# ---- design 1 ----
**Design 1: clock distribution**

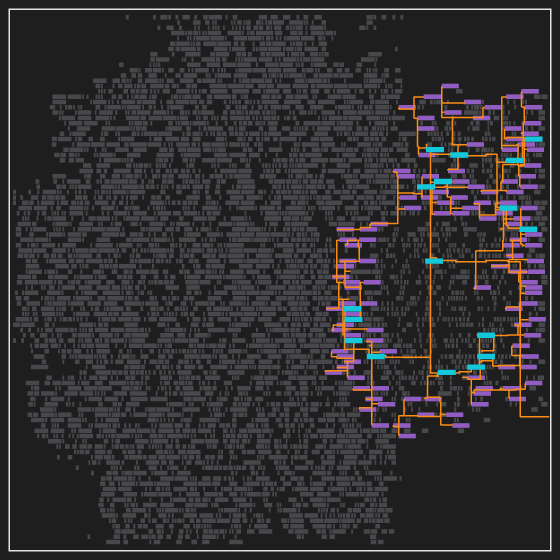

[src/rtl/sumsq_stream_accum.sv]
// Streaming sum-of-squares accumulator: stage 1 squares and sums the lanes of a beat,
// stage 2 accumulates beats until in_last and presents a saturated per-vector result.
module sumsq_stream_accum #(
    parameter int N_LANES = 8,
    parameter int ELEM_W  = 8,
    parameter int ACC_W   = 32,
    parameter int CNT_W   = 16
) (
    input  logic                      clk,
    input  logic                      rst_n,
    input  logic                      in_valid,
    output logic                      in_ready,
    input  logic [N_LANES*ELEM_W-1:0] in_data,
    input  logic                      in_signed,
    input  logic                      in_last,
    output logic                      out_valid,
    input  logic                      out_ready,
    output logic [ACC_W-1:0]          out_sum,
    output logic                      out_overflow,
    output logic [CNT_W-1:0]          out_beats
);

    localparam int SQ_W   = 2 * ELEM_W;
    localparam int PSUM_W = SQ_W + $clog2(N_LANES);

    // Two guard bits make the signed product of the extended operand exact; the square
    // itself always fits in SQ_W unsigned bits.
    function automatic logic [SQ_W-1:0] square_lane(input logic [ELEM_W-1:0] e,
                                                    input logic            sgn);
        logic signed [SQ_W+1:0] x;
        logic signed [SQ_W+1:0] sq;
        x  = signed'({{(ELEM_W+2){sgn & e[ELEM_W-1]}}, e});
        sq = x * x;
        return sq[SQ_W-1:0];
    endfunction

    function automatic logic [ACC_W-1:0] saturate(input logic [ACC_W:0] v, input logic ovf);
        return ovf ? {ACC_W{1'b1}} : v[ACC_W-1:0];
    endfunction

    logic              p_valid_q, p_last_q;
    logic [PSUM_W-1:0] p_sum_q, p_sum_d;
    logic [ACC_W-1:0]  acc_q;
    logic              sticky_q;
    logic [CNT_W-1:0]  cnt_q, cnt_inc_d;
    logic [ACC_W:0]    nxt_d;
    logic              ovf_d;
    logic              p_consume;
    logic              out_valid_q, out_overflow_q;
    logic [ACC_W-1:0]  out_sum_q;
    logic [CNT_W-1:0]  out_beats_q;

    always_comb begin
        p_sum_d = '0;
        for (int i = 0; i < N_LANES; i++) begin
            p_sum_d = p_sum_d + PSUM_W'(square_lane(in_data[i*ELEM_W +: ELEM_W], in_signed));
        end
    end

    // A held last beat may only retire once the output register is free or draining.
    assign p_consume = p_valid_q && (!p_last_q || !out_valid_q || out_ready);
    assign in_ready  = !p_valid_q || p_consume;

    assign nxt_d     = {1'b0, acc_q} + (ACC_W+1)'(p_sum_q);
    assign ovf_d     = nxt_d[ACC_W] | sticky_q;
    assign cnt_inc_d = (&cnt_q) ? cnt_q : cnt_q + 1'b1;

    always_ff @(posedge clk or negedge rst_n) begin
        if (!rst_n) begin
            p_valid_q      <= 1'b0;
            p_last_q       <= 1'b0;
            p_sum_q        <= '0;
            acc_q          <= '0;
            sticky_q       <= 1'b0;
            cnt_q          <= '0;
            out_valid_q    <= 1'b0;
            out_sum_q      <= '0;
            out_overflow_q <= 1'b0;
            out_beats_q    <= '0;
        end else begin
            if (in_ready) begin
                p_valid_q <= in_valid;
                if (in_valid) begin
                    p_sum_q  <= p_sum_d;
                    p_last_q <= in_last;
                end
            end

            if (p_consume && !p_last_q) begin
                acc_q    <= saturate(nxt_d, ovf_d);
                sticky_q <= ovf_d;
                cnt_q    <= cnt_inc_d;
            end else if (p_consume && p_last_q) begin
                acc_q    <= '0;
                sticky_q <= 1'b0;
                cnt_q    <= '0;
            end

            if (p_consume && p_last_q) begin
                out_valid_q    <= 1'b1;
                out_sum_q      <= saturate(nxt_d, ovf_d);
                out_overflow_q <= ovf_d;
                out_beats_q    <= cnt_inc_d;
            end else if (out_valid_q && out_ready) begin
                out_valid_q <= 1'b0;
            end
        end
    end

    assign out_valid    = out_valid_q;
    assign out_sum      = out_sum_q;
    assign out_overflow = out_overflow_q;
    assign out_beats    = out_beats_q;

endmodule

[config.mk]
export PLATFORM = sky130hd
export DESIGN_NAME = sumsq_stream_accum
export DESIGN_NICKNAME = d
export VERILOG_FILES = /design/src/rtl/sumsq_stream_accum.sv
export SDC_FILE = /design/constraint.sdc
export NUM_CORES = 2
export LEC_CHECK = 0
export ABC_AREA = 1
export CAP_MARGIN = 5
export CELL_PAD_IN_SITES_DETAIL_PLACEMENT = 0
export CELL_PAD_IN_SITES_GLOBAL_PLACEMENT = 2
export CORE_UTILIZATION = 39
export DETAILED_ROUTE_END_ITERATION = 8
export PLACE_DENSITY = 0.94
export REMOVE_ABC_BUFFERS = 1
export SYNTH_ARGS = -nofsm -noshare
export SYNTH_HDL_FRONTEND = slang
export SYNTH_SLANG_ARGS = --single-unit
[constraint.sdc]
create_clock -name clk -period 2.77 [get_ports clk]
set_input_delay 0.4155 -clock clk [delete_from_list [all_inputs] [get_ports clk]]
set_output_delay 0.4155 -clock clk [all_outputs]
set_load 0.005 [all_outputs]
# ---- design 2 ----
`src/rtl/cmd_master.sv`:
```
`default_nettype none
// =============================================================================
// Module      : cmd_master
// Description : Frames RF read/write and ALU commands into a UART byte stream
//               and collects the 0/1/2-byte reply. Define CMD_MASTER_TIMEOUT_EN
//               to bound the reply wait by TIMEOUT_CYCLES.
// Revision    : 1.0 - initial release
// =============================================================================
module cmd_master #(
   parameter logic [15:0] TIMEOUT_CYCLES = 16'd50000
) (
   input  logic        i_clk,
   input  logic        i_arst,
   input  logic        i_req_valid,
   output logic        o_req_ready,
   input  logic [1:0]  i_req_op,
   input  logic [3:0]  i_req_addr,
   input  logic [7:0]  i_req_data,
   input  logic [7:0]  i_req_opa,
   input  logic [7:0]  i_req_opb,
   input  logic [3:0]  i_req_fun,
   output logic        o_tx_valid,
   output logic [7:0]  o_tx_data,
   input  logic        i_tx_ready,
   input  logic        i_rx_valid,
   input  logic [7:0]  i_rx_data,
   output logic        o_rsp_valid,
   output logic [15:0] o_rsp_data,
   output logic        o_rsp_timeout,
   output logic        o_busy
);

   typedef enum logic [1:0] {
      S_IDLE = 2'd0,
      S_SEND = 2'd1,
      S_WAIT = 2'd2
   } state_t;

   localparam logic [1:0] c_OP_WR  = 2'b00;
   localparam logic [1:0] c_OP_RD  = 2'b01;
   localparam logic [1:0] c_OP_ALU = 2'b10;

   state_t      r_state, w_state_next;
   logic [1:0]  r_op, r_tx_idx, w_last_idx;
   logic [3:0]  r_addr, r_fun;
   logic [7:0]  r_data, r_opa, r_opb, r_rx_b0, w_tx_byte;
   logic        r_rx_cnt, r_rsp_valid, r_rsp_timeout;
   logic [15:0] r_rsp_data;
   logic        w_tx_hs, w_tx_last, w_rx_final, w_timeout;

   assign w_tx_hs    = (r_state == S_SEND) && i_tx_ready;
   assign w_tx_last  = (r_tx_idx == w_last_idx);
   // Reads complete on their only byte, ALU replies on the second.
   assign w_rx_final = (r_state == S_WAIT) && i_rx_valid && ((r_op == c_OP_RD) || r_rx_cnt);

   always_comb begin
      w_last_idx = 2'd1;
      w_tx_byte  = 8'h00;
      case (r_op)
         2'b00: begin
            w_last_idx = 2'd2;
            case (r_tx_idx)
               2'd0:    w_tx_byte = 8'hAA;
               2'd1:    w_tx_byte = {4'h0, r_addr};
               default: w_tx_byte = r_data;
            endcase
         end
         2'b01:   w_tx_byte = (r_tx_idx == 2'd0) ? 8'hBB : {4'h0, r_addr};
         2'b10: begin
            w_last_idx = 2'd3;
            case (r_tx_idx)
               2'd0:    w_tx_byte = 8'hCC;
               2'd1:    w_tx_byte = r_opa;
               2'd2:    w_tx_byte = r_opb;
               default: w_tx_byte = {4'h0, r_fun};
            endcase
         end
         default: w_tx_byte = (r_tx_idx == 2'd0) ? 8'hDD : {4'h0, r_fun};
      endcase
   end

`ifdef CMD_MASTER_TIMEOUT_EN
   // Counts cycles since the frame finished or the last reply byte arrived.
   logic [15:0] r_timer;

   assign w_timeout = (r_state == S_WAIT) && !i_rx_valid &&
                      (({1'b0, r_timer} + 17'd1) >= {1'b0, TIMEOUT_CYCLES});

   always_ff @(posedge i_clk or posedge i_arst) begin
      if (i_arst) begin
         r_timer <= 16'd0;
      end else if (w_tx_hs && w_tx_last) begin
         r_timer <= 16'd1;
      end else if (r_state == S_WAIT) begin
         r_timer <= i_rx_valid ? 16'd1 : r_timer + 16'd1;
      end
   end
`else
   logic w_unused_timeout;
   assign w_unused_timeout = ^TIMEOUT_CYCLES;
   assign w_timeout        = 1'b0;
`endif

   always_ff @(posedge i_clk or posedge i_arst) begin
      if (i_arst) r_state <= S_IDLE;
      else        r_state <= w_state_next;
   end

   always_comb begin
      w_state_next = r_state;
      o_req_ready  = 1'b0;
      o_tx_valid   = 1'b0;
      o_tx_data    = 8'h00;
      o_busy       = 1'b1;
      case (r_state)
         S_IDLE: begin
            o_busy      = 1'b0;
            o_req_ready = !i_arst;
            if (i_req_valid && !i_arst) w_state_next = S_SEND;
         end
         S_SEND: begin
            o_tx_valid = 1'b1;
            o_tx_data  = w_tx_byte;
            if (w_tx_hs && w_tx_last) w_state_next = (r_op == c_OP_WR) ? S_IDLE : S_WAIT;
         end
         S_WAIT: begin
            if (w_rx_final || w_timeout) w_state_next = S_IDLE;
         end
         default: w_state_next = S_IDLE;
      endcase
   end

   always_ff @(posedge i_clk or posedge i_arst) begin
      if (i_arst) begin
         r_op          <= 2'd0;
         r_addr        <= 4'd0;
         r_data        <= 8'd0;
         r_opa         <= 8'd0;
         r_opb         <= 8'd0;
         r_fun         <= 4'd0;
         r_tx_idx      <= 2'd0;
         r_rx_cnt      <= 1'b0;
         r_rx_b0       <= 8'd0;
         r_rsp_valid   <= 1'b0;
         r_rsp_data    <= 16'd0;
         r_rsp_timeout <= 1'b0;
      end else begin
         r_rsp_valid <= 1'b0;
         if (r_state == S_IDLE && i_req_valid) begin
            r_op     <= i_req_op;
            r_addr   <= i_req_addr;
            r_data   <= i_req_data;
            r_opa    <= i_req_opa;
            r_opb    <= i_req_opb;
            r_fun    <= i_req_fun;
            r_tx_idx <= 2'd0;
         end
         if (w_tx_hs) begin
            r_tx_idx <= r_tx_idx + 2'd1;
            if (w_tx_last) begin
               r_rx_cnt <= 1'b0;
               r_rx_b0  <= 8'h00;
               if (r_op == c_OP_WR) begin
                  r_rsp_valid   <= 1'b1;
                  r_rsp_data    <= 16'h0000;
                  r_rsp_timeout <= 1'b0;
               end
            end
         end
         if (w_rx_final) begin
            r_rsp_valid   <= 1'b1;
            r_rsp_timeout <= 1'b0;
            r_rsp_data    <= (r_op == c_OP_RD) ? {8'h00, i_rx_data} : {i_rx_data, r_rx_b0};
         end else if (r_state == S_WAIT && i_rx_valid) begin
            r_rx_b0  <= i_rx_data;
            r_rx_cnt <= 1'b1;
         end else if (w_timeout) begin
            // Only the low byte can be present here; missing bytes read as zero.
            r_rsp_valid   <= 1'b1;
            r_rsp_timeout <= 1'b1;
            r_rsp_data    <= {8'h00, r_rx_b0};
         end
      end
   end

   assign o_rsp_valid   = r_rsp_valid;
   assign o_rsp_data    = r_rsp_data;
   assign o_rsp_timeout = r_rsp_timeout;

endmodule
`default_nettype wire

```
`config.mk`:
```
export PLATFORM = sky130hd
export DESIGN_NAME = cmd_master
export DESIGN_NICKNAME = d
export VERILOG_FILES = /design/src/rtl/cmd_master.sv
export SDC_FILE = /design/constraint.sdc
export NUM_CORES = 1
export LEC_CHECK = 0
export ABC_CLOCK_PERIOD_IN_PS = 3100
export CAP_MARGIN = 20
export CORE_UTILIZATION = 35
export CTS_CLUSTER_DIAMETER = 200
export DETAILED_ROUTE_END_ITERATION = 10
export GPL_ROUTABILITY_DRIVEN = 0
export SETUP_SLACK_MARGIN = 0.4
export SYNTH_ARGS = -nofsm -noshare
export SYNTH_HDL_FRONTEND = slang
export SYNTH_SLANG_ARGS = --single-unit
```
`constraint.sdc`:
```
create_clock -name i_clk -period 3.1 [get_ports i_clk]
set_clock_uncertainty 0.2 [all_clocks]
set_input_delay 0.775 -clock i_clk [delete_from_list [all_inputs] [get_ports i_clk]]
set_output_delay 0.775 -clock i_clk [all_outputs]
set_load 0.02 [all_outputs]
```

## Gallery

Met1 routing.
Plate I
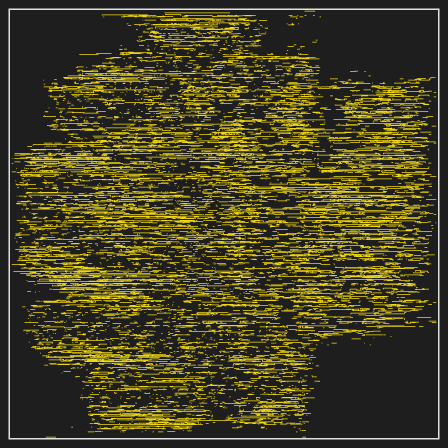
Plate II
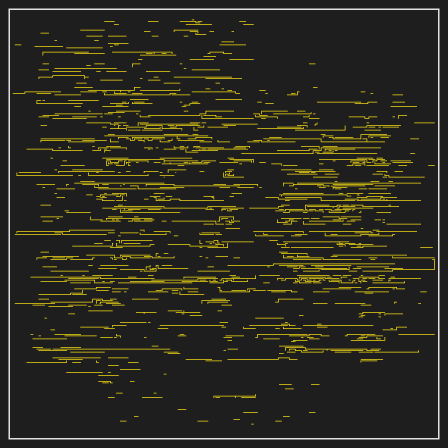
design 1 -> Plate I
design 2 -> Plate II

Key to Plate II:
nets with wire on the layer = 385
longest straight run = 28.5 um

**Design 2: sequential cells coloured by netlist name**

Other sequential cells in the stronger grey, the rest of the logic in the fainter grey.
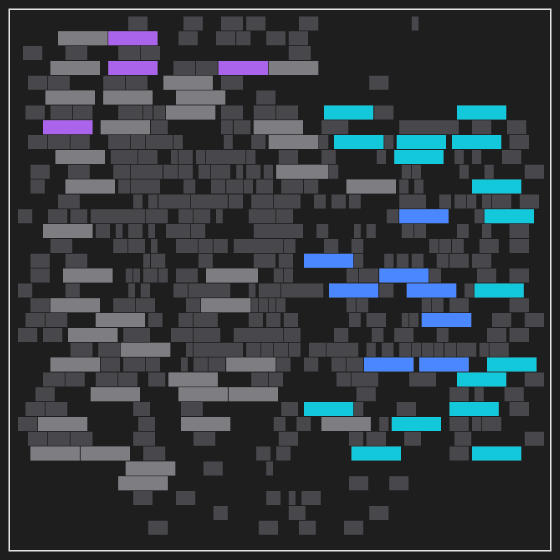
blue -> r_rx_b0  # sequential cells 8, where east
purple -> r_fun  # sequential cells 4, where north-west
cyan -> o_rsp_data  # sequential cells 16
Sequential Area: 1600 um^2

==> flow_summary.ini, design 2 <==
; synthesis and place-and-route metrics
[detailed_routing]
top_layer_used = met4

[finish]
instances_no_fill = 504
final_core_util_pct = 50.5
nonClkBufAreaFrac_pct = 22.0
diodes = 0

[worst_setup_path]
worst_path_largest_cell_delay_ps = 450
cp-start-kind = flop
crit_start = r_tx_idx[0]$_DFFE_PP0P_

[timing]
final_hold_viol_count = 0
finalSetupTns_ps = 0
post-route-min-period_ps = 3030

[hold_path]
min_path_type = flop to flop
holdPathEnd = r_data[7]$_DFFE_PP0P_

[status]
status = finished clean

[global_routing]
antenna_found_initial = 0

[die]
n_tap_cell = 111
**Design 1: sequential cells coloured by netlist name**

Other sequential cells in the stronger grey, the rest of the logic in the fainter grey.
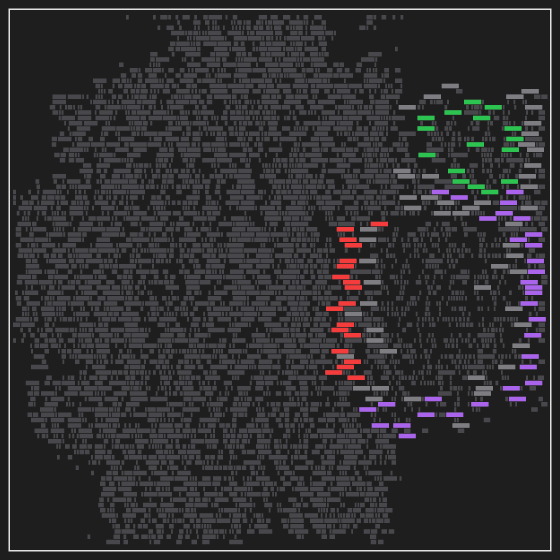
purple -> out_sum  # sequential cells 32
red -> p_sum_q  # sequential cells 19
green -> cnt_q  # sequential cells 16, where north-east
sequential cell area share: 7.69%
Util after Layout: 52.3%
Sequential Area: 3000 um^2

About 'clock distribution' of design 1:
orange -> clock wires  # length 1800 um
cyan -> clock-net drivers  # count 17
purple -> flip-flops  # count 120
routed clock nets = 18
later-pin clock latency in the skew report: 420 ps

==> flow_summary.ini, design 1 <==
; synthesis and place-and-route metrics
[status]
status = finished, violations left
violations = negative setup slack

[timing]
setup_viol = 16
post-route-min-period_ps = 7530
worst_slack_ps = -4760
whs_ps = 473

[worst_setup_path]
rr_startpoint = p_sum_q[0]$_DFFE_PN0P_
cp-start-kind = input port

[finish]
instances_no_fill = 5420
lay_top_count = inv_1
ff_count = 120

[global_routing]
met3_usage_pct = 1.06
grt-busiest-layer = met2
grt_pass1_wl_um = 127000

[die]
ios = 121

[detailed_routing]
ant_nets = 0
drt_wl_total_um = 74700
wl_met3_um = 1330
num_vias = 24500

[cts]
tritoncts = yes
post_cts_buffers = 42
ctsHoldBuffers = 1

[synthesis]
mux_share_pct = 0
avgSynthCellArea_um2 = 7.80
top_area_share_pct = 35.1

# ---- design 3 ----
**Design 3: clock distribution**

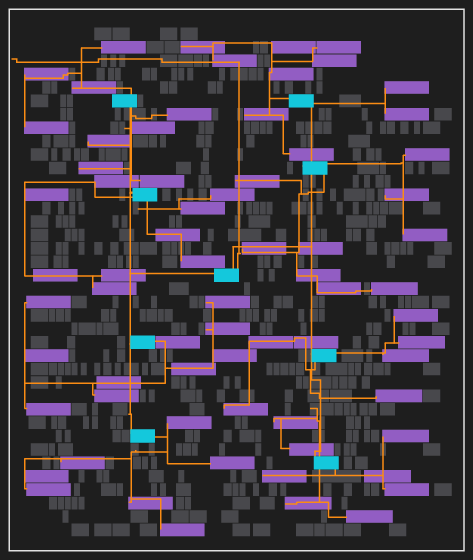

--- src/rtl/seq_bcd_outport_if.sv ---
// Bus between a CPU output port and the seven-segment driver.
// Ports: data_in (port value, toward driver); hex_hi/hex_lo (active-low
// segments {g,f,e,d,c,b,a}); busy (conversion running); done (one-cycle update pulse).
interface seq_bcd_outport_if #(
  parameter int WIDTH = 32
);
  logic [WIDTH-1:0] data_in;
  logic [6:0]       hex_hi;
  logic [6:0]       hex_lo;
  logic             busy;
  logic             done;

  // master: the side that owns data_in (CPU port / testbench)
  modport master (output data_in, input hex_hi, hex_lo, busy, done);
  // slave: the display driver
  modport slave  (input data_in, output hex_hi, hex_lo, busy, done);
endinterface

--- src/rtl/seq_bcd_outport.sv ---
// Sequential two-digit decimal display driver for one CPU output port.
// A change on data_in is latched, converted by a 7-step shift-add-3 engine,
// and shown on hex_hi/hex_lo. Values above 99 show dash/dash.
// Ports: clock, reset (async, active-high), port (slave side of seq_bcd_outport_if).
module seq_bcd_outport #(
  parameter int WIDTH              = 32,
  parameter bit BLANK_LEADING_ZERO = 1'b1
) (
  input logic               clock,
  input logic               reset,
  seq_bcd_outport_if.slave  port
);

  typedef enum logic [1:0] {IDLE, SHIFT, UPDATE} state_t;

  localparam logic [6:0] SEG_BLANK = 7'b1111111;
  localparam logic [6:0] SEG_DASH  = 7'b0111111;
  localparam logic [6:0] SEG_ZERO  = 7'b1000000;
  localparam logic [6:0] HI_RESET  = BLANK_LEADING_ZERO ? SEG_BLANK : SEG_ZERO;

  function automatic logic [6:0] seg_code(input logic [3:0] d);
    case (d)
      4'd0:    seg_code = 7'b1000000;
      4'd1:    seg_code = 7'b1111001;
      4'd2:    seg_code = 7'b0100100;
      4'd3:    seg_code = 7'b0110000;
      4'd4:    seg_code = 7'b0011001;
      4'd5:    seg_code = 7'b0010010;
      4'd6:    seg_code = 7'b0000010;
      4'd7:    seg_code = 7'b1111000;
      4'd8:    seg_code = 7'b0000000;
      4'd9:    seg_code = 7'b0010000;
      default: seg_code = SEG_BLANK;
    endcase
  endfunction

  state_t           state_q;
  logic [WIDTH-1:0] last_q;
  logic [6:0]       sr_q;
  logic [7:0]       bcd_q;
  logic [2:0]       cnt_q;
  logic             ovf_q;
  logic             busy_q;
  logic             done_q;
  logic [6:0]       hex_hi_q;
  logic [6:0]       hex_lo_q;

  // BCD digits after the add-3 correction, ready to be shifted.
  logic [7:0] bcd_d;

  always_comb begin
    bcd_d = bcd_q;
    if (bcd_q[3:0] >= 4'd5) bcd_d[3:0] = bcd_q[3:0] + 4'd3;
    if (bcd_q[7:4] >= 4'd5) bcd_d[7:4] = bcd_q[7:4] + 4'd3;
  end

  always_ff @(posedge clock or posedge reset) begin
    if (reset) begin
      state_q  <= IDLE;
      last_q   <= '0;
      sr_q     <= '0;
      bcd_q    <= '0;
      cnt_q    <= '0;
      ovf_q    <= 1'b0;
      busy_q   <= 1'b0;
      done_q   <= 1'b0;
      hex_hi_q <= HI_RESET;
      hex_lo_q <= SEG_ZERO;
    end else begin
      done_q <= 1'b0;
      case (state_q)
        IDLE: begin
          if (port.data_in != last_q) begin
            last_q <= port.data_in;
            // Only the low 7 bits are converted; anything wider than 99
            // takes the overflow path and never reaches the shifter.
            sr_q   <= port.data_in[6:0];
            busy_q <= 1'b1;
            if (port.data_in > WIDTH'(99)) begin
              ovf_q   <= 1'b1;
              state_q <= UPDATE;
            end else begin
              bcd_q   <= '0;
              cnt_q   <= '0;
              state_q <= SHIFT;
            end
          end
        end

        SHIFT: begin
          // Shift the corrected {bcd, sr} pair left by one bit.
          {bcd_q, sr_q} <= {bcd_d[6:0], sr_q, 1'b0};
          cnt_q         <= cnt_q + 3'd1;
          if (cnt_q == 3'd6) state_q <= UPDATE;
        end

        UPDATE: begin
          if (ovf_q) begin
            hex_hi_q <= SEG_DASH;
            hex_lo_q <= SEG_DASH;
          end else begin
            hex_lo_q <= seg_code(bcd_q[3:0]);
            if (BLANK_LEADING_ZERO && (bcd_q[7:4] == 4'd0))
              hex_hi_q <= SEG_BLANK;
            else
              hex_hi_q <= seg_code(bcd_q[7:4]);
          end
          done_q  <= 1'b1;
          busy_q  <= 1'b0;
          ovf_q   <= 1'b0;
          state_q <= IDLE;
        end

        default: state_q <= IDLE;
      endcase
    end
  end

  assign port.hex_hi = hex_hi_q;
  assign port.hex_lo = hex_lo_q;
  assign port.busy   = busy_q;
  assign port.done   = done_q;

endmodule

--- src/flat_wrapper.sv ---
// flat-port wrapper written by rule: the top's interface ports become plain ports
module seq_bcd_outport_flat 
#(
  parameter int WIDTH              = 32,
  parameter bit BLANK_LEADING_ZERO = 1'b1
)
  (clock, reset, port_data_in, port_hex_hi, port_hex_lo, port_busy, port_done);
  seq_bcd_outport_if #(.WIDTH(WIDTH)) port_i ();
  input logic clock;
  input logic reset;
  input wire logic [$bits(port_i.data_in)-1:0] port_data_in;
  output wire logic [$bits(port_i.hex_hi)-1:0] port_hex_hi;
  output wire logic [$bits(port_i.hex_lo)-1:0] port_hex_lo;
  output wire logic [$bits(port_i.busy)-1:0] port_busy;
  output wire logic [$bits(port_i.done)-1:0] port_done;
  assign port_i.data_in = port_data_in;
  assign port_hex_hi = port_i.hex_hi;
  assign port_hex_lo = port_i.hex_lo;
  assign port_busy = port_i.busy;
  assign port_done = port_i.done;
  seq_bcd_outport #(.WIDTH(WIDTH), .BLANK_LEADING_ZERO(BLANK_LEADING_ZERO)) u_core (.clock(clock), .reset(reset), .port(port_i));
endmodule
--- config.mk ---
export PLATFORM = sky130hd
export DESIGN_NAME = seq_bcd_outport_flat
export DESIGN_NICKNAME = d
export VERILOG_FILES = /design/src/rtl/seq_bcd_outport_if.sv /design/src/rtl/seq_bcd_outport.sv /design/src/flat_wrapper.sv
export SDC_FILE = /design/constraint.sdc
export NUM_CORES = 1
export LEC_CHECK = 0
export ABC_AREA = 1
export CELL_PAD_IN_SITES_DETAIL_PLACEMENT = 0
export CELL_PAD_IN_SITES_GLOBAL_PLACEMENT = 1
export CORE_ASPECT_RATIO = 1.2
export CORE_MARGIN = 2
export CORE_UTILIZATION = 40
export CTS_CLUSTER_SIZE = 8
export DETAILED_ROUTE_END_ITERATION = 7
export GPL_TIMING_DRIVEN = 0
export HOLD_SLACK_MARGIN = 0.15
export PLACE_DENSITY_LB_ADDON = 0.1
export REMOVE_ABC_BUFFERS = 1
export SYNTH_ARGS = -nofsm -noshare
export SYNTH_HDL_FRONTEND = slang
export SYNTH_SLANG_ARGS = --single-unit
export TNS_END_PERCENT = 5
--- constraint.sdc ---
create_clock -name clock -period 4.5 [get_ports clock]
set_clock_uncertainty 0.15 [all_clocks]
set_input_delay 1.35 -clock clock [delete_from_list [all_inputs] [get_ports clock]]
set_output_delay 1.35 -clock clock [all_outputs]
set_load 0.05 [all_outputs]
# ---- design 4 ----
## src/rtl/sram_d_arbiter.sv

```systemverilog
// rtl/sram_d_arbiter.sv - two-master round-robin OBI arbiter for the SRAM data port
// Out-of-window requests are granted locally and answered with an error response.
module sram_d_arbiter #(
  parameter logic [31:0] SRAM_BASE_ADDR = 32'h8000_0000,
  parameter logic [31:0] SRAM_END_ADDR  = 32'h8000_C000
) (
  input  logic        clk_i,
  input  logic        rst_i,
  input  logic        m0_req_i,
  output logic        m0_gnt_o,
  input  logic [31:0] m0_addr_i,
  input  logic        m0_we_i,
  input  logic [3:0]  m0_be_i,
  input  logic [31:0] m0_wdata_i,
  output logic        m0_rvalid_o,
  output logic [31:0] m0_rdata_o,
  output logic        m0_err_o,
  input  logic        m1_req_i,
  output logic        m1_gnt_o,
  input  logic [31:0] m1_addr_i,
  input  logic        m1_we_i,
  input  logic [3:0]  m1_be_i,
  input  logic [31:0] m1_wdata_i,
  output logic        m1_rvalid_o,
  output logic [31:0] m1_rdata_o,
  output logic        m1_err_o,
  output logic        sram_d_req_o,
  input  logic        sram_d_gnt_i,
  output logic [31:0] sram_d_addr_o,
  output logic        sram_d_we_o,
  output logic [3:0]  sram_d_be_o,
  output logic [31:0] sram_d_wdata_o,
  input  logic        sram_d_rvalid_i,
  input  logic [31:0] sram_d_rdata_i,
  output logic        illegal_access_o,
  output logic        protocol_err_o
);

  logic m0_in_win, m1_in_win;
  logic any_req, win, win_in_win, grant;
  logic prio, pend, owner, lerr;
  logic sram_rsp, rsp_valid;

  assign m0_in_win = (m0_addr_i >= SRAM_BASE_ADDR) && (m0_addr_i < SRAM_END_ADDR);
  assign m1_in_win = (m1_addr_i >= SRAM_BASE_ADDR) && (m1_addr_i < SRAM_END_ADDR);

  // win: 0 selects m0, 1 selects m1; prio only matters when both request
  assign any_req    = m0_req_i | m1_req_i;
  assign win        = (m0_req_i & m1_req_i) ? prio : m1_req_i;
  assign win_in_win = win ? m1_in_win : m0_in_win;

  assign sram_d_req_o     = any_req & win_in_win;
  assign grant            = any_req & (~win_in_win | sram_d_gnt_i);
  assign m0_gnt_o         = grant & ~win;
  assign m1_gnt_o         = grant & win;
  assign illegal_access_o = any_req & ~win_in_win;

  always_comb begin
    sram_d_addr_o  = '0;
    sram_d_we_o    = 1'b0;
    sram_d_be_o    = '0;
    sram_d_wdata_o = '0;
    if (sram_d_req_o) begin
      sram_d_addr_o  = win ? m1_addr_i  : m0_addr_i;
      sram_d_we_o    = win ? m1_we_i    : m0_we_i;
      sram_d_be_o    = win ? m1_be_i    : m0_be_i;
      sram_d_wdata_o = win ? m1_wdata_i : m0_wdata_i;
    end
  end

  always_ff @(posedge clk_i or posedge rst_i) begin
    if (rst_i) begin
      prio           <= 1'b0;
      pend           <= 1'b0;
      owner          <= 1'b0;
      lerr           <= 1'b0;
      protocol_err_o <= 1'b0;
    end else begin
      pend <= grant;
      if (grant) begin
        prio  <= ~win;
        owner <= win;
        lerr  <= ~win_in_win;
      end
      // a response nobody is waiting for from the SRAM is dropped and flagged
      if (sram_d_rvalid_i && (!pend || lerr))
        protocol_err_o <= 1'b1;
    end
  end

  assign sram_rsp  = pend & ~lerr;
  assign rsp_valid = pend & (lerr | sram_d_rvalid_i);

  assign m0_rvalid_o = rsp_valid & ~owner;
  assign m1_rvalid_o = rsp_valid & owner;
  assign m0_rdata_o  = (sram_rsp & ~owner) ? sram_d_rdata_i : '0;
  assign m1_rdata_o  = (sram_rsp & owner) ? sram_d_rdata_i : '0;
  assign m0_err_o    = pend & lerr & ~owner;
  assign m1_err_o    = pend & lerr & owner;

endmodule

```

## config.mk

```make
export PLATFORM = sky130hd
export DESIGN_NAME = sram_d_arbiter
export DESIGN_NICKNAME = d
export VERILOG_FILES = /design/src/rtl/sram_d_arbiter.sv
export SDC_FILE = /design/constraint.sdc
export NUM_CORES = 1
export LEC_CHECK = 0
export ABC_AREA = 1
export CORE_AREA = 10 10 115 117
export DETAILED_ROUTE_END_ITERATION = 16
export DIE_AREA = 0 0 125 127
export PLACE_DENSITY = 0.68
export SLEW_MARGIN = 0
export SYNTH_ARGS = -nofsm -noshare
export SYNTH_HDL_FRONTEND = slang
export SYNTH_SLANG_ARGS = --single-unit
```

## constraint.sdc

```tcl
create_clock -name clk_i -period 2 [get_ports clk_i]
set_input_delay 0.4 -clock clk_i [delete_from_list [all_inputs] [get_ports clk_i]]
set_output_delay 0.4 -clock clk_i [all_outputs]
set_load 0.01 [all_outputs]
```

# ---- design 5 ----
$ cat config.mk
export PLATFORM = sky130hd
export DESIGN_NAME = param_seg_counter
export DESIGN_NICKNAME = d
export VERILOG_FILES = /design/src/rtl/param_seg_counter.sv
export SDC_FILE = /design/constraint.sdc
export NUM_CORES = 1
export LEC_CHECK = 0
export ABC_AREA = 1
export CAP_MARGIN = 40
export CORE_MARGIN = 5
export CORE_UTILIZATION = 29
export CTS_BUF_LIST = sky130_fd_sc_hd__clkbuf_8
export DETAILED_ROUTE_END_ITERATION = 6
export HOLD_SLACK_MARGIN = 0.12
export SYNTH_ARGS = -nofsm -noshare
export SYNTH_HDL_FRONTEND = slang
export SYNTH_SLANG_ARGS = --single-unit
$ cat constraint.sdc
create_clock -name clk -period 1.75 [get_ports clk]
set_input_delay 0.4375 -clock clk [delete_from_list [all_inputs] [get_ports clk]]
set_output_delay 0.4375 -clock clk [all_outputs]
set_load 0.1 [all_outputs]
$ cat src/rtl/param_seg_counter.sv
// Modulo-MOD up/down counter built from cascaded SEG_W-bit segments, with a
// registered wrap pulse and a saturating wrap counter.
module param_seg_counter #(
    parameter int MOD    = 40000,
    parameter int SEG_W  = 16,
    parameter int WRAP_W = 8,
    localparam int W     = $clog2(MOD),
    localparam int NSEG  = (W + SEG_W - 1) / SEG_W
) (
    input  logic              clk,
    input  logic              rst,
    input  logic              en,
    input  logic              dir,
    input  logic              clr,
    input  logic              load,
    input  logic [W-1:0]      load_val,
    output logic [W-1:0]      q,
    output logic              tc,
    output logic              wrap,
    output logic [WRAP_W-1:0] wrap_cnt
);

    localparam logic [W-1:0] MAX_VAL = W'(MOD - 1);

    logic [W-1:0]      load_sat;
    logic [W-1:0]      wrap_val;
    logic [NSEG-1:0]   carry;
    logic              wrap_next;
    logic              wrap_reg;
    logic [WRAP_W-1:0] wrap_cnt_next;
    logic [WRAP_W-1:0] wrap_cnt_reg;

    // Terminal detection uses the whole W-bit value so non-power-of-two moduli wrap exactly.
    assign tc       = dir ? (q == MAX_VAL) : (q == '0);
    assign load_sat = (load_val > MAX_VAL) ? MAX_VAL : load_val;
    assign wrap_val = dir ? '0 : MAX_VAL;
    assign carry[0] = 1'b1;

    genvar gi;
    generate
        for (gi = 0; gi < NSEG; gi++) begin : g_seg
            localparam int LO = gi * SEG_W;
            // The top segment is narrowed so q never carries padding bits.
            localparam int SW = (gi == NSEG - 1) ? (W - LO) : SEG_W;

            logic [SW-1:0] seg_reg;
            logic [SW-1:0] seg_next;

            if (gi < NSEG - 1) begin : g_carry
                logic seg_term;
                assign seg_term     = dir ? (&seg_reg) : (seg_reg == '0);
                assign carry[gi+1]  = carry[gi] & seg_term;
            end

            always_comb begin
                seg_next = seg_reg;
                if (clr) begin
                    seg_next = '0;
                end else if (load) begin
                    seg_next = load_sat[LO +: SW];
                end else if (en) begin
                    if (tc) begin
                        seg_next = wrap_val[LO +: SW];
                    end else if (carry[gi]) begin
                        seg_next = dir ? (seg_reg + SW'(1)) : (seg_reg - SW'(1));
                    end
                end
            end

            always_ff @(posedge clk or posedge rst) begin
                if (rst) begin
                    seg_reg <= '0;
                end else begin
                    seg_reg <= seg_next;
                end
            end

            assign q[LO +: SW] = seg_reg;
        end
    endgenerate

    // clr and load outrank a coincident wrap, so they also suppress the pulse.
    assign wrap_next = ~clr & ~load & en & tc;

    always_comb begin
        wrap_cnt_next = wrap_cnt_reg;
        if (clr) begin
            wrap_cnt_next = '0;
        end else if (wrap_next && (wrap_cnt_reg != '1)) begin
            wrap_cnt_next = wrap_cnt_reg + WRAP_W'(1);
        end
    end

    always_ff @(posedge clk or posedge rst) begin
        if (rst) begin
            wrap_reg     <= 1'b0;
            wrap_cnt_reg <= '0;
        end else begin
            wrap_reg     <= wrap_next;
            wrap_cnt_reg <= wrap_cnt_next;
        end
    end

    assign wrap     = wrap_reg;
    assign wrap_cnt = wrap_cnt_reg;

endmodule

**Design 4: met1 routing**

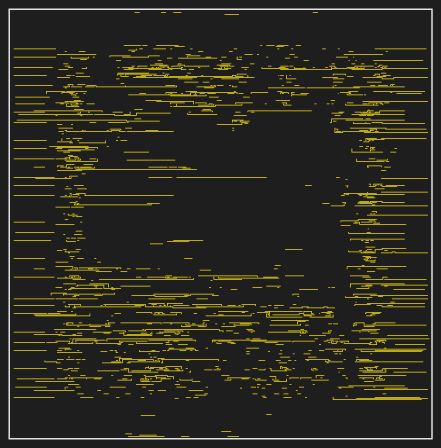
main direction = horizontal
longest straight run = 35.9 um
drt total wl: 13300 um
vias post-DR: 3435

==> flow_summary.ini, design 4 <==
; synthesis and place-and-route metrics
[timing]
worst_slack_ps = -153
setup_viol = 57
whs_ps = 394
rsz0062_at_grt = yes

[worst_setup_path]
cp-start-kind = input port
rr_startpoint = prio$_DFFE_PP0P_

[synthesis]
synth_cells = 371
ys_sh_aoi_pct = 24.4
avgSynthCellArea_um2 = 5.06
synthTopCellsByCount = nand2_1 (129), nor2_1 (88), a21oi_2 (48), inv_1 (44), clkbuf_1 (16)
syn_area_um2 = 1880

[status]
status = finished, violations left
violations = negative setup slack

[global_routing]
gr-usage-all-layers_pct = 14.6

[power_and_ir_drop]
top_power_group = combinational cells

[finish]
fill_cells = 1179
diodes = 0

[placement]
port_buffers = 302
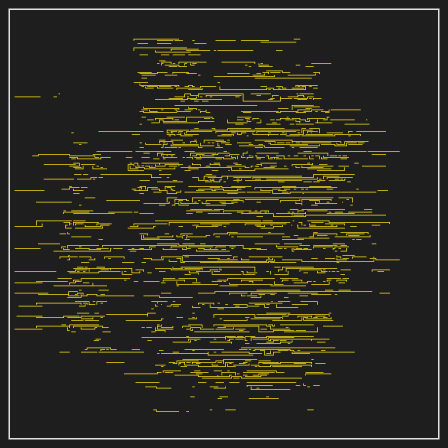
**Above:** design 5 (met1 routing).
wire length on this layer = 4040 um
main direction = horizontal
vias post-DR: 3040
met1 Use GR: 23.7%
drt total wl: 9670 um

==> flow_summary.ini, design 5 <==
; synthesis and place-and-route metrics
[status]
status = finished, violations left
violations = negative setup slack

[placement]
dpl.hpwl_um = 6780
placed_area_um2 = 3920

[finish]
final-clk-cell-share_pct = 0.956
comb_area_um2 = 2120
ff_count = 25
largest_reg_flops = 16

[synthesis]
ys_sh_aoi_pct = 11.6
largest_area_cell = dfrtp_1
mux_share_pct = 0
synth_cell_types = 30
topCellsByArea = dfrtp_1 (26%), nand2_1 (22%), ha_1 (7.8%), inv_1 (7.4%), nand3_1 (6.1%)
floorplan.nets = 420

[worst_setup_path]
crit_path_top_delay_cell = dfrtp_4
cpMostUsedCell = nor2_4
endpoint_kind = output pin

[timing]
worst_slack_ps = -272
setup_viol = 23
rsz0062_at_grt = yes
skew_ps = 10.4
final_hold_viol_count = 0
post-route-min-period_ps = 2020

[detailed_routing]
drc = 0

[cts]
tritoncts = yes

[power_and_ir_drop]
top_power_group = combinational cells
finalPower_mw = 3.57
**Design 3: routing congestion**

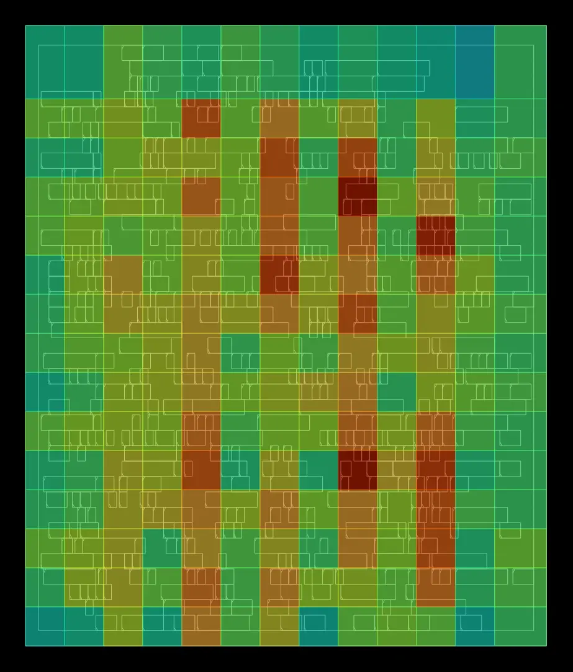
Util after Layout: 49.5%
met2 usage: 29.8%

About 'clock distribution' of design 3:
purple -> flip-flops  # count 69
orange -> clock wires  # length 1050 um
cyan -> clock-net drivers  # count 9
flops lie = widely spread
routed clock nets = 10
clock share of power: 36.6%
later-pin clock latency in the skew report: 350 ps
clk pwr: 0.440 mW

==> flow_summary.ini, design 3 <==
; synthesis and place-and-route metrics
[finish]
reg.largest.list = u_core.last_q (32), u_core.bcd_q (8)
signal_buffers = 50
final_cell_mix = nand2_1 (164), dfrtp_1 (61), clkdlybuf4s50_1 (49), inv_1 (44)
ff_latch_area_um2 = 1740

[timing]
max-slew-margin-rel_pct = 19.1
worst_slack_ps = 782

[cts]
clock-sinks = 69
cts_resized = 0

[detailed_routing]
wl_met1_um = 3570
drt_iter0_drc = 175

[synthesis]
ys_seq_share_pct = 46.7
edf_count = 0

[power_and_ir_drop]
finalPower_mw = 1.20

[hold_path]
whs_path_depth = 2

[status]
status = finished clean

[worst_setup_path]
cp.depth = 11

[die]
die_area_um2 = 10100

# ---- design 6 ----
**Design 6: clock distribution**

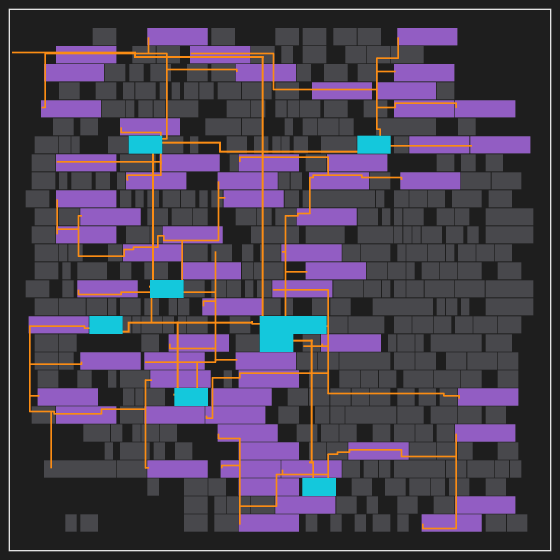

**src/rtl/hazard_scoreboard.sv**
```systemverilog
`default_nettype none
// ============================================================================
// hazard_scoreboard : in-flight destination scoreboard with D-stage stall,
//                     forwarding select, MDU busy window and stall counter.
// Revision 1.0
// ============================================================================
module hazard_scoreboard #(
  parameter int DEPTH       = 3,
  parameter int TNEW_W      = 2,
  parameter int MULT_CYCLES = 5,
  parameter int DIV_CYCLES  = 10,
  parameter int SEL_W       = $clog2(DEPTH + 1)
) (
  input  logic              clk,
  input  logic              reset,
  input  logic [4:0]        D_rs,
  input  logic [4:0]        D_rt,
  input  logic [TNEW_W-1:0] D_TuseRs,
  input  logic [TNEW_W-1:0] D_TuseRt,
  input  logic [4:0]        D_dst,
  input  logic              D_writeReg_EN,
  input  logic [TNEW_W-1:0] D_Tnew,
  input  logic [1:0]        D_mduOp,
  output logic              stall,
  output logic [SEL_W-1:0]  fwdSelRs,
  output logic [SEL_W-1:0]  fwdSelRt,
  output logic              mduBusy,
  output logic [31:0]       stallCount
);

  localparam int C_MAX_CYC = (MULT_CYCLES > DIV_CYCLES) ? MULT_CYCLES : DIV_CYCLES;
  localparam int C_CNT_W   = $clog2(C_MAX_CYC + 1);
  localparam logic [TNEW_W-1:0] C_TUSE_NONE = {TNEW_W{1'b1}};
  localparam logic [1:0] C_MDU_MULT = 2'b01;
  localparam logic [1:0] C_MDU_DIV  = 2'b10;

  logic [DEPTH-1:0]  valid_q;
  logic [4:0]        addr_q [DEPTH];
  logic [TNEW_W-1:0] tnew_q [DEPTH];
  logic [1:0]        mdu_q;
  logic [C_CNT_W-1:0] busy_q, busy_d;
  logic [31:0]       stall_cnt_q;

  logic              hit_rs, hit_rt;
  logic [TNEW_W-1:0] tnew_rs, tnew_rt;
  logic [SEL_W-1:0]  idx_rs, idx_rt;
  logic              haz_rs, haz_rt, haz_m, mdu_active;

  // Scanning from oldest to youngest lets the youngest match overwrite older ones.
  always_comb begin
    hit_rs  = 1'b0;
    hit_rt  = 1'b0;
    tnew_rs = '0;
    tnew_rt = '0;
    idx_rs  = '0;
    idx_rt  = '0;
    for (int k = DEPTH - 1; k >= 0; k--) begin
      if (valid_q[k] && (addr_q[k] == D_rs) && (D_rs != 5'd0)) begin
        hit_rs  = 1'b1;
        tnew_rs = tnew_q[k];
        idx_rs  = SEL_W'(k + 1);
      end
      if (valid_q[k] && (addr_q[k] == D_rt) && (D_rt != 5'd0)) begin
        hit_rt  = 1'b1;
        tnew_rt = tnew_q[k];
        idx_rt  = SEL_W'(k + 1);
      end
    end
  end

  assign haz_rs     = (D_TuseRs != C_TUSE_NONE) && hit_rs && (tnew_rs > D_TuseRs);
  assign haz_rt     = (D_TuseRt != C_TUSE_NONE) && hit_rt && (tnew_rt > D_TuseRt);
  assign fwdSelRs   = (hit_rs && (tnew_rs == '0)) ? idx_rs : '0;
  assign fwdSelRt   = (hit_rt && (tnew_rt == '0)) ? idx_rt : '0;

  assign mdu_active = (mdu_q == C_MDU_MULT) || (mdu_q == C_MDU_DIV);
  assign mduBusy    = (busy_q != '0) || mdu_active;
  assign haz_m      = (D_mduOp != 2'b00) && mduBusy;
  assign stall      = haz_rs || haz_rt || haz_m;
  assign stallCount = stall_cnt_q;

  always_comb begin
    busy_d = busy_q;
    if (mdu_active && (busy_q == '0)) begin
      busy_d = (mdu_q == C_MDU_MULT) ? C_CNT_W'(MULT_CYCLES) : C_CNT_W'(DIV_CYCLES);
    end else if (busy_q != '0) begin
      busy_d = busy_q - C_CNT_W'(1);
    end
  end

  always_ff @(posedge clk or negedge reset) begin
    if (!reset) begin
      valid_q     <= '0;
      mdu_q       <= 2'b00;
      busy_q      <= '0;
      stall_cnt_q <= '0;
      for (int k = 0; k < DEPTH; k++) begin
        addr_q[k] <= '0;
        tnew_q[k] <= '0;
      end
    end else begin
      valid_q[0] <= !stall && D_writeReg_EN && (D_dst != 5'd0);
      addr_q[0]  <= D_dst;
      tnew_q[0]  <= D_Tnew;
      mdu_q      <= stall ? 2'b00 : D_mduOp;
      for (int k = 1; k < DEPTH; k++) begin
        valid_q[k] <= valid_q[k-1];
        addr_q[k]  <= addr_q[k-1];
        tnew_q[k]  <= (tnew_q[k-1] == '0) ? '0 : tnew_q[k-1] - TNEW_W'(1);
      end
      busy_q <= busy_d;
      if (stall) begin
        stall_cnt_q <= stall_cnt_q + 32'd1;
      end
    end
  end

endmodule
`default_nettype wire
```
**config.mk**
```make
export PLATFORM = sky130hd
export DESIGN_NAME = hazard_scoreboard
export DESIGN_NICKNAME = d
export VERILOG_FILES = /design/src/rtl/hazard_scoreboard.sv
export SDC_FILE = /design/constraint.sdc
export NUM_CORES = 1
export LEC_CHECK = 0
export CORE_MARGIN = 2
export CORE_UTILIZATION = 51
export DETAILED_ROUTE_END_ITERATION = 16
export PLACE_DENSITY = 0.78
export SETUP_SLACK_MARGIN = 0.1
export SYNTH_ARGS = -nofsm -noshare
export SYNTH_HDL_FRONTEND = slang
export SYNTH_SLANG_ARGS = --single-unit
```
**constraint.sdc**
```tcl
create_clock -name clk -period 6.8 [get_ports clk]
set_input_delay 2.04 -clock clk [delete_from_list [all_inputs] [get_ports clk]]
set_output_delay 2.04 -clock clk [all_outputs]
set_load 0.05 [all_outputs]
```
# ---- design 7 ----
`config.mk`:
```
export PLATFORM = sky130hd
export DESIGN_NAME = uart_tx_ctrl
export DESIGN_NICKNAME = d
export VERILOG_FILES = /design/src/rtl/uart_defs_pkg.sv /design/src/rtl/uart_tick_gen.sv /design/src/rtl/uart_tx_ctrl.sv
export SDC_FILE = /design/constraint.sdc
export NUM_CORES = 1
export LEC_CHECK = 0
export CAP_MARGIN = 20
export CORE_UTILIZATION = 51
export DETAILED_ROUTE_END_ITERATION = 8
export GPL_ROUTABILITY_DRIVEN = 0
export PLACE_DENSITY = 0.75
export SLEW_MARGIN = 40
export SYNTH_ARGS = -nofsm -noshare
export SYNTH_HDL_FRONTEND = slang
export SYNTH_SLANG_ARGS = --single-unit
```
`constraint.sdc`:
```
create_clock -name clk_in -period 1.9 [get_ports clk_in]
set_clock_uncertainty 0.1 [all_clocks]
set_input_delay 0.19 -clock clk_in [delete_from_list [all_inputs] [get_ports clk_in]]
set_output_delay 0.19 -clock clk_in [all_outputs]
set_load 0.02 [all_outputs]
```
`src/rtl/uart_defs_pkg.sv`:
```
// Shared UART definitions: frame state encoding, parity modes and the tick divisor
// calculation used by both the transmit and receive controllers.
package uart_defs_pkg;

  typedef enum logic [2:0] {
    ST_IDLE,
    ST_START,
    ST_DATA,
    ST_PARITY,
    ST_STOP
  } uart_state_e;

  localparam int PARITY_NONE = 0;
  localparam int PARITY_EVEN = 1;
  localparam int PARITY_ODD  = 2;

  // Clock cycles between oversampling ticks; 0 flags an unusable rate setting.
  function automatic int calc_tick_div(input int clock_hz, input int baud, input int osr);
    if (osr <= 0 || baud <= 0) return 0;
    return clock_hz / (osr * baud);
  endfunction

endpackage

```
`src/rtl/uart_tick_gen.sv`:
```
// Oversampling tick generator: one-cycle enable every TICK_DIV clocks, restartable
// from zero so bit timing can be referenced to an arbitrary edge.
module uart_tick_gen #(
  parameter int TICK_DIV = 54
) (
  input  logic clk_in,
  input  logic rst_in,
  input  logic clear_in,
  output logic tick_out
);

  localparam int CNT_W = $clog2(TICK_DIV);

  logic [CNT_W-1:0] cnt_q, cnt_d;
  logic             at_wrap;

  assign at_wrap  = (cnt_q == CNT_W'(TICK_DIV - 1));
  assign tick_out = at_wrap && !clear_in;

  always_comb begin
    cnt_d = cnt_q;
    if (clear_in || at_wrap) cnt_d = '0;
    else                     cnt_d = cnt_q + 1'b1;
  end

  always_ff @(posedge clk_in or posedge rst_in) begin
    if (rst_in) cnt_q <= '0;
    else        cnt_q <= cnt_d;
  end

endmodule

```
`src/rtl/uart_tx_ctrl.sv`:
```
// UART transmit controller: accepts a word on a valid/ready handshake and shifts it out
// LSB first as start, data, optional parity and stop bits, all outputs registered.
module uart_tx_ctrl
  import uart_defs_pkg::*;
#(
  parameter int BAUD_RATE         = 230_400,
  parameter int CLOCK_IN          = 100_000_000,
  parameter int OVERSAMPLING_RATE = 8,
  parameter int DATA_BITS         = 8,
  parameter int PARITY            = 0,
  parameter int STOP_BITS         = 1
) (
  input  logic                 clk_in,
  input  logic                 rst_in,
  input  logic [DATA_BITS-1:0] data_in,
  input  logic                 valid_in,
  output logic                 ready_out,
  output logic                 tx_out,
  output logic                 busy_out,
  output logic                 done_out
);

  localparam int TICK_DIV = calc_tick_div(CLOCK_IN, BAUD_RATE, OVERSAMPLING_RATE);
  localparam int OS_W     = (OVERSAMPLING_RATE >= 2) ? $clog2(OVERSAMPLING_RATE) : 1;
  localparam int BIT_W    = 4;

  if (TICK_DIV < 2) begin : g_bad_tick_div
    $error("uart_tx_ctrl: TICK_DIV must be at least 2");
  end
  if (OVERSAMPLING_RATE < 2) begin : g_bad_osr
    $error("uart_tx_ctrl: OVERSAMPLING_RATE must be at least 2");
  end
  if (DATA_BITS < 5 || DATA_BITS > 9) begin : g_bad_data_bits
    $error("uart_tx_ctrl: DATA_BITS must be 5..9");
  end
  if (PARITY < PARITY_NONE || PARITY > PARITY_ODD) begin : g_bad_parity
    $error("uart_tx_ctrl: PARITY must be 0, 1 or 2");
  end
  if (STOP_BITS < 1 || STOP_BITS > 2) begin : g_bad_stop_bits
    $error("uart_tx_ctrl: STOP_BITS must be 1 or 2");
  end

  uart_state_e          state_q, state_d;
  logic [DATA_BITS-1:0] shift_q, shift_d;
  logic [OS_W-1:0]      os_q, os_d;
  logic [BIT_W-1:0]     bit_q, bit_d;
  logic                 par_q, par_d;
  logic                 tx_q, tx_d;
  logic                 ready_q, ready_d;
  logic                 busy_q, busy_d;
  logic                 done_q, done_d;
  logic                 tick;
  logic                 bit_end;

  // Tick phase restarts on the acceptance edge because the counter is held at zero in idle.
  uart_tick_gen #(
    .TICK_DIV(TICK_DIV)
  ) u_tick_gen (
    .clk_in  (clk_in),
    .rst_in  (rst_in),
    .clear_in(state_q == ST_IDLE),
    .tick_out(tick)
  );

  assign bit_end = tick && (os_q == OS_W'(OVERSAMPLING_RATE - 1));

  always_comb begin
    state_d = state_q;
    shift_d = shift_q;
    bit_d   = bit_q;
    par_d   = par_q;
    tx_d    = tx_q;
    ready_d = ready_q;
    busy_d  = busy_q;
    done_d  = 1'b0;
    if (state_q == ST_IDLE) os_d = '0;
    else if (tick)          os_d = bit_end ? '0 : os_q + 1'b1;
    else                    os_d = os_q;

    case (state_q)
      ST_IDLE: begin
        tx_d    = 1'b1;
        ready_d = 1'b1;
        busy_d  = 1'b0;
        if (valid_in && ready_q) begin
          state_d = ST_START;
          shift_d = data_in;
          par_d   = (^data_in) ^ (PARITY == PARITY_ODD);
          bit_d   = '0;
          tx_d    = 1'b0;
          ready_d = 1'b0;
          busy_d  = 1'b1;
        end
      end
      ST_START: begin
        if (bit_end) begin
          state_d = ST_DATA;
          bit_d   = '0;
          tx_d    = shift_q[0];
        end
      end
      ST_DATA: begin
        if (bit_end) begin
          shift_d = shift_q >> 1;
          if (bit_q == BIT_W'(DATA_BITS - 1)) begin
            bit_d = '0;
            if (PARITY != PARITY_NONE) begin
              state_d = ST_PARITY;
              tx_d    = par_q;
            end else begin
              state_d = ST_STOP;
              tx_d    = 1'b1;
            end
          end else begin
            bit_d = bit_q + 1'b1;
            tx_d  = shift_q[1];
          end
        end
      end
      ST_PARITY: begin
        if (bit_end) begin
          state_d = ST_STOP;
          bit_d   = '0;
          tx_d    = 1'b1;
        end
      end
      ST_STOP: begin
        if (bit_end) begin
          if (bit_q == BIT_W'(STOP_BITS - 1)) begin
            state_d = ST_IDLE;
            bit_d   = '0;
            done_d  = 1'b1;
            ready_d = 1'b1;
            busy_d  = 1'b0;
          end else begin
            bit_d = bit_q + 1'b1;
          end
        end
      end
      default: begin
        state_d = ST_IDLE;
      end
    endcase
  end

  always_ff @(posedge clk_in or posedge rst_in) begin
    if (rst_in) begin
      state_q <= ST_IDLE;
      shift_q <= '0;
      os_q    <= '0;
      bit_q   <= '0;
      par_q   <= 1'b0;
      tx_q    <= 1'b1;
      ready_q <= 1'b1;
      busy_q  <= 1'b0;
      done_q  <= 1'b0;
    end else begin
      state_q <= state_d;
      shift_q <= shift_d;
      os_q    <= os_d;
      bit_q   <= bit_d;
      par_q   <= par_d;
      tx_q    <= tx_d;
      ready_q <= ready_d;
      busy_q  <= busy_d;
      done_q  <= done_d;
    end
  end

  assign tx_out    = tx_q;
  assign ready_out = ready_q;
  assign busy_out  = busy_q;
  assign done_out  = done_q;

endmodule

```
# ---- design 8 ----
**src/rtl/sha3_pad_framer.sv**
```systemverilog
// sha3_pad_framer: turns a raw host message byte stream into the SHA-3
// padded byte stream (DOMAIN_PAD ... 0x80, pad10*1) over a RATE_BYTES rate,
// generating start, data_valid, last_block and frame_done for the absorber.
// Optional build macro VILYA_PAD_MSGLEN_EN enables the msg_len byte counter;
// without it msg_len is tied to zero.
module sha3_pad_framer #(
  parameter int unsigned RATE_BYTES = 136,
  parameter logic [7:0]  DOMAIN_PAD = 8'h06
) (
  input  logic        clk,
  input  logic        rst_n,
  input  logic [7:0]  msg_byte,
  input  logic        msg_valid,
  input  logic        msg_last,
  input  logic        msg_empty,
  output logic        msg_ready,
  input  logic        absorb_ready,
  output logic        start,
  output logic [7:0]  data_out,
  output logic        data_valid,
  output logic        last_block,
  output logic        frame_done,
  output logic [15:0] msg_len
);

  localparam int unsigned IW = $clog2(RATE_BYTES);
  localparam logic [IW-1:0] LAST_IDX = IW'(RATE_BYTES - 1);

  typedef enum logic [2:0] {
    S_IDLE,
    S_START,
    S_MSG,
    S_PAD_FIRST,
    S_PAD_ZERO,
    S_DONE
  } state_t;

  state_t        state_q, state_d;
  logic [IW-1:0] idx_q, idx_d;
  logic [7:0]    data_q, data_d;
  logic          valid_q, valid_d;
  logic          last_q, last_d;
  logic          done_q, done_d;
  logic          empty_q, empty_d;

  logic          xfer;
  logic          slot_free;
  logic          accept;
  logic [IW-1:0] idx_inc;
  logic [IW-1:0] load_idx;

  // Handshake decode; load_idx is the block position of a byte loaded this cycle
  always_comb begin
    xfer      = valid_q && absorb_ready;
    slot_free = !valid_q || absorb_ready;
    idx_inc   = (idx_q == LAST_IDX) ? '0 : idx_q + 1'b1;
    load_idx  = xfer ? idx_inc : idx_q;
    msg_ready = (state_q == S_MSG) && slot_free;
    accept    = msg_valid && msg_ready;
  end

  // Next-state logic: FSM, output byte register, block index and flags
  always_comb begin
    state_d = state_q;
    idx_d   = xfer ? idx_inc : idx_q;
    data_d  = data_q;
    valid_d = valid_q && !absorb_ready;
    last_d  = last_q;
    done_d  = 1'b0;
    empty_d = empty_q;
    unique case (state_q)
      S_IDLE: begin
        if (msg_valid) begin
          empty_d = 1'b0;
          state_d = S_START;
        end else if (msg_empty) begin
          empty_d = 1'b1;
          state_d = S_START;
        end
      end
      S_START: begin
        state_d = empty_q ? S_PAD_FIRST : S_MSG;
      end
      S_MSG: begin
        if (accept) begin
          data_d  = msg_byte;
          valid_d = 1'b1;
          if (msg_last) begin
            state_d = S_PAD_FIRST;
            // A last byte filling the block pushes padding into a fresh block
            last_d  = (load_idx != LAST_IDX);
          end
        end
      end
      S_PAD_FIRST: begin
        if (slot_free) begin
          valid_d = 1'b1;
          last_d  = 1'b1;
          if (load_idx == LAST_IDX) begin
            data_d  = DOMAIN_PAD | 8'h80;
            state_d = S_DONE;
          end else begin
            data_d  = DOMAIN_PAD;
            state_d = S_PAD_ZERO;
          end
        end
      end
      S_PAD_ZERO: begin
        if (slot_free) begin
          valid_d = 1'b1;
          if (load_idx == LAST_IDX) begin
            data_d  = 8'h80;
            state_d = S_DONE;
          end else begin
            data_d  = 8'h00;
          end
        end
      end
      S_DONE: begin
        if (xfer) begin
          done_d  = 1'b1;
          last_d  = 1'b0;
          state_d = S_IDLE;
        end
      end
      default: state_d = S_IDLE;
    endcase
  end

  // State and output registers
  always_ff @(posedge clk or negedge rst_n) begin
    if (!rst_n) begin
      state_q <= S_IDLE;
      idx_q   <= '0;
      data_q  <= '0;
      valid_q <= 1'b0;
      last_q  <= 1'b0;
      done_q  <= 1'b0;
      empty_q <= 1'b0;
    end else begin
      state_q <= state_d;
      idx_q   <= idx_d;
      data_q  <= data_d;
      valid_q <= valid_d;
      last_q  <= last_d;
      done_q  <= done_d;
      empty_q <= empty_d;
    end
  end

  assign start      = (state_q == S_START);
  assign data_out   = data_q;
  assign data_valid = valid_q;
  assign last_block = last_q;
  assign frame_done = done_q;

`ifdef VILYA_PAD_MSGLEN_EN
  logic [15:0] len_q, len_d;

  // Accepted-byte counter: cleared on start, saturating, held until next start
  always_comb begin
    len_d = len_q;
    if (state_q == S_START) begin
      len_d = '0;
    end else if (accept && (len_q != 16'hFFFF)) begin
      len_d = len_q + 16'd1;
    end
  end

  // Message length register
  always_ff @(posedge clk or negedge rst_n) begin
    if (!rst_n) begin
      len_q <= '0;
    end else begin
      len_q <= len_d;
    end
  end

  assign msg_len = len_q;
`else
  assign msg_len = '0;
`endif

endmodule

```
**config.mk**
```make
export PLATFORM = sky130hd
export DESIGN_NAME = sha3_pad_framer
export DESIGN_NICKNAME = d
export VERILOG_FILES = /design/src/rtl/sha3_pad_framer.sv
export SDC_FILE = /design/constraint.sdc
export NUM_CORES = 1
export LEC_CHECK = 0
export ABC_AREA = 1
export ABC_CLOCK_PERIOD_IN_PS = 2200
export CORE_MARGIN = 2
export CORE_UTILIZATION = 25
export CTS_CLUSTER_SIZE = 40
export DETAILED_ROUTE_END_ITERATION = 12
export GPL_TIMING_DRIVEN = 0
export PLACE_DENSITY = 0.54
export SYNTH_ARGS = -nofsm -noshare
export SYNTH_HDL_FRONTEND = slang
export SYNTH_SLANG_ARGS = --single-unit
```
**constraint.sdc**
```tcl
create_clock -name clk -period 2.2 [get_ports clk]
set_input_delay 0.44 -clock clk [delete_from_list [all_inputs] [get_ports clk]]
set_output_delay 0.44 -clock clk [all_outputs]
set_load 0.03 [all_outputs]
```
# ---- design 9 ----
<file path="src/rtl/move_sched_pkg.sv">
// Shared types and default tuning for the maze-game movement scheduler.
// Latency: none (types and constants only).
// Backpressure: none.
package move_sched_pkg;

    typedef enum logic [2:0] {
        ST_IDLE   = 3'd0,
        ST_READY  = 3'd1,
        ST_RUN    = 3'd2,
        ST_DYING  = 3'd3,
        ST_CLEAR  = 3'd4,
        ST_PAUSED = 3'd5
    } game_state_t;

    typedef enum logic [1:0] {
        GM_SCATTER = 2'd0,
        GM_CHASE   = 2'd1,
        GM_FRIGHT  = 2'd2
    } ghost_mode_t;

    localparam int DEF_N_GHOST        = 4;
    localparam int DEF_PLAYER_SPD     = 205;
    localparam int DEF_GHOST_SPD      = 192;
    localparam int DEF_FRIGHT_SPD     = 128;
    localparam int DEF_TUNNEL_SPD     = 100;
    localparam int DEF_READY_FRAMES   = 120;
    localparam int DEF_SCATTER_FRAMES = 420;
    localparam int DEF_CHASE_FRAMES   = 1200;
    localparam int DEF_FRIGHT_FRAMES  = 360;
    localparam int DEF_DYING_FRAMES   = 90;
    localparam int DEF_N_PHASES       = 4;

    localparam int          TMR_W     = 11;
    localparam logic [7:0]  PAUSE_KEY = 8'h13;

endpackage

</file>
<file path="src/rtl/move_scheduler_if.sv">
// Game-logic <-> scheduler bundle: frame events in, per-mover step bits and mode/state out.
// Latency: none (wiring only).
// Backpressure: none; every field is a per-frame level.
interface move_scheduler_if #(
    parameter int N_GHOST = 4
);
    import move_sched_pkg::*;

    logic               start;
    logic               power_pellet;
    logic               player_caught;
    logic               level_clear;
    logic [N_GHOST-1:0] ghost_tunnel;
    logic [7:0]         keycode;
    logic               player_step;
    logic [N_GHOST-1:0] ghost_step;
    logic               ghost_reverse;
    ghost_mode_t        ghost_mode;
    game_state_t        game_state;

    modport master (
        output start, power_pellet, player_caught, level_clear, ghost_tunnel, keycode,
        input  player_step, ghost_step, ghost_reverse, ghost_mode, game_state
    );

    modport slave (
        input  start, power_pellet, player_caught, level_clear, ghost_tunnel, keycode,
        output player_step, ghost_step, ghost_reverse, ghost_mode, game_state
    );

endinterface

</file>
<file path="src/rtl/speed_accum.sv">
// Fractional speed accumulator: emits one step per 256/spd enabled frames on average.
// Latency: step registered one frame edge after the enabled add.
// Backpressure: none; en=0 holds the accumulator and forces step low.
module speed_accum (
    input  logic       frame_clk,
    input  logic       Reset,
    input  logic       clr,
    input  logic       en,
    input  logic [7:0] spd,
    output logic       step
);

    logic [7:0] acc;
    logic [8:0] sum;

    assign sum = {1'b0, acc} + {1'b0, spd};

    always_ff @(posedge frame_clk or posedge Reset) begin
        if (Reset) begin
            acc  <= 8'd0;
            step <= 1'b0;
        end else if (clr) begin
            acc  <= 8'd0;
            step <= 1'b0;
        end else if (en) begin
            acc  <= sum[7:0];
            step <= sum[8];
        end else begin
            step <= 1'b0;
        end
    end

endmodule

</file>
<file path="src/rtl/move_scheduler.sv">
// Per-frame movement scheduler: speed-gated step bits, game state sequencing, ghost mode schedule.
// Latency: inputs sampled at a frame edge appear on the registered outputs right after that edge.
// Backpressure: none; with PAUSE_KEY_EN defined, keycode 8'h13 edges toggle a freeze of all timers/accumulators.
module move_scheduler
    import move_sched_pkg::*;
#(
    parameter int N_GHOST        = DEF_N_GHOST,
    parameter int PLAYER_SPD     = DEF_PLAYER_SPD,
    parameter int GHOST_SPD      = DEF_GHOST_SPD,
    parameter int FRIGHT_SPD     = DEF_FRIGHT_SPD,
    parameter int TUNNEL_SPD     = DEF_TUNNEL_SPD,
    parameter int READY_FRAMES   = DEF_READY_FRAMES,
    parameter int SCATTER_FRAMES = DEF_SCATTER_FRAMES,
    parameter int CHASE_FRAMES   = DEF_CHASE_FRAMES,
    parameter int FRIGHT_FRAMES  = DEF_FRIGHT_FRAMES,
    parameter int DYING_FRAMES   = DEF_DYING_FRAMES,
    parameter int N_PHASES       = DEF_N_PHASES
) (
    input  logic              frame_clk,
    input  logic              Reset,
    move_scheduler_if.slave   bus
);

    localparam logic [7:0]       P_SPD     = 8'(PLAYER_SPD);
    localparam logic [7:0]       G_SPD     = 8'(GHOST_SPD);
    localparam logic [7:0]       F_SPD     = 8'(FRIGHT_SPD);
    localparam logic [7:0]       T_SPD     = 8'(TUNNEL_SPD);
    localparam logic [TMR_W-1:0] T_READY   = TMR_W'(READY_FRAMES);
    localparam logic [TMR_W-1:0] T_SCATTER = TMR_W'(SCATTER_FRAMES);
    localparam logic [TMR_W-1:0] T_CHASE   = TMR_W'(CHASE_FRAMES);
    localparam logic [TMR_W-1:0] T_FRIGHT  = TMR_W'(FRIGHT_FRAMES);
    localparam logic [TMR_W-1:0] T_DYING   = TMR_W'(DYING_FRAMES);
    localparam logic [TMR_W-1:0] T_ONE     = TMR_W'(1);
    localparam int               PH_W      = $clog2(N_PHASES + 1);
    localparam logic [PH_W-1:0]  LAST_PH   = PH_W'(N_PHASES - 1);
    localparam logic [PH_W-1:0]  PH_ONE    = PH_W'(1);

    game_state_t        state;
    ghost_mode_t        mode;
    ghost_mode_t        base_mode;
    logic [TMR_W-1:0]   st_tmr;
    logic [TMR_W-1:0]   ph_tmr;
    logic [TMR_W-1:0]   fr_tmr;
    logic [PH_W-1:0]    phase;
    logic               rev;
    logic               key_rise;

`ifdef PAUSE_KEY_EN
    logic key_hit;
    logic key_q;

    assign key_hit  = (bus.keycode == PAUSE_KEY);
    assign key_rise = key_hit && !key_q;

    always_ff @(posedge frame_clk or posedge Reset) begin
        if (Reset) key_q <= 1'b0;
        else       key_q <= key_hit;
    end
`else
    logic keycode_unused;
    assign keycode_unused = ^bus.keycode;
    assign key_rise       = 1'b0;
`endif

    // stay_run: a RUN frame with no higher-priority exit; only these frames advance movers and timers
    logic in_run;
    logic stay_run;
    logic acc_clr;

    assign in_run   = (state == ST_RUN);
    assign stay_run = in_run && !bus.level_clear && !bus.player_caught && !key_rise;
    assign acc_clr  = (state == ST_CLEAR) && bus.start;

    logic               player_step_w;
    logic [N_GHOST-1:0] ghost_step_w;

    speed_accum u_player_acc (
        .frame_clk (frame_clk),
        .Reset     (Reset),
        .clr       (acc_clr),
        .en        (stay_run),
        .spd       (P_SPD),
        .step      (player_step_w)
    );

    for (genvar gi = 0; gi < N_GHOST; gi++) begin : g_ghost_acc
        logic [7:0] spd;
        assign spd = bus.ghost_tunnel[gi] ? T_SPD :
                     (mode == GM_FRIGHT)  ? F_SPD : G_SPD;

        speed_accum u_acc (
            .frame_clk (frame_clk),
            .Reset     (Reset),
            .clr       (acc_clr),
            .en        (stay_run),
            .spd       (spd),
            .step      (ghost_step_w[gi])
        );
    end

    always_ff @(posedge frame_clk or posedge Reset) begin
        if (Reset) begin
            state     <= ST_IDLE;
            mode      <= GM_SCATTER;
            base_mode <= GM_SCATTER;
            st_tmr    <= '0;
            ph_tmr    <= '0;
            fr_tmr    <= '0;
            phase     <= '0;
            rev       <= 1'b0;
        end else begin
            rev <= 1'b0;
            case (state)
                ST_IDLE, ST_CLEAR: begin
                    if (bus.start) begin
                        state  <= ST_READY;
                        st_tmr <= T_READY;
                    end
                end
                ST_READY: begin
                    if (st_tmr <= T_ONE) begin
                        state     <= ST_RUN;
                        st_tmr    <= '0;
                        mode      <= GM_SCATTER;
                        base_mode <= GM_SCATTER;
                        phase     <= '0;
                        ph_tmr    <= T_SCATTER;
                        fr_tmr    <= '0;
                    end else begin
                        st_tmr <= st_tmr - T_ONE;
                    end
                end
                ST_DYING: begin
                    if (st_tmr <= T_ONE) begin
                        state     <= ST_READY;
                        st_tmr    <= T_READY;
                        mode      <= GM_SCATTER;
                        base_mode <= GM_SCATTER;
                        phase     <= '0;
                        fr_tmr    <= '0;
                    end else begin
                        st_tmr <= st_tmr - T_ONE;
                    end
                end
                ST_PAUSED: begin
                    if (key_rise) state <= ST_RUN;
                end
                ST_RUN: begin
                    if (bus.level_clear) begin
                        state <= ST_CLEAR;
                    end else if (bus.player_caught) begin
                        state  <= ST_DYING;
                        st_tmr <= T_DYING;
                    end else if (key_rise) begin
                        state <= ST_PAUSED;
                    end else begin
                        if (mode != GM_FRIGHT && phase != LAST_PH) begin
                            if (ph_tmr <= T_ONE) begin
                                phase <= phase + PH_ONE;
                                rev   <= 1'b1;
                                if ((phase + PH_ONE) == LAST_PH) begin
                                    base_mode <= GM_CHASE;
                                    mode      <= GM_CHASE;
                                    ph_tmr    <= '0;
                                end else if (base_mode == GM_SCATTER) begin
                                    base_mode <= GM_CHASE;
                                    mode      <= GM_CHASE;
                                    ph_tmr    <= T_CHASE;
                                end else begin
                                    base_mode <= GM_SCATTER;
                                    mode      <= GM_SCATTER;
                                    ph_tmr    <= T_SCATTER;
                                end
                            end else begin
                                ph_tmr <= ph_tmr - T_ONE;
                            end
                        end
                        // later assignments win: a pellet overrides a same-frame phase flip of the visible mode
                        if (bus.power_pellet) begin
                            mode   <= GM_FRIGHT;
                            fr_tmr <= T_FRIGHT;
                            if (mode != GM_FRIGHT) rev <= 1'b1;
                        end else if (mode == GM_FRIGHT) begin
                            if (fr_tmr <= T_ONE) begin
                                mode   <= base_mode;
                                fr_tmr <= '0;
                            end else begin
                                fr_tmr <= fr_tmr - T_ONE;
                            end
                        end
                    end
                end
                default: state <= ST_IDLE;
            endcase
        end
    end

    assign bus.player_step   = player_step_w;
    assign bus.ghost_step    = ghost_step_w;
    assign bus.ghost_reverse = rev;
    assign bus.ghost_mode    = mode;
    assign bus.game_state    = state;

endmodule
</file>
<file path="src/flat_wrapper.sv">
// flat-port wrapper written by rule: the top's interface ports become plain ports
module move_scheduler_flat import move_sched_pkg::*;
#(
    parameter int N_GHOST        = DEF_N_GHOST,
    parameter int PLAYER_SPD     = DEF_PLAYER_SPD,
    parameter int GHOST_SPD      = DEF_GHOST_SPD,
    parameter int FRIGHT_SPD     = DEF_FRIGHT_SPD,
    parameter int TUNNEL_SPD     = DEF_TUNNEL_SPD,
    parameter int READY_FRAMES   = DEF_READY_FRAMES,
    parameter int SCATTER_FRAMES = DEF_SCATTER_FRAMES,
    parameter int CHASE_FRAMES   = DEF_CHASE_FRAMES,
    parameter int FRIGHT_FRAMES  = DEF_FRIGHT_FRAMES,
    parameter int DYING_FRAMES   = DEF_DYING_FRAMES,
    parameter int N_PHASES       = DEF_N_PHASES
)
  (frame_clk, Reset, bus_start, bus_power_pellet, bus_player_caught, bus_level_clear, bus_ghost_tunnel, bus_keycode, bus_player_step, bus_ghost_step, bus_ghost_reverse, bus_ghost_mode, bus_game_state);
  move_scheduler_if #(.N_GHOST(N_GHOST)) bus_i ();
  input  logic frame_clk;
  input  logic Reset;
  input wire logic [$bits(bus_i.start)-1:0] bus_start;
  input wire logic [$bits(bus_i.power_pellet)-1:0] bus_power_pellet;
  input wire logic [$bits(bus_i.player_caught)-1:0] bus_player_caught;
  input wire logic [$bits(bus_i.level_clear)-1:0] bus_level_clear;
  input wire logic [$bits(bus_i.ghost_tunnel)-1:0] bus_ghost_tunnel;
  input wire logic [$bits(bus_i.keycode)-1:0] bus_keycode;
  output wire logic [$bits(bus_i.player_step)-1:0] bus_player_step;
  output wire logic [$bits(bus_i.ghost_step)-1:0] bus_ghost_step;
  output wire logic [$bits(bus_i.ghost_reverse)-1:0] bus_ghost_reverse;
  output wire logic [$bits(bus_i.ghost_mode)-1:0] bus_ghost_mode;
  output wire logic [$bits(bus_i.game_state)-1:0] bus_game_state;
  assign bus_i.start = bus_start;
  assign bus_i.power_pellet = bus_power_pellet;
  assign bus_i.player_caught = bus_player_caught;
  assign bus_i.level_clear = bus_level_clear;
  assign bus_i.ghost_tunnel = bus_ghost_tunnel;
  assign bus_i.keycode = bus_keycode;
  assign bus_player_step = bus_i.player_step;
  assign bus_ghost_step = bus_i.ghost_step;
  assign bus_ghost_reverse = bus_i.ghost_reverse;
  assign bus_ghost_mode = bus_i.ghost_mode;
  assign bus_game_state = bus_i.game_state;
  move_scheduler #(.N_GHOST(N_GHOST), .PLAYER_SPD(PLAYER_SPD), .GHOST_SPD(GHOST_SPD), .FRIGHT_SPD(FRIGHT_SPD), .TUNNEL_SPD(TUNNEL_SPD), .READY_FRAMES(READY_FRAMES), .SCATTER_FRAMES(SCATTER_FRAMES), .CHASE_FRAMES(CHASE_FRAMES), .FRIGHT_FRAMES(FRIGHT_FRAMES), .DYING_FRAMES(DYING_FRAMES), .N_PHASES(N_PHASES)) u_core (.frame_clk(frame_clk), .Reset(Reset), .bus(bus_i));
endmodule
</file>
<file path="config.mk">
export PLATFORM = sky130hd
export DESIGN_NAME = move_scheduler_flat
export DESIGN_NICKNAME = d
export VERILOG_FILES = /design/src/rtl/move_sched_pkg.sv /design/src/rtl/move_scheduler_if.sv /design/src/rtl/speed_accum.sv /design/src/rtl/move_scheduler.sv /design/src/flat_wrapper.sv
export SDC_FILE = /design/constraint.sdc
export NUM_CORES = 1
export LEC_CHECK = 0
export ABC_CLOCK_PERIOD_IN_PS = 2300
export CORE_MARGIN = 2
export CORE_UTILIZATION = 42
export DETAILED_ROUTE_END_ITERATION = 7
export PLACE_DENSITY = 0.66
export SLEW_MARGIN = 20
export SYNTH_ARGS = -nofsm -noshare
export SYNTH_HDL_FRONTEND = slang
export SYNTH_SLANG_ARGS = --single-unit
</file>
<file path="constraint.sdc">
create_clock -name frame_clk -period 2.3 [get_ports frame_clk]
set_input_delay 0.46 -clock frame_clk [delete_from_list [all_inputs] [get_ports frame_clk]]
set_output_delay 0.46 -clock frame_clk [all_outputs]
set_load 0.01 [all_outputs]
</file>
**Design 6: I/O nets highlighted**

Scale bar: 20 um.
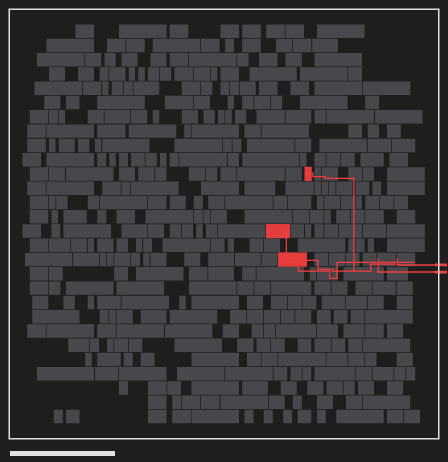
red -> D_TuseRs  # bits 2, direction input, edge east, end cells 3, buffers 2, wire 109 um
I/O pins: 64
Port-buffer cells: 63

**Design 6: met1 routing**

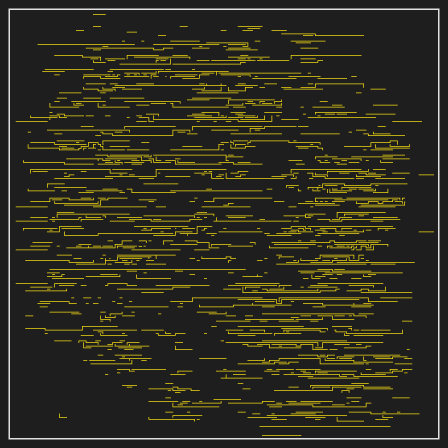
share of all routed wire = 46%
longest straight run = 37.3 um
drt total wl: 7740 um
met1 Use GR: 32.7%
vias post-DR: 2537

## Picture notes: 'clock distribution' of design 6
cyan -> clock-net drivers  # count 9
purple -> flip-flops  # count 62
orange -> clock wires  # length 819 um
flops lie = widely spread
clock share of power: 31.9%
later-pin clock latency in the skew report: 340 ps

==> flow_summary.ini, design 6 <==
; synthesis and place-and-route metrics
[worst_setup_path]
rr_startpoint = addr_q[4]$_DFF_PN0_
cp-start-kind = input port
worst_path_largest_cell_delay_ps = 430

[detailed_routing]
drc = 0
viasPerCell = 5.40
ant_nets = 0

[timing]
final_max_slew_viol_count = 0
final_hold_viol_count = 0

[power_and_ir_drop]
p_sw_share_pct = 33.7

[finish]
nNetsFinal = 424
final_cell_mix = dfrtp_1 (62), clkdlybuf4s50_1 (47), xor2_1 (41), buf_4 (38), xnor2_1 (21)
nNonClkInverters = 10
largestClassByArea = multi-input combinational cells
lay_top_count = dfrtp_1

[synthesis]
largest_area_cell = dfrtp_1

[global_routing]
grt_max_degree = 63
gr-usage-all-layers_pct = 24.8

[cts]
ctsHoldBuffers = 0
tritoncts = yes

[job]
warnings = 27

[die]
die_w_um = 81.6

[status]
status = finished clean
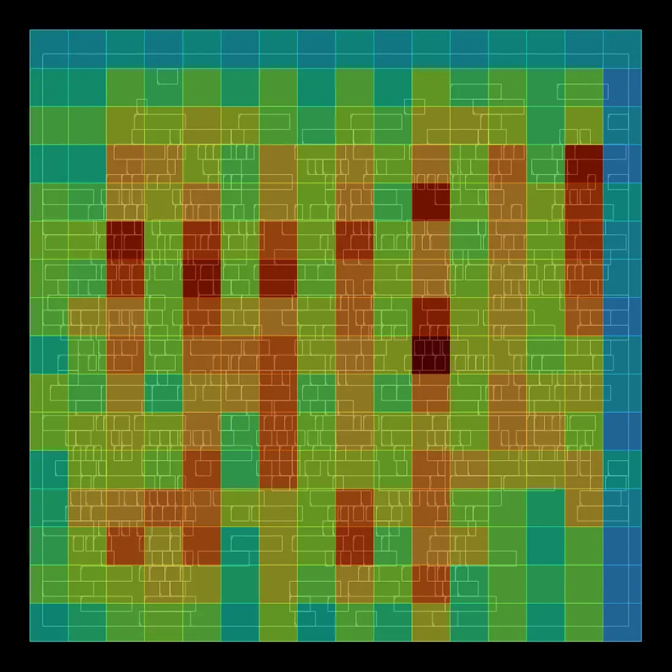
**Above:** design 9 (routing congestion).
WL per Instance: 14.9 um
M3 GR Usage: 4.34%
Util after Layout: 52.0%
Total Routing Usage GR: 18.3%
met1 Use GR: 23.5%

**Design 9: clock distribution**

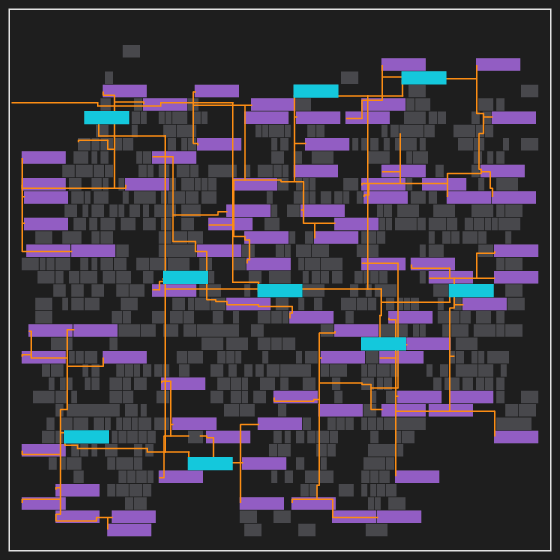
orange -> clock wires  # length 1190 um
purple -> flip-flops  # count 80
cyan -> clock-net drivers  # count 9
flops lie = widely spread
later-pin clock latency in the skew report: 350 ps
clk pwr: 1.50 mW
clock share of power: 32.4%
clock skew: 10.2 ps

==> flow_summary.ini, design 9 <==
; synthesis and place-and-route metrics
[detailed_routing]
drt_wl_total_um = 10700
first_pass_iters = 5

[finish]
diodes = 0
final-clk-cell-share_pct = 5.37
nClkBuffers = 11
largest_reg_flops = 24
fin_area_um2 = 5680

[worst_setup_path]
path_buffers = 0
cpMostUsedCell = or4_4
crit_fanout = 6
crit_type = flop to flop
reg2reg_slack_ps = 70
rr_startpoint = u_core.st_tmr[4]$_DFFE_PP0P_

[power_and_ir_drop]
powerComb_mw = 1.36
peakVddDrop_v = 0.000570

[status]
status = finished clean

[timing]
finalSetupTns_ps = 0
setup_viol = 0

[synthesis]
synth_top_cell_by_count = dfrtp_1

[cts]
tritoncts = yes
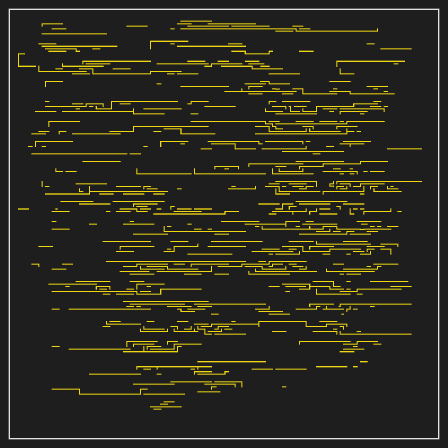
**Above:** design 7 (met1 routing).
longest straight run = 18.9 um
main direction = horizontal
share of all routed wire = 42%
met1 Use GR: 28.9%
vias post-DR: 1339
drt total wl: 3720 um

**Design 7: I/O nets highlighted**

Scale bar: 20 um.
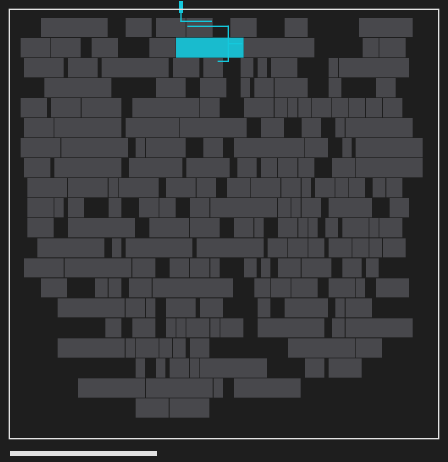
cyan -> busy_out  # bits 1, direction output, edge north, end cells 1, buffers 1, wire 18.9 um
Port-buffer cells: 14
I/O pins: 15

==> flow_summary.ini, design 7 <==
; synthesis and place-and-route metrics
[power_and_ir_drop]
p_leak_nw = 0.952
powerComb_mw = 0.773
p_comb_share_pct = 35.7
powerDensity_nw_per_um2 = 1020

[synthesis]
synthTopCellsByCount = dfrtp_1 (26), mux2_2 (16), nor2_1 (13), nand2_1 (12), a21oi_1 (9)
synth.logic.top_family = simple AND/OR/NAND/NOR gates
ff_type = dfrtp_1

[cts]
post_cts_buffers = 1
cts_resized = 4
clk_latency_ps = 340
cts_max_level = 1

[die]
n_tap_cell = 44
die_area_um2 = 3380
die_h_um = 58.1

[finish]
comb_share_pct = 43.8
top_register = shift_q
fin_area_um2 = 2130

[status]
status = finished clean

[timing]
setup_viol = 0

[global_routing]
use_met2_pct = 38.4

[detailed_routing]
first_pass_iters = 4

[worst_setup_path]
crit_type = flop to flop
worst_path_largest_cell_delay_ps = 430
cpMostUsedCell = and2_4
path_buffers = 1

[placement]
dpl.hpwl_um = 2610
**Design 8: clock distribution**

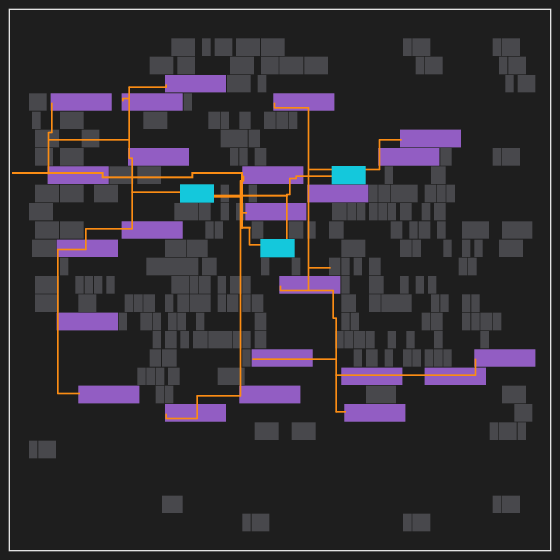
orange -> clock wires  # length 356 um
purple -> flip-flops  # count 23
cyan -> clock-net drivers  # count 3
routed clock nets = 4
clock skew: 5.50 ps
clock share of power: 10.9%
later-pin clock latency in the skew report: 260 ps

==> flow_summary.ini, design 8 <==
; synthesis and place-and-route metrics
[status]
status = finished clean

[placement]
placed_area_um2 = 1850

[finish]
ff_count = 23
nNonClkInverters = 27
comb_share_pct = 36.1

[power_and_ir_drop]
pg_clk_mw = 0.267

[worst_setup_path]
reg2reg_slack_ps = 410
cp-start-kind = flop

[die]
die_w_um = 80.3

[detailed_routing]
wl_met3_um = 144
drt_wl_total_um = 3090

[synthesis]
yosys-stat-cells = 191
yosys.area_share.simple_pct = 31.3
xor_share_pct = 0

[hold_path]
hold_path_startpoint = data_out[1]$_DFFE_PN0P_

[global_routing]
grt.overflow.total = 0
antenna_found_initial = 0

## Gallery

Sequential cells coloured by netlist name.
Other sequential cells in the stronger grey, the rest of the logic in the fainter grey.
(a)
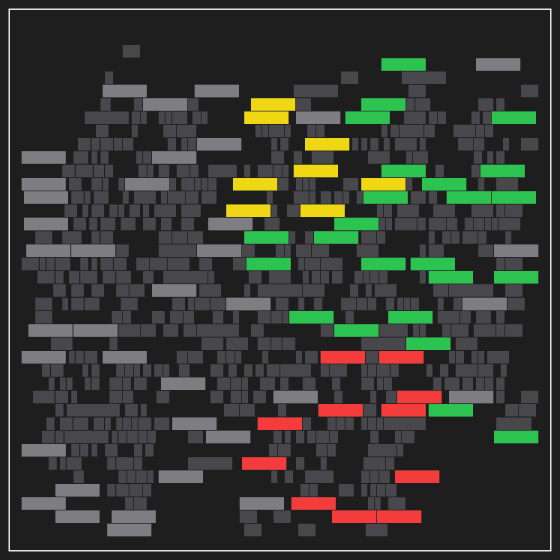
(b)
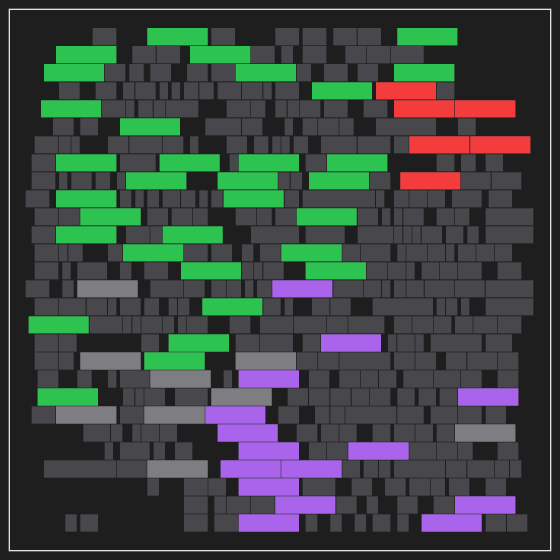
(c)
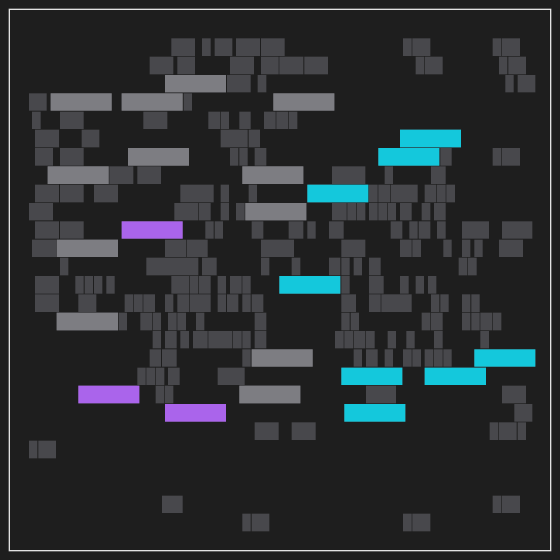
(d)
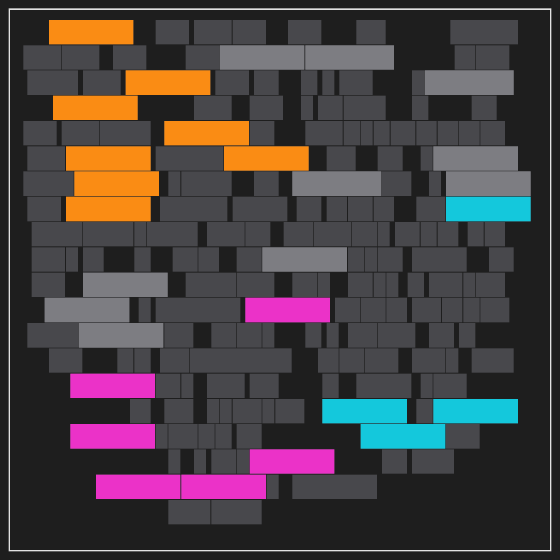
Of these, fewest cells: (d)
| from | picture |
|---|---|
| design 8 | (c) |
| design 7 | (d) |
| design 9 | (a) |
| design 6 | (b) |

Key to (a):
green -> u_core.g_ghost_acc.u_acc.acc  # sequential cells 24
yellow -> u_core.u_player_acc.acc  # sequential cells 8
red -> u_core.fr_tmr  # sequential cells 11
not coloured = 37



==> layout pictures side by side <==
I/O nets highlighted.
image #1
Scale bar: 20 um.
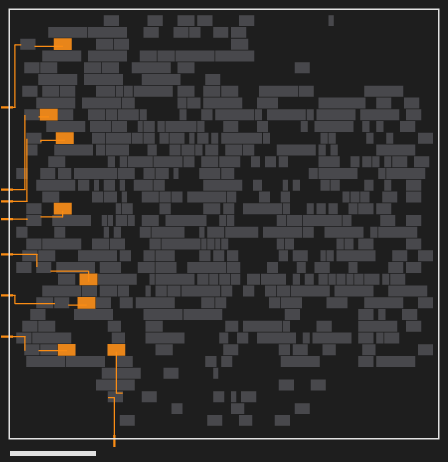
image #2
Scale bar: 50 um.
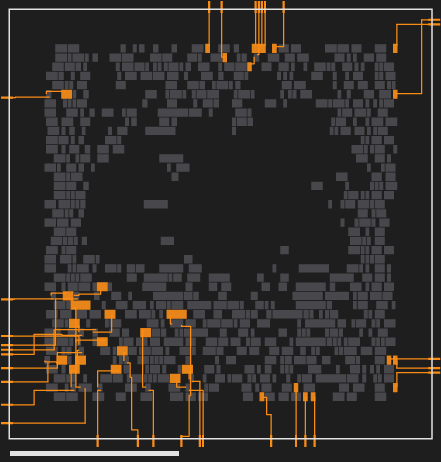
image #3
Scale bar: 20 um.
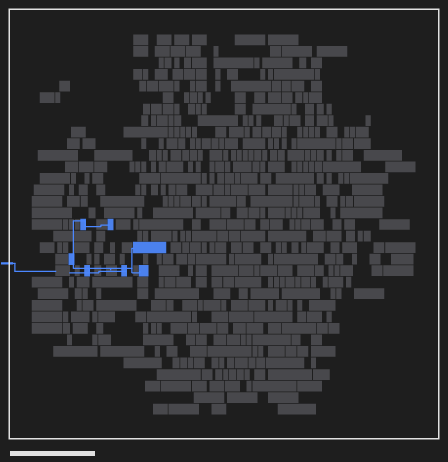
image #4
Scale bar: 20 um.
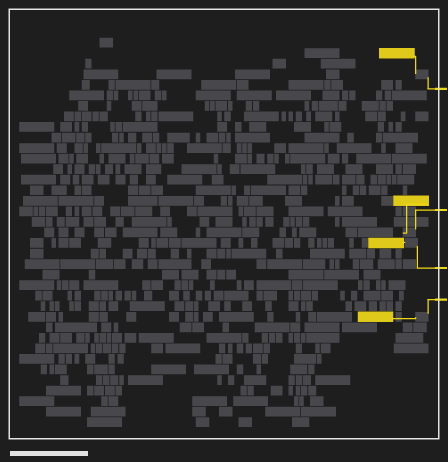
image #5
Scale bar: 100 um.
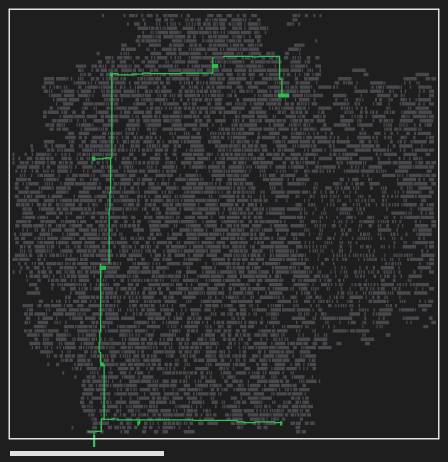
image #6
Scale bar: 20 um.
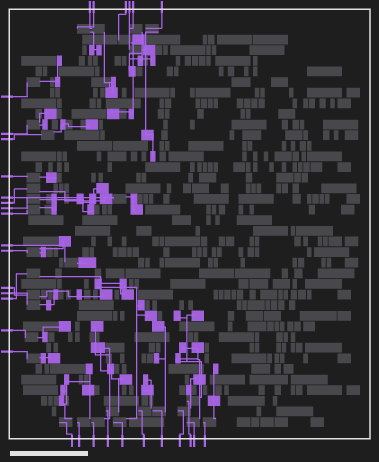
For design 9, see image #4.
For design 5, see image #3.
For design 3, see image #6.
For design 1, see image #5.
For design 4, see image #2.
For design 2, see image #1.
The one with the fewest cells is image #1.
The one with the largest die is image #5.


==> gallery <==
Routing congestion.
picture 1
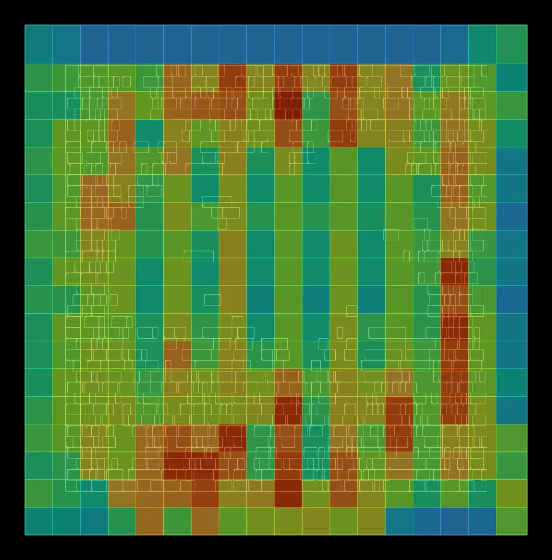
picture 2
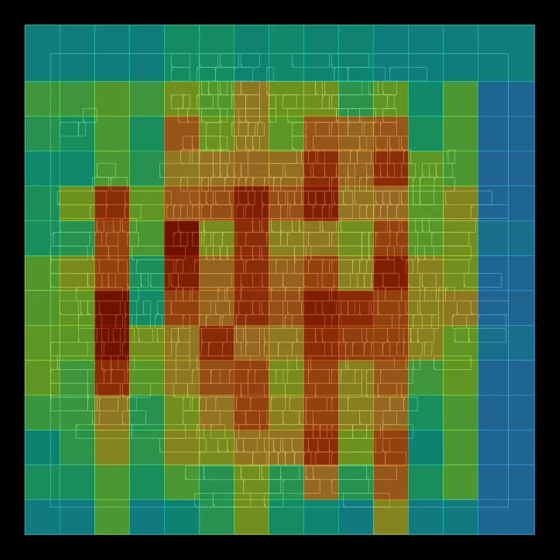
picture 3
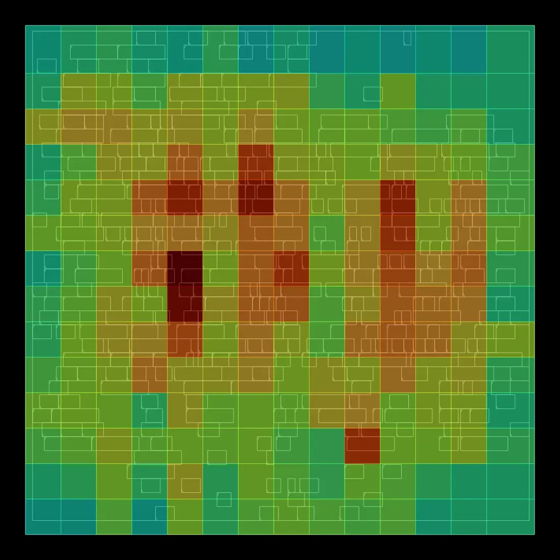
picture 4
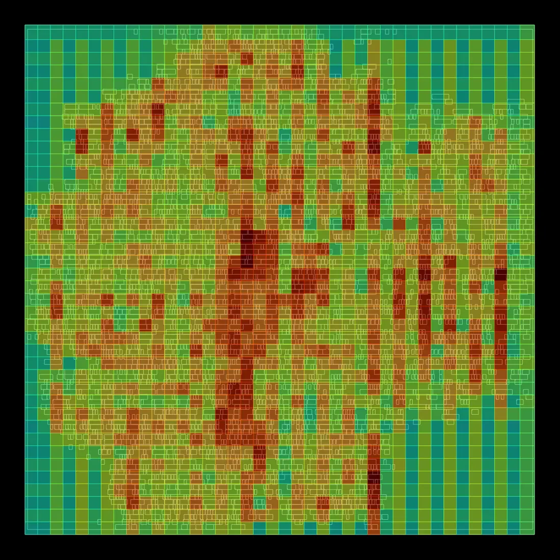
picture 5
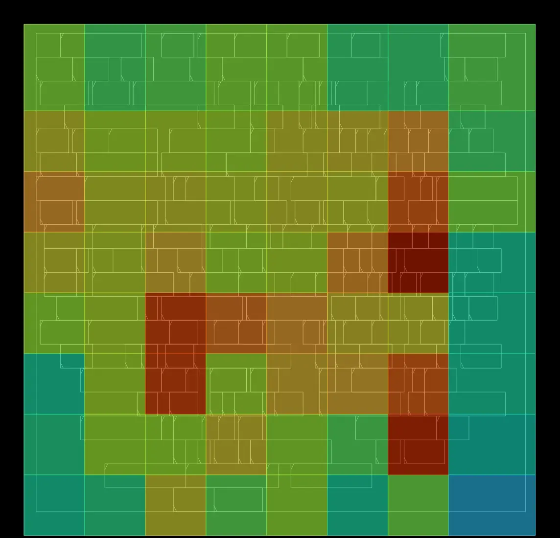
picture 6
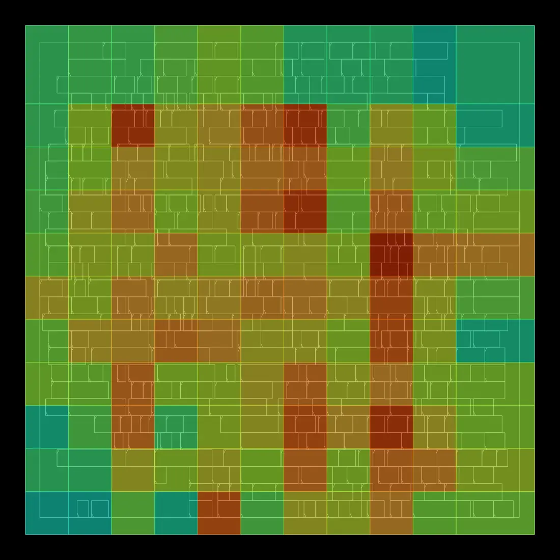
Design 6 is picture 6.
Design 2 is picture 3.
Design 4 is picture 1.
Design 1 is picture 4.
Design 5 is picture 2.
Design 7 is picture 5.
The one with the lowest track usage is picture 1.

No activity file was given, so power comes from the tool's default toggle rates.
